=== block 1 ===
Figure 1. Hierarchy map of the flops (block 1).
Bar = 100 um. Other sequential cells in the stronger gray, the rest of the logic in the fainter gray.
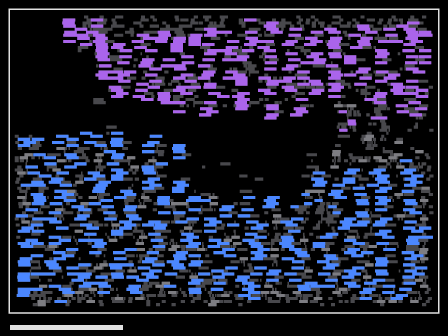

<file path="config.mk">
export PLATFORM = sky130hd
export DESIGN_NAME = simple_axi_cmd_sequencer
export DESIGN_NICKNAME = d
export VERILOG_FILES = /design/src/rtl/simple_axi_pkg.sv /design/src/rtl/simple_axi_sync_fifo.sv /design/src/rtl/simple_axi_cmd_sequencer.sv
export SDC_FILE = /design/constraint.sdc
export NUM_CORES = 1
export LEC_CHECK = 0
export CORE_ASPECT_RATIO = 0.7
export CORE_MARGIN = 4
export CORE_UTILIZATION = 30
export DETAILED_ROUTE_END_ITERATION = 7
export PLACE_DENSITY_LB_ADDON = 0.12
export SETUP_SLACK_MARGIN = 0.05
export SLEW_MARGIN = 15
export SYNTH_ARGS = -nofsm -noshare
export SYNTH_HDL_FRONTEND = slang
export SYNTH_SLANG_ARGS = --single-unit
</file>
<file path="constraint.sdc">
create_clock -name i_clk -period 5.6 [get_ports i_clk]
set_clock_uncertainty 0.1 [all_clocks]
set_input_delay 0.56 -clock i_clk [delete_from_list [all_inputs] [get_ports i_clk]]
set_output_delay 0.56 -clock i_clk [all_outputs]
set_load 0.05 [all_outputs]
</file>
<file path="src/rtl/simple_axi_pkg.sv">
// Shared types for the simple_axi command sequencer: rw codes, FSM states, response status.
package simple_axi_pkg;

  localparam logic [1:0] RW_NOP   = 2'b00;
  localparam logic [1:0] RW_READ  = 2'b01;
  localparam logic [1:0] RW_WRITE = 2'b10;

  typedef enum logic [1:0] {
    IDLE  = 2'b00,
    ISSUE = 2'b01,
    WAIT  = 2'b10,
    CLEAR = 2'b11
  } seq_state_t;

  typedef enum logic [1:0] {
    RSP_OKAY    = 2'b00,
    RSP_ERROR   = 2'b01,
    RSP_INVALID = 2'b10,
    RSP_TIMEOUT = 2'b11
  } rsp_status_t;

  // An invalid command outranks a bus error when the master flags both.
  function automatic rsp_status_t done_status(input logic invalid, input logic error);
    if (invalid) return RSP_INVALID;
    if (error)   return RSP_ERROR;
    return RSP_OKAY;
  endfunction

endpackage

</file>
<file path="src/rtl/simple_axi_sync_fifo.sv">
// Single-clock FIFO with wrap-bit pointers; head word is presented combinationally on rdata_o.
module simple_axi_sync_fifo #(
  parameter int WIDTH = 8,
  parameter int DEPTH = 4
) (
  input  logic             clk_i,
  input  logic             rst_i,
  input  logic             push_i,
  input  logic [WIDTH-1:0] wdata_i,
  input  logic             pop_i,
  output logic [WIDTH-1:0] rdata_o,
  output logic             full_o,
  output logic             empty_o
);

  localparam int AW = $clog2(DEPTH);
  localparam logic [AW:0] PTR_ONE = (AW+1)'(1);

  logic [AW:0]      wr_ptr_q, rd_ptr_q;
  logic [WIDTH-1:0] mem_q [DEPTH];
  logic             do_push, do_pop;

  assign full_o  = (wr_ptr_q[AW] != rd_ptr_q[AW]) && (wr_ptr_q[AW-1:0] == rd_ptr_q[AW-1:0]);
  assign empty_o = (wr_ptr_q == rd_ptr_q);
  assign do_push = push_i && !full_o;
  assign do_pop  = pop_i && !empty_o;
  assign rdata_o = mem_q[rd_ptr_q[AW-1:0]];

  always_ff @(posedge clk_i) begin
    if (rst_i) begin
      wr_ptr_q <= '0;
      rd_ptr_q <= '0;
    end else begin
      if (do_push) wr_ptr_q <= wr_ptr_q + PTR_ONE;
      if (do_pop)  rd_ptr_q <= rd_ptr_q + PTR_ONE;
    end
  end

  // NOTE: storage is deliberately not reset; the pointers alone decide which entries are valid.
  always_ff @(posedge clk_i) begin
    if (do_push) mem_q[wr_ptr_q[AW-1:0]] <= wdata_i;
  end

endmodule

</file>
<file path="src/rtl/simple_axi_cmd_sequencer.sv">
// Queues host commands and runs the strobe/done/clear handshake with simple_axi_master.
// Optional watchdog in WAIT: define SIMPLE_AXI_SEQ_TIMEOUT_EN.
module simple_axi_cmd_sequencer
  import simple_axi_pkg::*;
#(
  parameter int DATA_WIDTH  = 64,
  parameter int CMD_DEPTH   = 4,
  parameter int RSP_DEPTH   = 4,
  parameter int TIMEOUT_CYC = 1024
) (
  input  logic                  i_clk,
  input  logic                  i_rst,
  input  logic                  s_cmd_valid,
  output logic                  s_cmd_ready,
  input  logic [1:0]            s_cmd_rw,
  input  logic [2:0]            s_cmd_size,
  input  logic [31:0]           s_cmd_addr,
  input  logic [DATA_WIDTH-1:0] s_cmd_wdata,
  output logic                  m_rsp_valid,
  input  logic                  m_rsp_ready,
  output logic [DATA_WIDTH-1:0] m_rsp_rdata,
  output logic [1:0]            m_rsp_status,
  output logic [1:0]            o_rw,
  output logic [2:0]            o_size,
  output logic [31:0]           o_addr,
  output logic [DATA_WIDTH-1:0] o_wdata,
  input  logic [DATA_WIDTH-1:0] i_rdata,
  input  logic                  i_wait,
  input  logic                  i_done,
  input  logic                  i_error,
  input  logic                  i_invalid,
  output logic                  o_clear,
  output logic                  o_busy
);

  localparam int CMD_W = 2 + 3 + 32 + DATA_WIDTH;
  localparam int RSP_W = DATA_WIDTH + 2;

  seq_state_t            state_q;
  logic [1:0]            cur_rw_q, o_rw_q;
  logic [2:0]            o_size_q;
  logic [31:0]           o_addr_q;
  logic [DATA_WIDTH-1:0] o_wdata_q;
  logic                  o_clear_q;

  logic             cmd_full, cmd_empty, cmd_pop;
  logic [CMD_W-1:0] cmd_rdata;
  logic             rsp_full, rsp_empty, rsp_push, done_ok, to_fire;
  logic [RSP_W-1:0] rsp_wdata, rsp_rdata;

  simple_axi_sync_fifo #(.WIDTH(CMD_W), .DEPTH(CMD_DEPTH)) u_cmd_fifo (
    .clk_i   (i_clk),
    .rst_i   (i_rst),
    .push_i  (s_cmd_valid),
    .wdata_i ({s_cmd_rw, s_cmd_size, s_cmd_addr, s_cmd_wdata}),
    .pop_i   (cmd_pop),
    .rdata_o (cmd_rdata),
    .full_o  (cmd_full),
    .empty_o (cmd_empty)
  );

  simple_axi_sync_fifo #(.WIDTH(RSP_W), .DEPTH(RSP_DEPTH)) u_rsp_fifo (
    .clk_i   (i_clk),
    .rst_i   (i_rst),
    .push_i  (rsp_push),
    .wdata_i (rsp_wdata),
    .pop_i   (m_rsp_ready),
    .rdata_o (rsp_rdata),
    .full_o  (rsp_full),
    .empty_o (rsp_empty)
  );

  assign cmd_pop = (state_q == IDLE) && !cmd_empty && !i_wait;
  assign done_ok = (state_q == WAIT) && i_done && !rsp_full;

`ifdef SIMPLE_AXI_SEQ_TIMEOUT_EN
  localparam int TW = $clog2(TIMEOUT_CYC) + 1;
  logic [TW-1:0] to_cnt_q;
  logic          to_hit;

  assign to_hit  = (to_cnt_q == TW'(TIMEOUT_CYC - 1));
  assign to_fire = (state_q == WAIT) && !i_done && to_hit && !rsp_full;

  // Saturates at the limit so a full response FIFO just delays the timeout push.
  always_ff @(posedge i_clk) begin
    if (i_rst || state_q != WAIT) to_cnt_q <= '0;
    else if (!to_hit)             to_cnt_q <= to_cnt_q + TW'(1);
  end
`else
  assign to_fire = 1'b0;
`endif

  assign rsp_push  = done_ok || to_fire;
  assign rsp_wdata = to_fire ? {{DATA_WIDTH{1'b0}}, RSP_TIMEOUT}
                             : {(cur_rw_q == RW_READ) ? i_rdata : {DATA_WIDTH{1'b0}},
                                done_status(i_invalid, i_error)};

  always_ff @(posedge i_clk) begin
    if (i_rst) begin
      state_q   <= IDLE;
      cur_rw_q  <= RW_NOP;
      o_rw_q    <= RW_NOP;
      o_size_q  <= '0;
      o_addr_q  <= '0;
      o_wdata_q <= '0;
      o_clear_q <= 1'b0;
    end else begin
      unique case (state_q)
        IDLE: if (cmd_pop) begin
          {cur_rw_q, o_size_q, o_addr_q, o_wdata_q} <= cmd_rdata;
          o_rw_q  <= cmd_rdata[CMD_W-1 -: 2];
          state_q <= ISSUE;
        end
        ISSUE: begin
          o_rw_q  <= RW_NOP;
          state_q <= WAIT;
        end
        WAIT: if (rsp_push) begin
          o_clear_q <= 1'b1;
          state_q   <= CLEAR;
        end
        CLEAR: begin
          o_clear_q <= 1'b0;
          state_q   <= IDLE;
        end
      endcase
    end
  end

  assign s_cmd_ready  = !cmd_full;
  assign m_rsp_valid  = !rsp_empty;
  assign m_rsp_rdata  = rsp_rdata[RSP_W-1:2];
  assign m_rsp_status = rsp_rdata[1:0];
  assign o_rw         = o_rw_q;
  assign o_size       = o_size_q;
  assign o_addr       = o_addr_q;
  assign o_wdata      = o_wdata_q;
  assign o_clear      = o_clear_q;
  assign o_busy       = (state_q != IDLE) || !cmd_empty;

endmodule
</file>
=== block 2 ===
<file path="src/rtl/dmi_pkg.sv">
// Shared definitions for the DMI request path: dmistat encodings, FSM state type
// and default bus widths.
package dmi_pkg;

  localparam int DMI_ADDR_W = 7;
  localparam int DMI_DATA_W = 32;

  localparam logic [1:0] DMISTAT_OK   = 2'd0;
  localparam logic [1:0] DMISTAT_FAIL = 2'd2;
  localparam logic [1:0] DMISTAT_BUSY = 2'd3;

  typedef enum logic [1:0] {
    ST_IDLE = 2'd0,
    ST_REQ  = 2'd1,
    ST_RSP  = 2'd2
  } dmi_state_e;

endpackage

</file>
<file path="src/rtl/dmi_core_req_ctrl.sv">
// Core-clock DMI request controller: turns synchronized JTAG access pulses into a
// single valid/ready request, waits for the response and reports dmistat.
module dmi_core_req_ctrl
  import dmi_pkg::*;
#(
  parameter int ADDR_W  = DMI_ADDR_W,
  parameter int DATA_W  = DMI_DATA_W,
  parameter int TIMEOUT = 255,
  parameter int TO_W    = 8
) (
  input  logic              clk,
  input  logic              rst,
  input  logic              reg_en,
  input  logic              reg_wr_en,
  input  logic [ADDR_W-1:0] reg_addr,
  input  logic [DATA_W-1:0] reg_wdata,
  input  logic              dmi_reset,
  input  logic              dmi_hard_reset,
  output logic              req_valid,
  input  logic              req_ready,
  output logic              req_write,
  output logic [ADDR_W-1:0] req_addr,
  output logic [DATA_W-1:0] req_wdata,
  input  logic              rsp_valid,
  input  logic              rsp_err,
  input  logic [DATA_W-1:0] rsp_rdata,
  output logic [DATA_W-1:0] rdata,
  output logic              busy,
  output logic              done,
  output logic [1:0]        dmistat
);

  // Timeout fires on the edge where the counter would step onto TIMEOUT.
  localparam logic [TO_W-1:0] TO_LAST = TO_W'(TIMEOUT - 1);

  dmi_state_e        state_q, state_d;
  logic              req_write_q, req_write_d;
  logic [ADDR_W-1:0] req_addr_q, req_addr_d;
  logic [DATA_W-1:0] req_wdata_q, req_wdata_d;
  logic [DATA_W-1:0] rdata_q, rdata_d;
  logic [TO_W-1:0]   cnt_q, cnt_d;
  logic              done_q, done_d;
  logic [1:0]        dmistat_q, dmistat_d;
  logic              complete, fail, overrun;

  // NOTE: every signal written here gets a default first, so no path leaves one
  // unassigned and no latch is inferred.
  always_comb begin
    state_d     = state_q;
    req_write_d = req_write_q;
    req_addr_d  = req_addr_q;
    req_wdata_d = req_wdata_q;
    rdata_d     = rdata_q;
    cnt_d       = cnt_q;
    done_d      = 1'b0;
    complete    = 1'b0;
    fail        = 1'b0;
    overrun     = reg_en && (state_q != ST_IDLE);

    unique case (state_q)
      ST_IDLE: begin
        if (reg_en && (dmistat_q == DMISTAT_OK)) begin
          state_d     = ST_REQ;
          req_write_d = reg_wr_en;
          req_addr_d  = reg_addr;
          req_wdata_d = reg_wdata;
        end
      end
      ST_REQ: begin
        if (req_ready) begin
          if (rsp_valid) begin
            complete = 1'b1;
          end else begin
            state_d = ST_RSP;
            cnt_d   = '0;
          end
        end
      end
      ST_RSP: begin
        if (rsp_valid) begin
          complete = 1'b1;
        end else if (cnt_q == TO_LAST) begin
          state_d = ST_IDLE;
          done_d  = 1'b1;
          fail    = 1'b1;
        end else begin
          cnt_d = cnt_q + 1'b1;
        end
      end
      default: state_d = ST_IDLE;
    endcase

    if (complete) begin
      state_d = ST_IDLE;
      done_d  = 1'b1;
      if (rsp_err) begin
        fail = 1'b1;
      end else if (!req_write_q) begin
        rdata_d = rsp_rdata;
      end
    end

    // Sticky status: clear first so a same-cycle set wins; failure never
    // downgrades a pending busy-overrun.
    dmistat_d = dmi_reset ? DMISTAT_OK : dmistat_q;
    if (fail && (dmistat_d != DMISTAT_BUSY)) dmistat_d = DMISTAT_FAIL;
    if (overrun) dmistat_d = DMISTAT_BUSY;

    if (dmi_hard_reset) begin
      state_d     = ST_IDLE;
      req_write_d = 1'b0;
      req_addr_d  = '0;
      req_wdata_d = '0;
      rdata_d     = rdata_q;
      cnt_d       = '0;
      done_d      = 1'b0;
      dmistat_d   = DMISTAT_OK;
    end
  end

  // NOTE: sequential state uses non-blocking assignments so all registers update
  // together from values sampled at the same edge.
  always_ff @(posedge clk) begin
    if (rst) begin
      state_q     <= ST_IDLE;
      req_write_q <= 1'b0;
      req_addr_q  <= '0;
      req_wdata_q <= '0;
      rdata_q     <= '0;
      cnt_q       <= '0;
      done_q      <= 1'b0;
      dmistat_q   <= DMISTAT_OK;
    end else begin
      state_q     <= state_d;
      req_write_q <= req_write_d;
      req_addr_q  <= req_addr_d;
      req_wdata_q <= req_wdata_d;
      rdata_q     <= rdata_d;
      cnt_q       <= cnt_d;
      done_q      <= done_d;
      dmistat_q   <= dmistat_d;
    end
  end

  assign req_valid = (state_q == ST_REQ);
  assign busy      = (state_q != ST_IDLE);
  assign req_write = req_write_q;
  assign req_addr  = req_addr_q;
  assign req_wdata = req_wdata_q;
  assign rdata     = rdata_q;
  assign done      = done_q;
  assign dmistat   = dmistat_q;

endmodule

</file>
<file path="config.mk">
export PLATFORM = sky130hd
export DESIGN_NAME = dmi_core_req_ctrl
export DESIGN_NICKNAME = d
export VERILOG_FILES = /design/src/rtl/dmi_pkg.sv /design/src/rtl/dmi_core_req_ctrl.sv
export SDC_FILE = /design/constraint.sdc
export NUM_CORES = 1
export LEC_CHECK = 0
export CAP_MARGIN = 15
export CORE_MARGIN = 2
export CORE_UTILIZATION = 43
export DETAILED_ROUTE_END_ITERATION = 8
export HOLD_SLACK_MARGIN = 0.12
export PLACE_DENSITY = 0.9
export REMOVE_ABC_BUFFERS = 1
export SLEW_MARGIN = 10
export SYNTH_ARGS = -nofsm -noshare
export SYNTH_HDL_FRONTEND = slang
export SYNTH_SLANG_ARGS = --single-unit
</file>
<file path="constraint.sdc">
create_clock -name clk -period 2.68 [get_ports clk]
set_input_delay 0.536 -clock clk [delete_from_list [all_inputs] [get_ports clk]]
set_output_delay 0.536 -clock clk [all_outputs]
set_load 0.01 [all_outputs]
</file>

==> gallery <==
Gate families picked out.
(a)
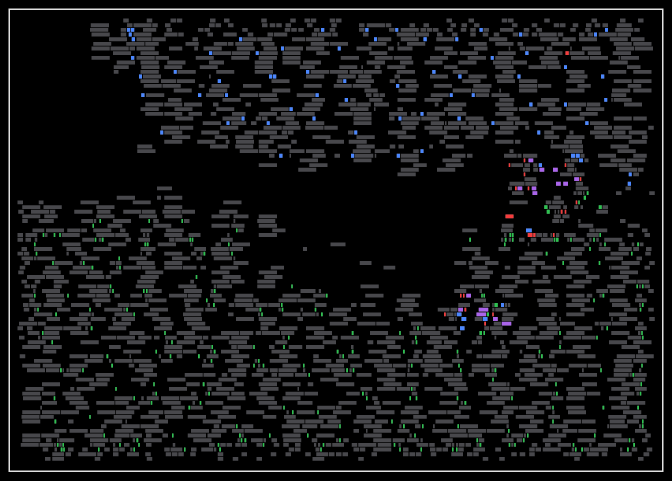
(b)
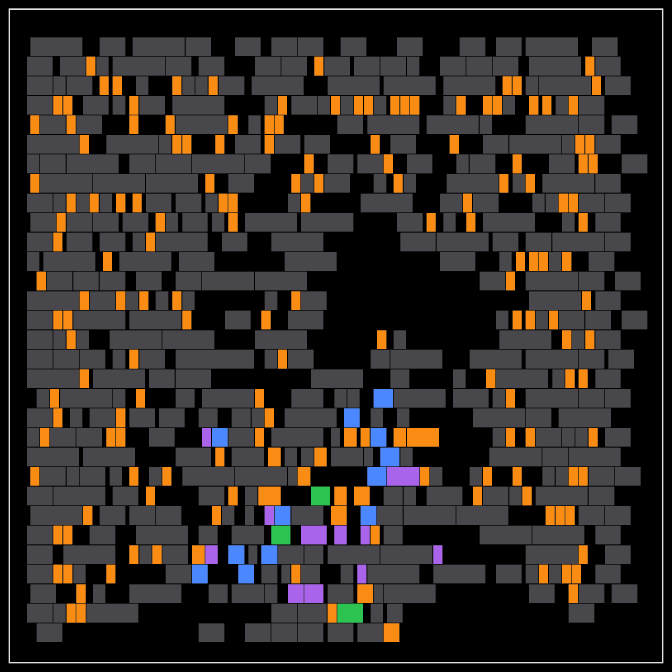
- block 1 = (a)
- block 2 = (b)
Of these, most cells: (a)

Key to (a):
| color | family | cells | most used |
|---|---|---|---|
| red | NOR gates | 21 | nor2_1 |
| blue | AND and OR gates | 74 | and2_1 |
| purple | XOR/XNOR gates | 15 | xnor2_1 |
| green | NAND gates | 216 | nand2_1 |

Figure 2. Sequential cells grouped by signal name (block 1).
Bar = 100 um. Other sequential cells in the stronger gray, the rest of the logic in the fainter gray.
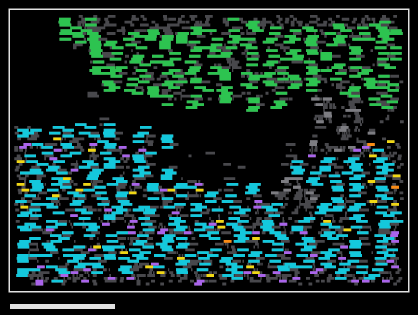
| color | name in the netlist | flops |
|---|---|---|
| cyan | u_cmd_fifo.mem_q | 404 |
| green | u_rsp_fifo.mem_q | 264 |
| yellow | o_addr | 32 |
| purple | o_wdata | 64 |
| orange | o_size | 3 |
not colored: 23
fraction of area in registers: 61.17%
reported sequential group power: 7.15 mW

Notes on Figure 1 above:
| color | scope | flops |
|---|---|---|
| purple | u_rsp_fifo | 270 |
| blue | u_cmd_fifo | 410 |

==> summary.txt, block 1 <==
Worst setup SP type -> flip-flop
all-layer global routing usage -> 13.97%
number of synthesized register bits -> 790
met1 usage -> 17.88%
pre-CTS worst setup slack -> 2.055 ns
total count of hold-check failures in the final report -> 0
TritonCTS sink count -> 790
placed instance area -> 34,040 um^2
internal power -> 11.41 mW
Largest cell class -> sequential cells
Comb pwr share -> 21.3%
CP top delay family -> buffers and inverters
CTS Hold Bufs -> 0
antenna-violating nets left -> 0
Layout Nets -> 2,072
slew at the pin with the worst max-slew slack -> 1.101 ns
core outline area -> 96,160 um^2
fill cell total of the finished layout -> 8,727
max-cap violation count -> 0
post-detail-place hpwl -> 43,590 um
share of power burned in the clock network -> 34.4%
non-clk buf share -> 9.988%
endpoint class of the critical path -> primary output
endpoint of the lowest-slack register-to-register path -> u_cmd_fifo.mem_q[0][82]
final core utilization -> 38.27%
Hold Slack -> 0.3529 ns
Routed Wire Length -> 72,280 um
setup_tns -> 0 ns
Largest cells by area -> sky130_fd_sc_hd__edfxtp_1 (69%), sky130_fd_sc_hd__mux4_2 (13%), sky130_fd_sc_hd__dfxtp_1 (8.4%), sky130_fd_sc_hd__nand2_1 (2.7%), sky130_fd_sc_hd__a21oi_1 (1.8%)
clock root cell -> sky130_fd_sc_hd__clkbuf_16
GPL Wtd Cong -> 0.7465
tool warnings -> 35
area share of the leading cell type in the synthesized netlist -> 68.90%
tally of unique sky130hd cells used after synthesis -> 38
post-layout worst setup margin -> 1.506 ns
placed insts -> 3,063
run status -> completed
Synthesis Warnings -> 0
synthesized netlist cell count -> 1,513
worst path cell trace -> buf_4 -> mux4_2 -> clkdlybuf4s50_1
count of clock buffers in the final design -> 108
==> block 1: layer usage <==
| layer | vias to the layer above | share of wire [%] |
|---|---|---|
| met5 | - | 0.12 |
| met1 | 7599 | 43 |
| li1 | 6654 | - |
| met2 | 235 | 50 |
| met3 | 98 | 5.1 |
| met4 | 12 | 1.9 |
==> block 1: tightest hold or removal path, cell delays in order (launching register included) <==
cell and delay (ns):
sky130_fd_sc_hd__dfxtp_1 0.31, sky130_fd_sc_hd__nand2_1 0.05, sky130_fd_sc_hd__a21oi_1 0.05
==> block 1: power groups by stage <==
| stage | clock network, mW | registers (mW) | logic [mW] |
|---|---|---|---|
| 2_1_floorplan | 0 | 7.67 | 1.88 |
| 3_3_place_gp | 0 | 7.29 | 3.50 |
| 3_5_place_dp | 0 | 7.30 | 3.51 |
| 4_1_cts | 5.74 | 7.18 | 3.53 |
| 5_1_grt | 6.00 | 7.21 | 3.67 |
| 6_report | 5.55 | 7.15 | 3.43 |
Figure 3. Sequential cells grouped by signal name (block 2).
Bar = 20 um. Other sequential cells in the stronger gray, the rest of the logic in the fainter gray.
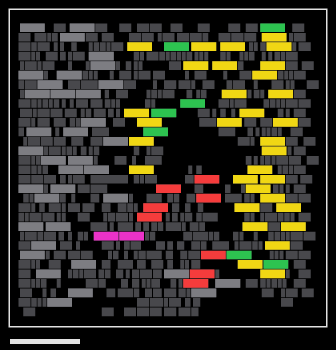
| color | name in the netlist | flops |
|---|---|---|
| yellow | req_wdata | 32 |
| green | req_addr | 7 |
| red | cnt_q | 8 |
| magenta | state_q | 2 |
reported sequential group power: 1.30 mW
fraction of area in registers: 33.68%

==> summary.txt, block 2 <==
highest clock frequency the design can meet -> 460.0 MHz
register-to-register setup slack -> 0.73 ns
setup repair after global routing missed its margin -> false
GPL Wtd Cong -> 0.7491
max-cap violation count -> 0
Core Rows -> 31
detail-routed net length per standard cell -> 13.47 um
count of buffers from port buffering -> 156
CTS HTree Levels -> 3
top logic cell by instance count in the layout -> sky130_fd_sc_hd__clkdlybuf4s50_1
antenna violations before repair -> 0
met1 usage -> 24.00%
initial standard-cell utilization of the core -> 44.41%
clock network power -> 0.858 mW
antenna-violating nets left -> 0
largest net degree at the start of global routing -> 42
multi-input gate area in the final layout -> 1396 um^2
crit path max fanout -> 3
buffers plus inverters on the worst setup path -> 3
Max power group -> registers
Max Used Layer -> met4
Final Max Tran Viols -> 0
synthesized netlist cell count -> 410
mean instance size in the synthesized netlist -> 7.898 um^2
CP top delay family -> buffers and inverters
total grt overflow -> 0
number of setup buffers added after CTS -> 0
routed length on met1 -> 3525 um
combinational group power -> 0.303 mW
hold wc startpoint -> req_wdata[28]
worst clock skew -> 0.008548 ns
count of clock buffers in the final design -> 9
iteration tally of the first detailed-router pass -> 4
Routed Wire Length -> 8914 um
cell repeated most along the worst path -> sky130_fd_sc_hd__inv_1
area taken by flip-flops and latches -> 1702 um^2
tool warnings -> 28
Critical Path AT -> 1.64 ns
cts bufs inserted -> 9
worst r2r path cells -> 6
post-synth design cell area -> 3238 um^2
latest clock arrival within the worst-skew pair -> 0.33 ns
number of gates resized after cts -> 0
Residual DRC -> 0
total count of hold-check failures in the final report -> 0
CTS tree -> done
worst hold path type -> reg -> reg
DR iter-0 viols -> 71
setup_tns -> 0 ns
critical path class -> reg -> out
run status -> completed
Hold Slack -> 0.4531 ns
Boundary Pins -> 157
final period utilization -> 81.12%
[block 2: worst min path at each step]
stage,to,slack [ns],depth (start not counted)
floorplan,state_q[0],0.45,2
global placement,rdata[31],0.44,2
detailed placement,req_wdata[4],0.45,2
CTS,req_wdata[4],0.46,2
global route,rdata[2],0.47,2
finish,req_wdata[28],0.45,2
[block 2: kinds of logic after synthesis]
group / after synthesis / share of synthesized area, %
muxes: 3 / 0.9660
buffers and inverters: 33 / 4.328
adders and majority gates: 5 / 1.932
and+or+nand+nor: 189 / 24.69
DFF: 85 / 52.55
AOI/OAI and AO/OA: 95 / 15.53
[block 2: synthesized netlist by cell type (all sizes together) (5+ instances only)]
| library cell | number | share of area (%) |
|---|---|---|
| nor2 | 5 | 0.58 |
| o21ai | 6 | 0.93 |
| nand2 | 153 | 18 |
| nand3 | 7 | 1.1 |
| dfxtp | 85 | 53 |
| inv | 7 | 0.81 |
| ha | 5 | 1.9 |
| a21oi | 80 | 12 |
| buf | 8 | 1.4 |
| clkbuf | 18 | 2.1 |
[block 2: stage by stage]
stage	power [mW]	cells
after floorplan	1.424	384
after global placement	1.624	646
after detailed placement	1.631	646
after CTS	2.490	662
after global routing	2.568	662
final	2.458	662

=== block 3 ===
Figure 4. Cells colored by class (block 3).
Bar = 100 um.
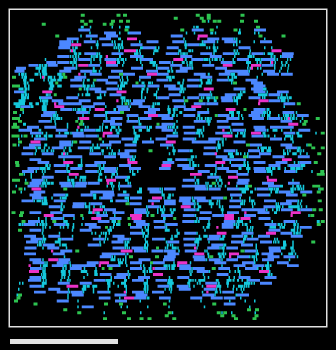

--- src/rtl/complex_pkg.sv ---
// Shared types for the complex row organizer back end.
//   ELEMENT_WIDTH      : width of one packed complex element
//   complex_t          : real part in [63:32], imaginary part in [31:0]
//   collector_state_t  : result collector FSM states
package complex_pkg;

    localparam int ELEMENT_WIDTH = 64;

    typedef struct packed {
        logic [31:0] real_part;
        logic [31:0] imag_part;
    } complex_t;

    typedef enum logic [1:0] {
        IDLE,
        COLLECT,
        DRAIN,
        DONE
    } collector_state_t;

endpackage

--- src/rtl/complex_result_buffer.sv ---
// Register file holding one result vector.
//   clk      : write clock
//   wr_en    : write strobe
//   wr_addr  : write index
//   wr_data  : element to store
//   rd_addr  : read index
//   rd_data  : element at rd_addr (combinational)
module complex_result_buffer #(
    parameter int element_width = 64,
    parameter int NO_OF_ROWS    = 8,
    localparam int PTR_W        = $clog2(NO_OF_ROWS)
) (
    input  logic                     clk,
    input  logic                     wr_en,
    input  logic [PTR_W-1:0]         wr_addr,
    input  logic [element_width-1:0] wr_data,
    input  logic [PTR_W-1:0]         rd_addr,
    output logic [element_width-1:0] rd_data
);

    logic [element_width-1:0] mem [NO_OF_ROWS];

    // Contents are never reset; the FSM only reads entries it has written.
    always_ff @(posedge clk) begin
        if (wr_en) begin
            mem[wr_addr] <= wr_data;
        end
    end

    assign rd_data = mem[rd_addr];

endmodule

--- src/rtl/complex_row_result_collector.sv ---
// Collects NO_OF_ROWS finished complex row sums and streams them out as one
// ordered vector over a valid/ready interface.
//   clk, main_reset : clock, asynchronous active-high reset
//   start           : rising edge arms a collection, low level aborts one
//   result_in       : row sum, qualified by result_valid (one-cycle pulse)
//   out_data        : buffered entry at the read pointer
//   out_valid       : out_data valid (DRAIN)
//   out_ready       : consumer accepts out_data
//   out_last        : final entry of the vector
//   collect_done    : one-cycle pulse after the last entry is accepted
//   busy            : collecting or draining
//   overflow        : sticky, a result_valid arrived outside COLLECT
//   drop_count      : saturating count of dropped results
//                     (only when COLLECTOR_DROP_CNT_EN is defined)
module complex_row_result_collector
    import complex_pkg::*;
#(
    parameter int element_width = ELEMENT_WIDTH,
    parameter int NO_OF_ROWS    = 8
) (
    input  logic                     clk,
    input  logic                     main_reset,
    input  logic                     start,
    input  logic [element_width-1:0] result_in,
    input  logic                     result_valid,
    output logic [element_width-1:0] out_data,
    output logic                     out_valid,
    input  logic                     out_ready,
    output logic                     out_last,
    output logic                     collect_done,
    output logic                     busy,
    output logic                     overflow
`ifdef COLLECTOR_DROP_CNT_EN
    ,
    output logic [7:0]               drop_count
`endif
);

    localparam int PTR_W = $clog2(NO_OF_ROWS);
    localparam logic [PTR_W-1:0] LAST_IDX = PTR_W'(NO_OF_ROWS - 1);

    collector_state_t         state;
    collector_state_t         next_state;
    logic                     start_q;
    logic                     start_rise;
    logic [PTR_W-1:0]         wr_ptr;
    logic [PTR_W-1:0]         rd_ptr;
    logic [element_width-1:0] rd_data;

    logic wr_en;
    logic wr_inc;
    logic rd_inc;
    logic ptr_clr;
    logic arm;
    logic drop;

    assign start_rise = start && !start_q;

    always_ff @(posedge clk or posedge main_reset) begin
        if (main_reset) begin
            state   <= IDLE;
            start_q <= 1'b0;
        end else begin
            state   <= next_state;
            start_q <= start;
        end
    end

    always_comb begin
        next_state   = state;
        wr_en        = 1'b0;
        wr_inc       = 1'b0;
        rd_inc       = 1'b0;
        ptr_clr      = 1'b0;
        arm          = 1'b0;
        drop         = 1'b0;
        out_valid    = 1'b0;
        out_last     = 1'b0;
        collect_done = 1'b0;
        busy         = 1'b0;
        case (state)
            IDLE: begin
                drop = result_valid;
                if (start_rise) begin
                    next_state = COLLECT;
                    arm        = 1'b1;
                end
            end
            COLLECT: begin
                busy = 1'b1;
                // A low start aborts even when a result arrives in the same cycle.
                if (!start) begin
                    next_state = IDLE;
                    ptr_clr    = 1'b1;
                end else if (result_valid) begin
                    wr_en = 1'b1;
                    // The pointer holds at the last index instead of wrapping.
                    if (wr_ptr == LAST_IDX) begin
                        next_state = DRAIN;
                    end else begin
                        wr_inc = 1'b1;
                    end
                end
            end
            DRAIN: begin
                busy      = 1'b1;
                out_valid = 1'b1;
                out_last  = (rd_ptr == LAST_IDX);
                drop      = result_valid;
                if (out_ready) begin
                    if (rd_ptr == LAST_IDX) begin
                        next_state = DONE;
                    end else begin
                        rd_inc = 1'b1;
                    end
                end
            end
            DONE: begin
                collect_done = 1'b1;
                drop         = result_valid;
                next_state   = IDLE;
            end
            default: begin
                next_state = IDLE;
            end
        endcase
    end

    always_ff @(posedge clk or posedge main_reset) begin
        if (main_reset) begin
            wr_ptr <= '0;
            rd_ptr <= '0;
        end else if (arm || ptr_clr) begin
            wr_ptr <= '0;
            rd_ptr <= '0;
        end else begin
            if (wr_inc) begin
                wr_ptr <= wr_ptr + 1'b1;
            end
            if (rd_inc) begin
                rd_ptr <= rd_ptr + 1'b1;
            end
        end
    end

    // Arming clears the flag even if a drop lands on the same edge.
    always_ff @(posedge clk or posedge main_reset) begin
        if (main_reset) begin
            overflow <= 1'b0;
        end else if (arm) begin
            overflow <= 1'b0;
        end else if (drop) begin
            overflow <= 1'b1;
        end
    end

`ifdef COLLECTOR_DROP_CNT_EN
    always_ff @(posedge clk or posedge main_reset) begin
        if (main_reset) begin
            drop_count <= '0;
        end else if (arm) begin
            drop_count <= '0;
        end else if (drop && (drop_count != 8'hFF)) begin
            drop_count <= drop_count + 8'd1;
        end
    end
`endif

    complex_result_buffer #(
        .element_width (element_width),
        .NO_OF_ROWS    (NO_OF_ROWS)
    ) u_buffer (
        .clk     (clk),
        .wr_en   (wr_en),
        .wr_addr (wr_ptr),
        .wr_data (result_in),
        .rd_addr (rd_ptr),
        .rd_data (rd_data)
    );

    // Forced to zero outside DRAIN so reset and idle show a clean bus.
    assign out_data = out_valid ? rd_data : '0;

endmodule

--- config.mk ---
export PLATFORM = sky130hd
export DESIGN_NAME = complex_row_result_collector
export DESIGN_NICKNAME = d
export VERILOG_FILES = /design/src/rtl/complex_pkg.sv /design/src/rtl/complex_result_buffer.sv /design/src/rtl/complex_row_result_collector.sv
export SDC_FILE = /design/constraint.sdc
export NUM_CORES = 1
export LEC_CHECK = 0
export ABC_AREA = 1
export CORE_UTILIZATION = 28
export DETAILED_ROUTE_END_ITERATION = 12
export GPL_ROUTABILITY_DRIVEN = 0
export HOLD_SLACK_MARGIN = 0.12
export PLACE_DENSITY_LB_ADDON = 0.12
export SYNTH_ARGS = -nofsm -noshare
export SYNTH_HDL_FRONTEND = slang
export SYNTH_HIERARCHICAL = 1
export SYNTH_SLANG_ARGS = --single-unit
--- constraint.sdc ---
create_clock -name clk -period 9.3 [get_ports clk]
set_input_delay 1.86 -clock clk [delete_from_list [all_inputs] [get_ports clk]]
set_output_delay 1.86 -clock clk [all_outputs]
set_load 0.005 [all_outputs]
=== block 4 ===
File: config.mk
export PLATFORM = sky130hd
export DESIGN_NAME = multicycle_sequencer
export DESIGN_NICKNAME = d
export VERILOG_FILES = /design/src/rtl/multicycle_sequencer.sv
export SDC_FILE = /design/constraint.sdc
export NUM_CORES = 1
export LEC_CHECK = 0
export CAP_MARGIN = 30
export CELL_PAD_IN_SITES_DETAIL_PLACEMENT = 1
export CELL_PAD_IN_SITES_GLOBAL_PLACEMENT = 1
export CORE_AREA = 2 2 84 86
export DETAILED_ROUTE_END_ITERATION = 10
export DIE_AREA = 0 0 86 88
export HOLD_SLACK_MARGIN = 0.12
export PLACE_DENSITY_LB_ADDON = 0.05
export SYNTH_ARGS = -nofsm -noshare
export SYNTH_HDL_FRONTEND = slang
export SYNTH_SLANG_ARGS = --single-unit
File: constraint.sdc
create_clock -name clk -period 3.9 [get_ports clk]
set_clock_uncertainty 0.15 [all_clocks]
set_input_delay 0.78 -clock clk [delete_from_list [all_inputs] [get_ports clk]]
set_output_delay 0.78 -clock clk [all_outputs]
set_load 0.03 [all_outputs]
File: src/rtl/multicycle_sequencer.sv
// Multi-cycle control sequencer for an RV32 datapath: FETCH/DECODE/EXEC/MEM/WB,
// with retired-instruction counting and halt on system instruction, illegal opcode or memory timeout.
module multicycle_sequencer #(
  parameter int unsigned MEM_TIMEOUT = 15
) (
  input  logic        clk,
  input  logic        rst,
  input  logic        start,
  input  logic        imem_ready,
  input  logic        dmem_ready,
  input  logic [6:0]  opcode,
  input  logic [2:0]  funct3,
  input  logic        branch_taken,
  output logic        imem_req,
  output logic        ir_we,
  output logic        dmem_req,
  output logic        dmem_we,
  output logic        rf_we,
  output logic        pc_we,
  output logic [1:0]  pc_sel,
  output logic [2:0]  state,
  output logic        halted,
  output logic [1:0]  err_code,
  output logic [31:0] instret
);

  typedef enum logic [2:0] {
    S_IDLE   = 3'd0,
    S_FETCH  = 3'd1,
    S_DECODE = 3'd2,
    S_EXEC   = 3'd3,
    S_MEM    = 3'd4,
    S_WB     = 3'd5,
    S_HALT   = 3'd6
  } state_e;

  typedef enum logic [2:0] {
    C_ALU, C_UIMM, C_LOAD, C_STORE, C_BRANCH, C_JAL, C_JALR
  } class_e;

  typedef enum logic [1:0] {
    E_NONE     = 2'b00,
    E_ILLEGAL  = 2'b01,
    E_IMEM_TO  = 2'b10,
    E_DMEM_TO  = 2'b11
  } err_e;

  localparam logic [1:0] PC_PLUS4  = 2'b00;
  localparam logic [1:0] PC_BRANCH = 2'b01;
  localparam logic [1:0] PC_JAL    = 2'b10;
  localparam logic [1:0] PC_JALR   = 2'b11;

  // The wait counter never exceeds MEM_TIMEOUT-1, so it only needs that range.
  localparam int unsigned CW = (MEM_TIMEOUT > 2) ? $clog2(MEM_TIMEOUT) : 1;

  state_e         state_q, state_d;
  class_e         class_q, class_d;
  err_e           err_q, err_d;
  logic [CW-1:0]  wait_q, wait_d;
  logic [31:0]    instret_q, instret_d;

  class_e dec_class;
  logic   dec_ok;
  logic   dec_sys;
  logic   retire_sys;
  logic   timeout_hit;

  assign timeout_hit = (MEM_TIMEOUT != 0) && (wait_q == CW'(MEM_TIMEOUT - 1));

  always_comb begin
    // NOTE: every combinational output gets a default first so no path leaves it unassigned (no latch).
    dec_class = C_ALU;
    dec_ok    = 1'b1;
    dec_sys   = 1'b0;
    case (opcode)
      7'b0000011: dec_class = C_LOAD;
      7'b0100011: dec_class = C_STORE;
      7'b1100011: dec_class = C_BRANCH;
      7'b1101111: dec_class = C_JAL;
      7'b1100111: dec_class = C_JALR;
      7'b0110011,
      7'b0010011: dec_class = C_ALU;
      7'b0110111,
      7'b0010111: dec_class = C_UIMM;
      7'b1110011: begin
        dec_ok  = 1'b0;
        dec_sys = (funct3 == 3'b000);
      end
      default:    dec_ok = 1'b0;
    endcase
  end

  always_comb begin
    state_d    = state_q;
    class_d    = class_q;
    err_d      = err_q;
    wait_d     = '0;
    imem_req   = 1'b0;
    ir_we      = 1'b0;
    dmem_req   = 1'b0;
    dmem_we    = 1'b0;
    rf_we      = 1'b0;
    pc_we      = 1'b0;
    pc_sel     = PC_PLUS4;
    retire_sys = 1'b0;
    case (state_q)
      S_IDLE: if (start) state_d = S_FETCH;
      S_FETCH: begin
        imem_req = 1'b1;
        if (imem_ready) begin
          ir_we   = 1'b1;
          state_d = S_DECODE;
        end else if (timeout_hit) begin
          state_d = S_HALT;
          err_d   = E_IMEM_TO;
        end else begin
          wait_d = wait_q + CW'(1);
        end
      end
      S_DECODE: begin
        class_d = dec_class;
        if (dec_ok) begin
          state_d = S_EXEC;
        end else if (dec_sys) begin
          state_d    = S_HALT;
          retire_sys = 1'b1;
        end else begin
          state_d = S_HALT;
          err_d   = E_ILLEGAL;
        end
      end
      S_EXEC: begin
        case (class_q)
          C_LOAD, C_STORE: state_d = S_MEM;
          C_BRANCH: begin
            pc_we   = 1'b1;
            pc_sel  = branch_taken ? PC_BRANCH : PC_PLUS4;
            state_d = S_FETCH;
          end
          default: state_d = S_WB;
        endcase
      end
      S_MEM: begin
        dmem_req = 1'b1;
        dmem_we  = (class_q == C_STORE);
        if (dmem_ready) begin
          if (class_q == C_STORE) begin
            pc_we   = 1'b1;
            state_d = S_FETCH;
          end else begin
            state_d = S_WB;
          end
        end else if (timeout_hit) begin
          state_d = S_HALT;
          err_d   = E_DMEM_TO;
        end else begin
          wait_d = wait_q + CW'(1);
        end
      end
      S_WB: begin
        rf_we   = 1'b1;
        pc_we   = 1'b1;
        pc_sel  = (class_q == C_JAL)  ? PC_JAL  :
                  (class_q == C_JALR) ? PC_JALR : PC_PLUS4;
        state_d = S_FETCH;
      end
      S_HALT: state_d = S_HALT;
      default: state_d = S_IDLE;
    endcase
  end

  assign instret_d = instret_q + {31'd0, (pc_we | retire_sys)};

  always_ff @(posedge clk) begin
    // NOTE: non-blocking assignments so all registers update from the same pre-edge values.
    if (rst) begin
      state_q   <= S_IDLE;
      class_q   <= C_ALU;
      err_q     <= E_NONE;
      wait_q    <= '0;
      instret_q <= '0;
    end else begin
      state_q   <= state_d;
      class_q   <= class_d;
      err_q     <= err_d;
      wait_q    <= wait_d;
      instret_q <= instret_d;
    end
  end

  assign state    = state_q;
  assign halted   = (state_q == S_HALT);
  assign err_code = err_q;
  assign instret  = instret_q;

endmodule

=== block 5 ===
$ cat config.mk
export PLATFORM = sky130hd
export DESIGN_NAME = fetch_controller
export DESIGN_NICKNAME = d
export VERILOG_FILES = /design/src/rtl/fetch_pkg.sv /design/src/rtl/fetch_queue.sv /design/src/rtl/fetch_controller.sv
export SDC_FILE = /design/constraint.sdc
export NUM_CORES = 1
export LEC_CHECK = 0
export ABC_AREA = 1
export CAP_MARGIN = 15
export CORE_UTILIZATION = 45
export CTS_BUF_LIST = sky130_fd_sc_hd__clkbuf_8 sky130_fd_sc_hd__clkbuf_16
export DETAILED_ROUTE_END_ITERATION = 10
export PLACE_DENSITY_LB_ADDON = 0.3
export SYNTH_ARGS = -nofsm -noshare
export SYNTH_HDL_FRONTEND = slang
export SYNTH_HIERARCHICAL = 1
export SYNTH_SLANG_ARGS = --single-unit
$ cat constraint.sdc
create_clock -name clk -period 4.3 [get_ports clk]
set_input_delay 0.43 -clock clk [delete_from_list [all_inputs] [get_ports clk]]
set_output_delay 0.43 -clock clk [all_outputs]
set_load 0.02 [all_outputs]
$ cat src/rtl/fetch_pkg.sv
// ----------------------------------------------------------------------------
// fetch_pkg
//   Shared types and constants for the instruction fetch slice.
//   - fetch_state_e : fetch sequencer states (IDLE, RUN, DRAIN)
//   - PC_STEP       : byte increment between sequential fetches
//   - fetch_entry_t : one prefetch-queue entry (instruction word + its PC)
// ----------------------------------------------------------------------------
package fetch_pkg;

  typedef enum logic [1:0] {
    IDLE  = 2'd0,
    RUN   = 2'd1,
    DRAIN = 2'd2
  } fetch_state_e;

  localparam logic [31:0] PC_STEP = 32'd4;

  typedef struct packed {
    logic [31:0] instr;
    logic [31:0] pc;
  } fetch_entry_t;

endpackage

$ cat src/rtl/fetch_queue.sv
// ----------------------------------------------------------------------------
// fetch_queue
//   Small prefetch FIFO of fetch_entry_t. Push and pop may happen in the same
//   cycle (count unchanged). Flush empties the queue and wins over push/pop.
//   The head is read straight from the storage registers, so a word pushed at
//   the end of cycle N is presented at the head during cycle N+1.
//
// Ports
//   clk, reset  clock and asynchronous active-high reset
//   push        write push_data at the tail
//   push_data   entry to write
//   pop         drop the head entry (caller guarantees the queue is not empty)
//   flush       discard all entries
//   head        entry at the head of the queue
//   valid       queue holds at least one entry
//   count       number of entries held (0..DEPTH)
// ----------------------------------------------------------------------------
module fetch_queue
  import fetch_pkg::*;
#(
  parameter int DEPTH = 2,
  parameter int CW    = $clog2(DEPTH) + 1
) (
  input  logic          clk,
  input  logic          reset,
  input  logic          push,
  input  fetch_entry_t  push_data,
  input  logic          pop,
  input  logic          flush,
  output fetch_entry_t  head,
  output logic          valid,
  output logic [CW-1:0] count
);

  localparam int AW = $clog2(DEPTH);

  fetch_entry_t  mem [DEPTH];
  logic [AW-1:0] wr_ptr;
  logic [AW-1:0] rd_ptr;

  // NOTE: sequential state is updated with non-blocking assignments only, so
  // every register samples pre-edge values regardless of statement order.
  // NOTE: the storage is reset as well; it is tiny, and it makes the head
  // (and therefore the instr/instr_pc outputs) read zero straight out of reset.
  always_ff @(posedge clk or posedge reset) begin
    if (reset) begin
      wr_ptr <= '0;
      rd_ptr <= '0;
      count  <= '0;
      for (int i = 0; i < DEPTH; i++) begin
        mem[i] <= '0;
      end
    end else if (flush) begin
      wr_ptr <= '0;
      rd_ptr <= '0;
      count  <= '0;
    end else begin
      if (push) begin
        mem[wr_ptr] <= push_data;
        wr_ptr      <= wr_ptr + 1'b1;
      end
      if (pop) begin
        rd_ptr <= rd_ptr + 1'b1;
      end
      case ({push, pop})
        2'b10:   count <= count + 1'b1;
        2'b01:   count <= count - 1'b1;
        default: count <= count;
      endcase
    end
  end

  assign head  = mem[rd_ptr];
  assign valid = (count != '0);

endmodule

$ cat src/rtl/fetch_controller.sv
// ----------------------------------------------------------------------------
// fetch_controller
//   Owns the fetch PC, issues word reads to a synchronous instruction memory
//   (data returns the cycle after the request), buffers returned words in a
//   prefetch queue and presents them to decode over valid/ready. Redirects
//   flush the queue and restart fetch at the new PC.
//
// Parameters
//   RESET_PC  fetch PC loaded on reset (word aligned)
//   QDEPTH    prefetch queue entries (power of 2, >= 2)
//
// Ports
//   clk             clock, rising edge
//   reset           asynchronous, active-high reset
//   run             1 = fetch enabled, 0 = stop issuing new reads
//   imem_req        read strobe to instruction memory this cycle
//   imem_addr       byte address of the read (the fetch PC)
//   imem_rdata      read data, valid the cycle after imem_req
//   instr           instruction at queue head
//   instr_pc        byte address of instr
//   instr_valid     queue head valid
//   instr_ready     decode accepts the head (fire = valid & ready)
//   redirect_valid  redirect fetch to redirect_pc and flush the queue
//   redirect_pc     new PC, low two bits forced to zero
//   busy            sequencer not idle, or a read is in flight
// ----------------------------------------------------------------------------
module fetch_controller
  import fetch_pkg::*;
#(
  parameter logic [31:0] RESET_PC = 32'h0000_0000,
  parameter int          QDEPTH   = 2
) (
  input  logic        clk,
  input  logic        reset,
  input  logic        run,
  output logic        imem_req,
  output logic [31:0] imem_addr,
  input  logic [31:0] imem_rdata,
  output logic [31:0] instr,
  output logic [31:0] instr_pc,
  output logic        instr_valid,
  input  logic        instr_ready,
  input  logic        redirect_valid,
  input  logic [31:0] redirect_pc,
  output logic        busy
);

  localparam int CW = $clog2(QDEPTH) + 1;

  // One bit wider than the queue count so count + inflight cannot wrap.
  typedef logic [CW:0] occ_t;

  fetch_state_e  state_q;
  fetch_state_e  state_d;
  logic [31:0]   fetch_pc_q;
  logic [31:0]   tag_pc_q;
  logic          inflight_q;
  logic          kill_q;

  logic          fire;
  logic          issue;
  logic          push;
  occ_t          occupancy;
  occ_t          limit;
  logic [CW-1:0] q_count;
  fetch_entry_t  q_head;
  fetch_entry_t  push_entry;

  assign fire = instr_valid & instr_ready;

  // Issue only while the queue can take the word when it lands:
  // count + inflight - fire < QDEPTH, rearranged to avoid a subtraction.
  assign occupancy = occ_t'(q_count) + occ_t'(inflight_q);
  assign limit     = occ_t'(QDEPTH) + occ_t'(fire);

  // NOTE: every signal driven here gets a default before the case, so no path
  // leaves one unassigned and no latch is inferred.
  always_comb begin
    state_d = state_q;
    issue   = 1'b0;
    unique case (state_q)
      IDLE: begin
        if (run) state_d = RUN;
      end
      RUN: begin
        if (!run) begin
          // A read issued last cycle lands now; DRAIN covers the cycle it is
          // handed to the queue before the sequencer reports idle.
          state_d = inflight_q ? DRAIN : IDLE;
        end else begin
          issue = !redirect_valid && (occupancy < limit);
        end
      end
      DRAIN: begin
        if (!inflight_q) state_d = run ? RUN : IDLE;
      end
      default: state_d = IDLE;
    endcase
  end

  // The returning word is dropped if a redirect arrives the same cycle (the
  // flush wins) or if it was marked stale by an earlier redirect.
  assign push       = inflight_q & ~kill_q & ~redirect_valid;
  assign push_entry = '{instr: imem_rdata, pc: tag_pc_q};

  always_ff @(posedge clk or posedge reset) begin
    if (reset) begin
      state_q    <= IDLE;
      fetch_pc_q <= RESET_PC;
      tag_pc_q   <= RESET_PC;
      inflight_q <= 1'b0;
      kill_q     <= 1'b0;
    end else begin
      state_q    <= state_d;
      inflight_q <= issue;
      // With a 1-cycle memory the only outstanding word returns in the
      // redirect cycle itself and is removed by the flush; kill marks any
      // response still outstanding past the redirect as stale.
      kill_q     <= redirect_valid & inflight_q;
      if (redirect_valid) begin
        fetch_pc_q <= redirect_pc & ~32'h3;
      end else if (issue) begin
        fetch_pc_q <= fetch_pc_q + PC_STEP;
      end
      if (issue) begin
        tag_pc_q <= fetch_pc_q;
      end
    end
  end

  fetch_queue #(
    .DEPTH (QDEPTH),
    .CW    (CW)
  ) u_queue (
    .clk       (clk),
    .reset     (reset),
    .push      (push),
    .push_data (push_entry),
    .pop       (fire),
    .flush     (redirect_valid),
    .head      (q_head),
    .valid     (instr_valid),
    .count     (q_count)
  );

  assign imem_req  = issue;
  assign imem_addr = fetch_pc_q;
  assign instr     = q_head.instr;
  assign instr_pc  = q_head.pc;
  assign busy      = (state_q != IDLE) | inflight_q;

endmodule

=== block 6 ===
--- src/rtl/a5_wb_ctrl.sv ---
`default_nettype none
// ==== a5_wb_ctrl : Wishbone register block with per-channel keystream FIFOs for NUM_CH A5/1 generators ====
// ==== Revision 1.0 ====
module a5_wb_ctrl #(
  parameter int NUM_CH     = 2,
  parameter int FIFO_DEPTH = 4
) (
  input  logic                   clk,
  input  logic                   reset_n,
  input  logic                   wbs_stb_i,
  input  logic                   wbs_cyc_i,
  input  logic                   wbs_we_i,
  input  logic [3:0]             wbs_sel_i,
  input  logic [31:0]            wbs_adr_i,
  input  logic [31:0]            wbs_dat_i,
  output logic                   wbs_ack_o,
  output logic [31:0]            wbs_dat_o,
  output logic                   irq_o,
  output logic [NUM_CH-1:0]      gen_load_o,
  output logic [64*NUM_CH-1:0]   gen_key_o,
  output logic [22*NUM_CH-1:0]   gen_frame_o,
  input  logic [NUM_CH-1:0]      gen_valid_i,
  input  logic [32*NUM_CH-1:0]   gen_data_i,
  output logic [NUM_CH-1:0]      gen_ready_o
);
  localparam int          PW   = $clog2(FIFO_DEPTH);
  localparam int          LW   = PW + 1;
  localparam logic [31:0] C_ID = 32'h4135_4132;

  logic                    r_ack;
  logic [31:0]             r_dat;
  logic [NUM_CH-1:0]       r_irq_st;
  logic [NUM_CH-1:0]       r_irq_en;
  logic                    w_access;
  logic                    w_wr;
  logic                    w_rd;
  logic                    w_glob;
  logic [2:0]              w_win;
  logic [4:0]              w_off;
  logic [31:0]             w_rdata;
  logic [NUM_CH-1:0]       w_ch_hit;
  logic [NUM_CH-1:0]       w_irq_set;
  logic [NUM_CH-1:0]       w_irq_clr;
  logic [NUM_CH-1:0][31:0] w_ch_rd;
  logic                    w_unused;

  function automatic logic [31:0] f_merge(input logic [31:0] old_v, input logic [31:0] new_v,
                                          input logic [3:0] sel);
    logic [31:0] v;
    for (int b = 0; b < 4; b++) v[8*b +: 8] = sel[b] ? new_v[8*b +: 8] : old_v[8*b +: 8];
    return v;
  endfunction

  assign w_access  = wbs_stb_i & wbs_cyc_i & ~r_ack;
  assign w_wr      = w_access & wbs_we_i;
  assign w_rd      = w_access & ~wbs_we_i;
  assign w_win     = wbs_adr_i[7:5];
  assign w_off     = wbs_adr_i[4:0];
  assign w_glob    = (w_win == 3'd0);
  assign w_unused  = &{1'b0, wbs_adr_i[31:8]};
  assign w_irq_clr = (w_wr && w_glob && w_off == 5'h04 && wbs_sel_i[0]) ? wbs_dat_i[NUM_CH-1:0] : '0;

  assign wbs_ack_o = r_ack;
  assign wbs_dat_o = r_dat;
  assign irq_o     = |(r_irq_st & r_irq_en);

  always_comb begin
    w_rdata = '0;
    if (w_glob) begin
      case (w_off)
        5'h00:   w_rdata = C_ID;
        5'h04:   w_rdata = 32'(r_irq_st);
        5'h08:   w_rdata = 32'(r_irq_en);
        default: w_rdata = '0;
      endcase
    end
    for (int c = 0; c < NUM_CH; c++) begin
      if (w_ch_hit[c]) w_rdata = w_ch_rd[c];
    end
  end

  always_ff @(posedge clk) begin
    if (!reset_n) begin
      r_ack    <= 1'b0;
      r_dat    <= '0;
      r_irq_st <= '0;
      r_irq_en <= '0;
    end else begin
      r_ack    <= w_access;
      r_dat    <= w_rd ? w_rdata : 32'h0;
      // A same-cycle FIFO-full event overrides the software clear.
      r_irq_st <= (r_irq_st & ~w_irq_clr) | w_irq_set;
      if (w_wr && w_glob && w_off == 5'h08 && wbs_sel_i[0]) r_irq_en <= wbs_dat_i[NUM_CH-1:0];
    end
  end

  for (genvar gc = 0; gc < NUM_CH; gc++) begin : g_ch
    logic [31:0]   r_mem [FIFO_DEPTH];
    logic [PW-1:0] r_wp;
    logic [PW-1:0] r_rp;
    logic [LW-1:0] r_lvl;
    logic          r_unf;
    logic          r_auto;
    logic          r_load;
    logic [31:0]   r_klo;
    logic [31:0]   r_khi;
    logic [21:0]   r_frame;
    logic [63:0]   r_gkey;
    logic [21:0]   r_gframe;
    logic          w_cwr;
    logic          w_ctl;
    logic          w_load;
    logic          w_clear;
    logic          w_full;
    logic          w_empty;
    logic          w_push;
    logic          w_data_rd;
    logic          w_pop;
    logic [31:0]   w_frame_m;

    assign w_ch_hit[gc] = (w_win == 3'(gc + 1));
    assign w_cwr        = w_wr & w_ch_hit[gc];
    assign w_ctl        = w_cwr & (w_off == 5'h04) & wbs_sel_i[0];
    assign w_load       = w_ctl & wbs_dat_i[0];
    assign w_clear      = w_ctl & (wbs_dat_i[0] | wbs_dat_i[1]);
    assign w_full       = (r_lvl == LW'(FIFO_DEPTH));
    assign w_empty      = (r_lvl == '0);
    assign w_push       = gen_valid_i[gc] & ~w_full;
    assign w_data_rd    = w_rd & w_ch_hit[gc] & (w_off == 5'h08);
    assign w_pop        = w_data_rd & ~w_empty;
    assign w_frame_m    = f_merge({10'b0, r_frame}, wbs_dat_i, wbs_sel_i);
    assign w_irq_set[gc] = ~w_clear & w_push & ~w_pop & (r_lvl == LW'(FIFO_DEPTH - 1));

    assign gen_ready_o[gc]              = ~w_full;
    assign gen_load_o[gc]               = r_load;
    assign gen_key_o[64*gc +: 64]       = r_gkey;
    assign gen_frame_o[22*gc +: 22]     = r_gframe;

    always_comb begin
      w_ch_rd[gc] = '0;
      case (w_off)
        5'h00:   w_ch_rd[gc] = {19'b0, 5'(r_lvl), 5'b0, r_unf, w_full, ~w_empty};
        5'h04:   w_ch_rd[gc] = {29'b0, r_auto, 2'b0};
        5'h08:   w_ch_rd[gc] = w_empty ? 32'h0 : r_mem[r_rp];
        5'h0C:   w_ch_rd[gc] = r_klo;
        5'h10:   w_ch_rd[gc] = r_khi;
        5'h14:   w_ch_rd[gc] = {10'b0, r_frame};
        default: w_ch_rd[gc] = '0;
      endcase
    end

    always_ff @(posedge clk) begin
      if (!reset_n) begin
        for (int i = 0; i < FIFO_DEPTH; i++) r_mem[i] <= '0;
        r_wp     <= '0;
        r_rp     <= '0;
        r_lvl    <= '0;
        r_unf    <= 1'b0;
        r_auto   <= 1'b0;
        r_load   <= 1'b0;
        r_klo    <= '0;
        r_khi    <= '0;
        r_frame  <= '0;
        r_gkey   <= '0;
        r_gframe <= '0;
      end else begin
        r_load <= w_load;
        if (w_load) begin
          r_gkey   <= {r_khi, r_klo};
          r_gframe <= r_frame;
        end
        if (w_ctl) r_auto <= wbs_dat_i[2];

        // AUTOINC from the same write applies to this load.
        if (w_load && wbs_dat_i[2])            r_frame <= r_frame + 22'd1;
        else if (w_cwr && w_off == 5'h14)      r_frame <= w_frame_m[21:0];
        if (w_cwr && w_off == 5'h0C)           r_klo   <= f_merge(r_klo, wbs_dat_i, wbs_sel_i);
        if (w_cwr && w_off == 5'h10)           r_khi   <= f_merge(r_khi, wbs_dat_i, wbs_sel_i);

        if (w_data_rd && w_empty)              r_unf <= 1'b1;
        else if (w_cwr && w_off == 5'h00 && wbs_sel_i[0] && wbs_dat_i[2]) r_unf <= 1'b0;

        if (w_clear) begin
          r_wp  <= '0;
          r_rp  <= '0;
          r_lvl <= '0;
        end else begin
          if (w_push) begin
            r_mem[r_wp] <= gen_data_i[32*gc +: 32];
            r_wp        <= r_wp + PW'(1);
          end
          if (w_pop) r_rp <= r_rp + PW'(1);
          if (w_push && !w_pop)      r_lvl <= r_lvl + LW'(1);
          else if (!w_push && w_pop) r_lvl <= r_lvl - LW'(1);
        end
      end
    end
  end : g_ch
endmodule
`default_nettype wire

--- config.mk ---
export PLATFORM = sky130hd
export DESIGN_NAME = a5_wb_ctrl
export DESIGN_NICKNAME = d
export VERILOG_FILES = /design/src/rtl/a5_wb_ctrl.sv
export SDC_FILE = /design/constraint.sdc
export NUM_CORES = 1
export LEC_CHECK = 0
export ABC_AREA = 1
export CAP_MARGIN = 5
export CELL_PAD_IN_SITES_DETAIL_PLACEMENT = 0
export CELL_PAD_IN_SITES_GLOBAL_PLACEMENT = 1
export CORE_ASPECT_RATIO = 0.7
export CORE_UTILIZATION = 38
export DETAILED_ROUTE_END_ITERATION = 8
export PLACE_DENSITY_LB_ADDON = 0.1
export SLEW_MARGIN = 20
export SYNTH_ARGS = -nofsm -noshare
export SYNTH_HDL_FRONTEND = slang
export SYNTH_SLANG_ARGS = --single-unit
--- constraint.sdc ---
create_clock -name clk -period 3.4 [get_ports clk]
set_input_delay 0.68 -clock clk [delete_from_list [all_inputs] [get_ports clk]]
set_output_delay 0.68 -clock clk [all_outputs]
set_load 0.05 [all_outputs]

==> layout pictures side by side <==
Clock network drawn from the DEF.
image #1
Bar = 100 um.
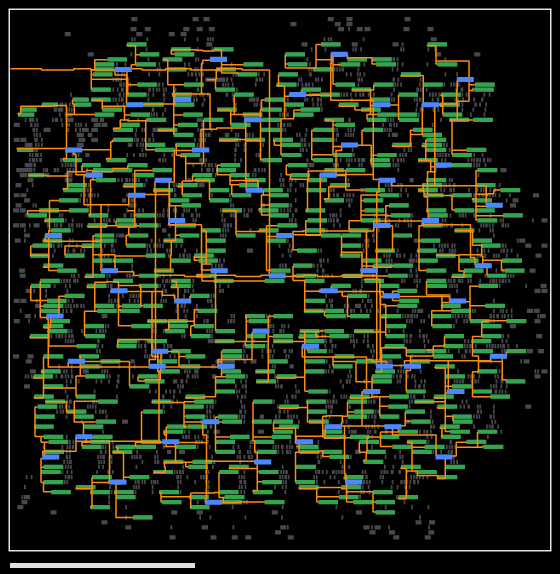
image #2
Bar = 50 um.
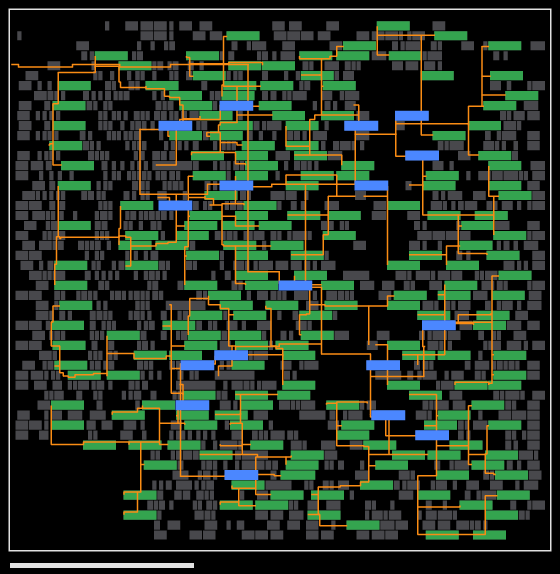
image #3
Bar = 20 um.
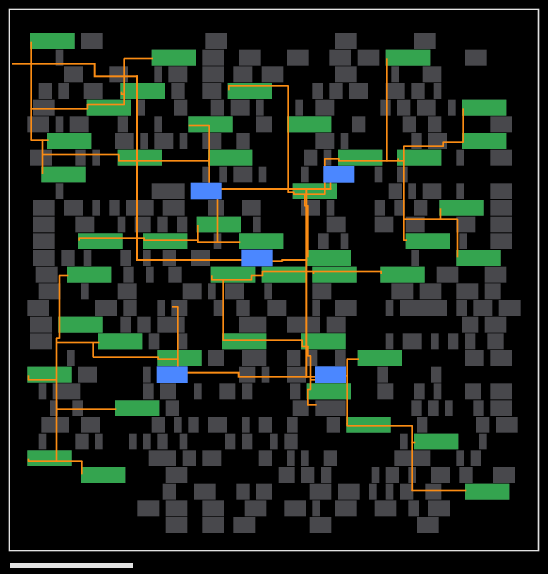
image #4
Bar = 100 um.
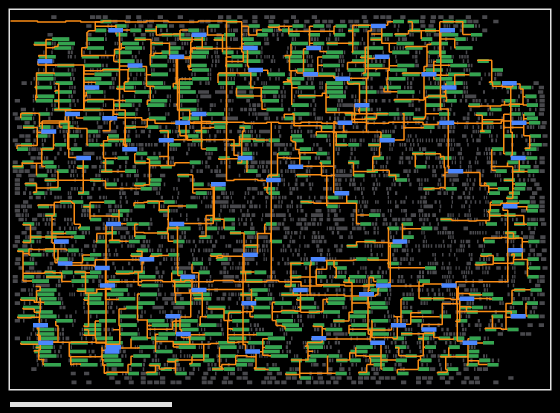
The one with the smallest die is image #3.
The one with the fewest sequential cells is image #3.
| picture | from |
|---|---|
| image #4 | block 6 |
| image #2 | block 5 |
| image #3 | block 4 |
| image #1 | block 3 |

Figure 5. Gate families picked out (block 5).
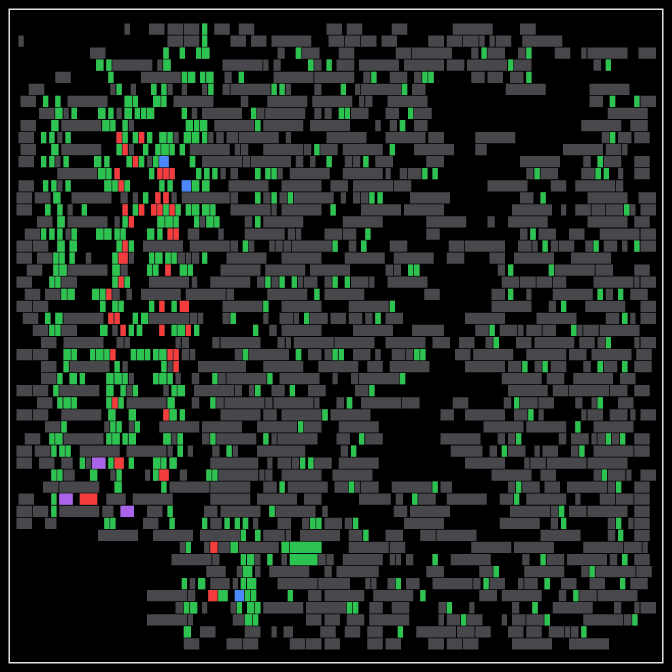
| color | family | cells | most used |
|---|---|---|---|
| blue | AND and OR gates | 3 | and2_1 |
| green | NAND gates | 417 | nand2_1 |
| purple | XOR/XNOR gates | 3 | xor2_1 |
| red | NOR gates | 42 | nor2_1 |
final standard cell count with taps included and fillers excluded: 1,504
fraction of standard cell area in multi-input logic: 31.56%
top logic cell by instance count in the layout: sky130_fd_sc_hd__nand2_1

==> summary.txt, block 5 <==
Worst setup SP type -> flip-flop
run status -> completed
power consumption -> 6.634 mW
buffers plus inverters on the worst setup path -> 2
tool warnings -> 30
power density over cell area -> 560.9 nW/um^2
cts bufs inserted -> 17
worst r2r path cells -> 9
share of final-layout standard cells stronger than drive strength 1 -> 12.97%
all-layer global routing usage -> 19.93%
source of the worst register-to-register timing path -> u_queue/count[0]
CTS HTree Levels -> 4
Layout Nets -> 1,294
overall die width -> 147.1 um
placed instance area -> 11,210 um^2
worst endpoint required time -> 3.87 ns
[block 5: flip-flops by register name, indices dropped and copies added (netlist names)]
signal,flops
imem_addr,30
inflight_q,1
kill_q,1
state_q,2
tag_pc_q,30
u_queue/count,2
u_queue/mem,128
u_queue/rd_ptr,1
u_queue/wr_ptr,1
[block 5: cell type report]
cell class	instances	area (um^2)
clock buffer	18	439.2
clock inverter	13	182.7
fill	1830	8601
inverter	128	488.0
multi-input combinational	708	3734
sequential	196	4906
tap	270	337.8
timing repair buffer	171	1742
[block 5: cell usage in the layout, fill, tap and decap left out, drive strengths merged]
cell,n
a21oi,3
a22oi,4
and2,2
buf,8
bufinv,4
clkbuf,18
clkdlybuf4s50,163
clkinv,4
clkinvlp,3
conb,4
dfrtp,196
ha,3
inv,130
mux2,64
nand2,335
nand3,79
nand3b,1
nand4,2
nor2,41
nor3,1
o21ai,165
or2,1
xor2,3
[block 5: power by group]
part / switching [mW] / leakage, nW / internal [mW]
Sequential: 0.327 / 2.56 / 2.33
Combinational: 1.19 / 2.76 / 1.12
Clock: 0.683 / 0.300 / 0.986
Total: 2.20 / 5.62 / 4.43
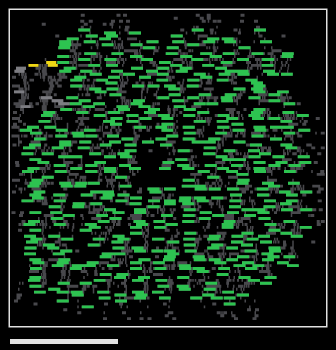
Figure 6: block 3, sequential cells grouped by signal name.
Bar = 100 um. Other sequential cells in the stronger gray, the rest of the logic in the fainter gray.
| color | name in the netlist | flops |
|---|---|---|
| green | u_buffer/mem | 512 |
| yellow | wr_ptr | 3 |
fraction of area in registers: 56.67%
final core utilization: 33.39%

Figure 7. Routing congestion map (block 3).
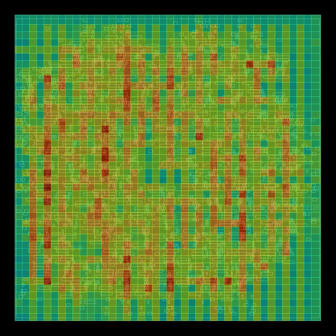
GRT met3 Usage: 2.535%
global routing met2 resource utilization: 25.32%
met1 usage: 19.50%

## Picture notes: Figure 4
| color | class | cells |
|---|---|---|
| blue | flip-flops | 522 |
| green | other buffers and delay cells | 160 |
| cyan | all other logic | 1,817 |
| magenta | clock drivers and dummy loads | 100 |

==> summary.txt, block 3 <==
run status -> completed
initial standard-cell utilization of the core -> 28.48%
Comb pwr share -> 23.8%
clock root cell -> sky130_fd_sc_hd__clkbuf_16
Flop pwr share -> 42.6%
number of vias in the routed layout -> 15,540
endpoint class of the critical path -> primary output
leading cell types by count after synthesis -> sky130_fd_sc_hd__nand2_1 (923), sky130_fd_sc_hd__inv_1 (545), sky130_fd_sc_hd__edfxtp_1 (512)
hold wc startpoint -> overflow
Critical Path AT -> 4.39 ns
top logic cell by instance count in the layout -> sky130_fd_sc_hd__nand2_1
tally of unique sky130hd cells used after synthesis -> 24
worst clock skew -> 0.02554 ns
Crit. Startpoint -> rd_ptr[1]
Post-Syn Nets -> 2,521
Largest cell class -> sequential cells
Synthesis Warnings -> 6
CTS HTree Levels -> 2
[block 3: metal layers]
metal | vias up | GRT usage [%] | routed length [um]
met1 | 7483 | 19.50 | 29220
met5 | - | 0 | 69
met3 | 89 | 2.535 | 2320
met2 | 229 | 25.32 | 30310
met4 | 10 | 3.646 | 1079
li1 | 7730 | - | -
[block 3: power groups by stage]
stage / registers [mW] / clock network, mW / logic [mW]
floorplan: 2.73 / 0 / 1.16
global placement: 2.78 / 0 / 1.56
detailed placement: 2.78 / 0 / 1.56
CTS: 2.74 / 2.24 / 1.57
global route: 2.74 / 2.32 / 1.77
finish: 2.73 / 2.15 / 1.53
[block 3: through the flow]
stage / hold WS (ns) / utilization [%] / setup WS [ns]
6_report: 0.4965 / 33.39 / 3.055
5_1_grt: 0.5297 / 33.39 / 2.765
4_1_cts: 0.5066 / 33.39 / 2.933
3_5_place_dp: 0.4846 / 31.30 / 3.631
3_3_place_gp: 0.4820 / 31.30 / 3.565
2_1_floorplan: 0.4746 / - / 3.986
[block 3: sequential cells by signal, summed over array words and instances, names as in the netlist, named ones only]
name          cells
overflow          1
rd_ptr            3
start_q           1
wr_ptr            3
u_buffer/mem    512
state             1
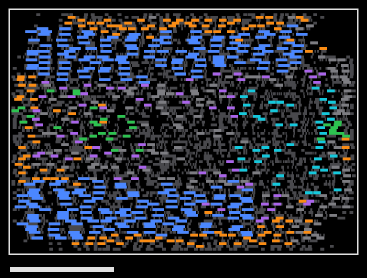
Figure 8: block 6, sequential cells grouped by signal name.
Bar = 100 um. Other sequential cells in the stronger gray, the rest of the logic in the fainter gray.
| color | name in the netlist | flops |
|---|---|---|
| green | wbs_dat_o | 32 |
| orange | g_ch.r_gkey | 128 |
| cyan | g_ch.r_frame | 44 |
| purple | g_ch.r_klo | 64 |
| blue | g_ch.r_mem | 256 |

Figure 9. Cells colored by class (block 6).
Bar = 100 um.
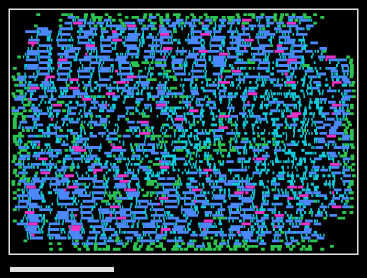
| color | class | cells |
|---|---|---|
| cyan | all other logic | 2,824 |
| blue | flip-flops | 661 |
| green | other buffers and delay cells | 477 |
| magenta | clock drivers and dummy loads | 127 |

==> summary.txt, block 6 <==
run status -> completed
area taken by flip-flops and latches -> 15,800 um^2
count of buffers from port buffering -> 324
Critical Path AT -> 2.36 ns
power consumption -> 17.60 mW
Layout Nets -> 4,179
area fraction in full adders, half adders and majority gates -> 0.3076%
simple-gate share of the synthesized area -> 17.95%
overall die width -> 333.8 um
TritonCTS sink count -> 661
detail-routed net length per standard cell -> 20.68 um
number of synthesized register bits -> 661
crit path max fanout -> 2
worst path cell trace -> inv_1 -> o21ai_0 -> buf_4 -> clkdlybuf4s50_1
antenna violations before repair -> 11
number of synthesized flops with an enable pin -> 256
yosys xor share -> 0.9869%
most instantiated logic cells after routing -> sky130_fd_sc_hd__nand2_1 (659), sky130_fd_sc_hd__inv_1 (571), sky130_fd_sc_hd__o21ai_0 (465)
core outline area -> 75,670 um^2
fin crit period -> 3.037 ns
number of buffers on the longest clock path -> 3
Hold Slack -> 0.4394 ns
ratio of routed vias to standard cells -> 5.017
clk slew on worst S/H paths -> 0.06 ns
## block 6: layout make-up
class	count	area share (%)
Sequential cell	661	43.19
Multi-Input combinational cell	2241	28.44
Timing Repair Buffer	477	12.91
Inverter	583	5.983
Clock buffer	93	5.282
Tap cell	989	3.383
Clock inverter	34	0.7800
Antenna cell	4	0.02737
## block 6: final timing paths
kind | from | to | slack, ns
max | r_irq_st[0] | irq_o | 0.36
min reg2reg | g_ch[0].r_gkey[31] | g_ch[0].r_gkey[31] | 0.44
min | g_ch[0].r_gkey[31] | g_ch[0].r_gkey[31] | 0.44
max reg2reg | wbs_ack_o | g_ch[1].r_mem[2][13] | 0.76
## block 6: worst max-delay path, delay by kind of cell (launching register included)
kind | cells | cell delay [ns]
buf+inv | 3 | 1.09
compound gates | 1 | 0.29
flops | 1 | 0.35
## block 6: cell families after synthesis
group	after synthesis
adders and majority gates	6
AOI/OAI and AO/OA	927
buffers and inverters	790
and+or+nand+nor	1275
DFF	661
xor gates and xnor gates	33
## block 6: per-layer routing
layer	global-route usage (%)	wire length (um)	up-vias
met1	38.86	50450	11960
met2	39.94	44700	778
met5	0	71	-
met3	5.888	7895	124
li1	-	-	12620
met4	5.533	1954	12
Figure 10. Sequential cells grouped by signal name (block 4).
Bar = 20 um. Other sequential cells in the stronger gray, the rest of the logic in the fainter gray.
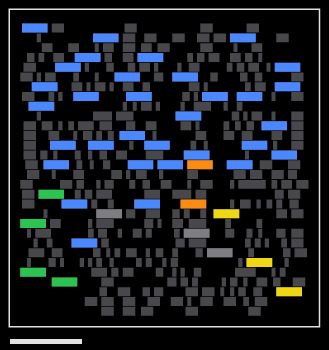
| color | name in the netlist | flops |
|---|---|---|
| blue | instret | 32 |
| green | wait_q | 4 |
| orange | err_code | 2 |
| yellow | class_q | 3 |

Figure 11. Routing congestion map (block 4).
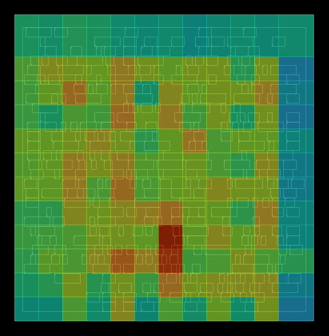
final core utilization: 46.16%
detail-routed net length per standard cell: 14.14 um
GRT met3 Usage: 4.336%
all-layer global routing usage: 15.77%
busiest layer in global routing: met2

==> summary.txt, block 4 <==
worst endpoint required time -> 3.95 ns
setup_tns -> 0 ns
count of flip-flops and latches -> 44
reported leakage power -> 1.094 nW
number of global-route vias before repair -> 1,973
final period utilization -> 85.96%
cts bufs inserted -> 5
top logic cell by instance count in the layout -> sky130_fd_sc_hd__clkdlybuf4s50_1
fraction of area in registers -> 28.72%
post-synth design cell area -> 2266 um^2
crit path max fanout -> 5
non-clk buf share -> 21.62%
Final Max Tran Viols -> 0
# diodes -> 0
post-synthesis mux area share -> 0%
Flop pwr share -> 53.5%
latest clock arrival within the worst-skew pair -> 0.30 ns
final number of setup-violating endpoints -> 0
fraction of standard cell area in multi-input logic -> 42.47%
CTS tree -> done
fill cell total of the finished layout -> 804
tool warnings -> 27
area of all placed cells without fillers -> 3067 um^2
clock network area share -> 3.060%
total count of hold-check failures in the final report -> 0
number of vias in the routed layout -> 2,108
CTS HTree Levels -> 2
Crit. path cell count -> 11
multi-input gates -> 207
Layout Nets -> 353
Slew HR -> 49.43%
cell repeated most along the worst path -> sky130_fd_sc_hd__ha_1
antenna-violating nets left -> 0
termination of the worst setup path -> instret[14]
synthesized netlist cell count -> 269
number of gates resized after cts -> 0
run status -> completed
pre-CTS worst setup slack -> 0.2011 ns
mean instance size in the synthesized netlist -> 8.424 um^2
count of clock buffers in the final design -> 7
TritonCTS sink count -> 44
Synthesis Warnings -> 0
first-pass GRT wire length -> 9501 um
internal power -> 0.6398 mW
endpoint class of the critical path -> flip-flop
hold path endpoint -> wait_q[0]
Largest cell class -> multi-input combinational cells
fin crit period -> 3.352 ns
highest clock frequency the design can meet -> 298.3 MHz
CP top delay family -> simple AND/OR/NAND/NOR gates
count of buffers from port buffering -> 61
area taken by flip-flops and latches -> 880.8 um^2
register-to-register setup slack -> 0.69 ns
DR iter-0 viols -> 51
-- block 4: sequential cells by signal, indices dropped and copies added, names as in the netlist --
signal / cells
class_q: 3
state: 3
instret: 32
wait_q: 4
err_code: 2
-- block 4: cells in the mapped netlist, drive strengths merged (5+ instances only) --
cell	instances	area share, %
a21oi	14	3.3
and3	7	1.9
buf	7	2.1
dfxtp	44	39
inv	7	1.2
nand2	20	3.3
nand2b	5	1.4
nand3	17	3.8
nand4	11	3.0
nor2	41	6.8
nor3	5	1.8
o21ai	10	2.2
xnor2	7	2.7
xor2	24	9.3
-- block 4: routing by layer --
layer	vias up	wire (um)	track usage, %
li1	1056	-	-
met1	1004	2989	22.14
met2	41	2526	23.82
met3	7	260	4.336
met4	0	75	4.329
met5	-	0	0
-- block 4: power groups by stage --
stage | clock network, mW | registers (mW) | logic [mW]
floorplan | 0 | 0.474 | 0.0489
global placement | 0 | 0.471 | 0.0936
detailed placement | 0 | 0.471 | 0.0941
CTS | 0.320 | 0.461 | 0.0947
global route | 0.336 | 0.462 | 0.101
finish | 0.307 | 0.461 | 0.0937


==> notes/layouts.md <==
Pictures saved along the way, in no particular order.

Cells colored by class.
panel A
Bar = 20 um.
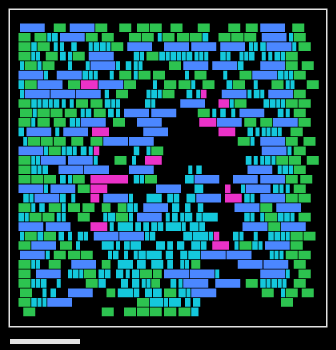
panel B
Bar = 20 um.
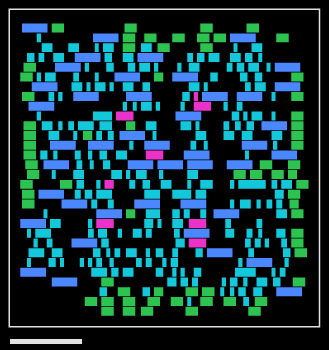
panel C
Bar = 50 um.
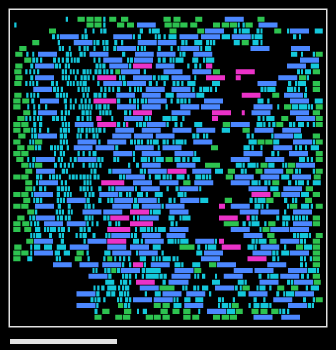
panel D
Bar = 100 um.
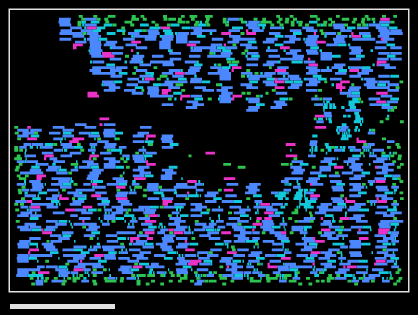
panel B: block 4
panel C: block 5
panel D: block 1
panel A: block 2


## Gallery

Routing congestion map.
shot_01.png
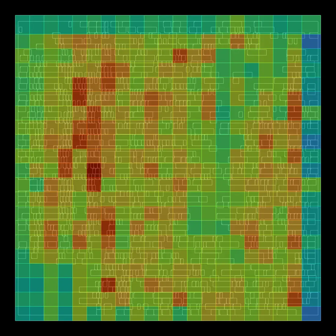
shot_02.png
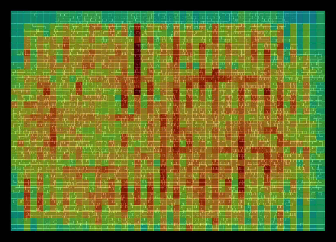
shot_03.png
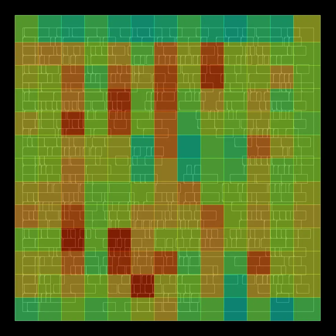
shot_04.png
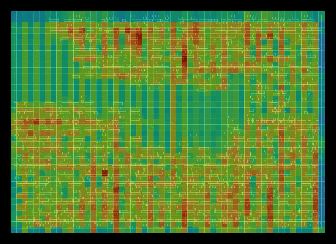
| picture | from |
|---|---|
| shot_01.png | block 5 |
| shot_03.png | block 2 |
| shot_02.png | block 6 |
| shot_04.png | block 1 |
- highest utilization: shot_03.png

Power and IR drop assume default switching activity.
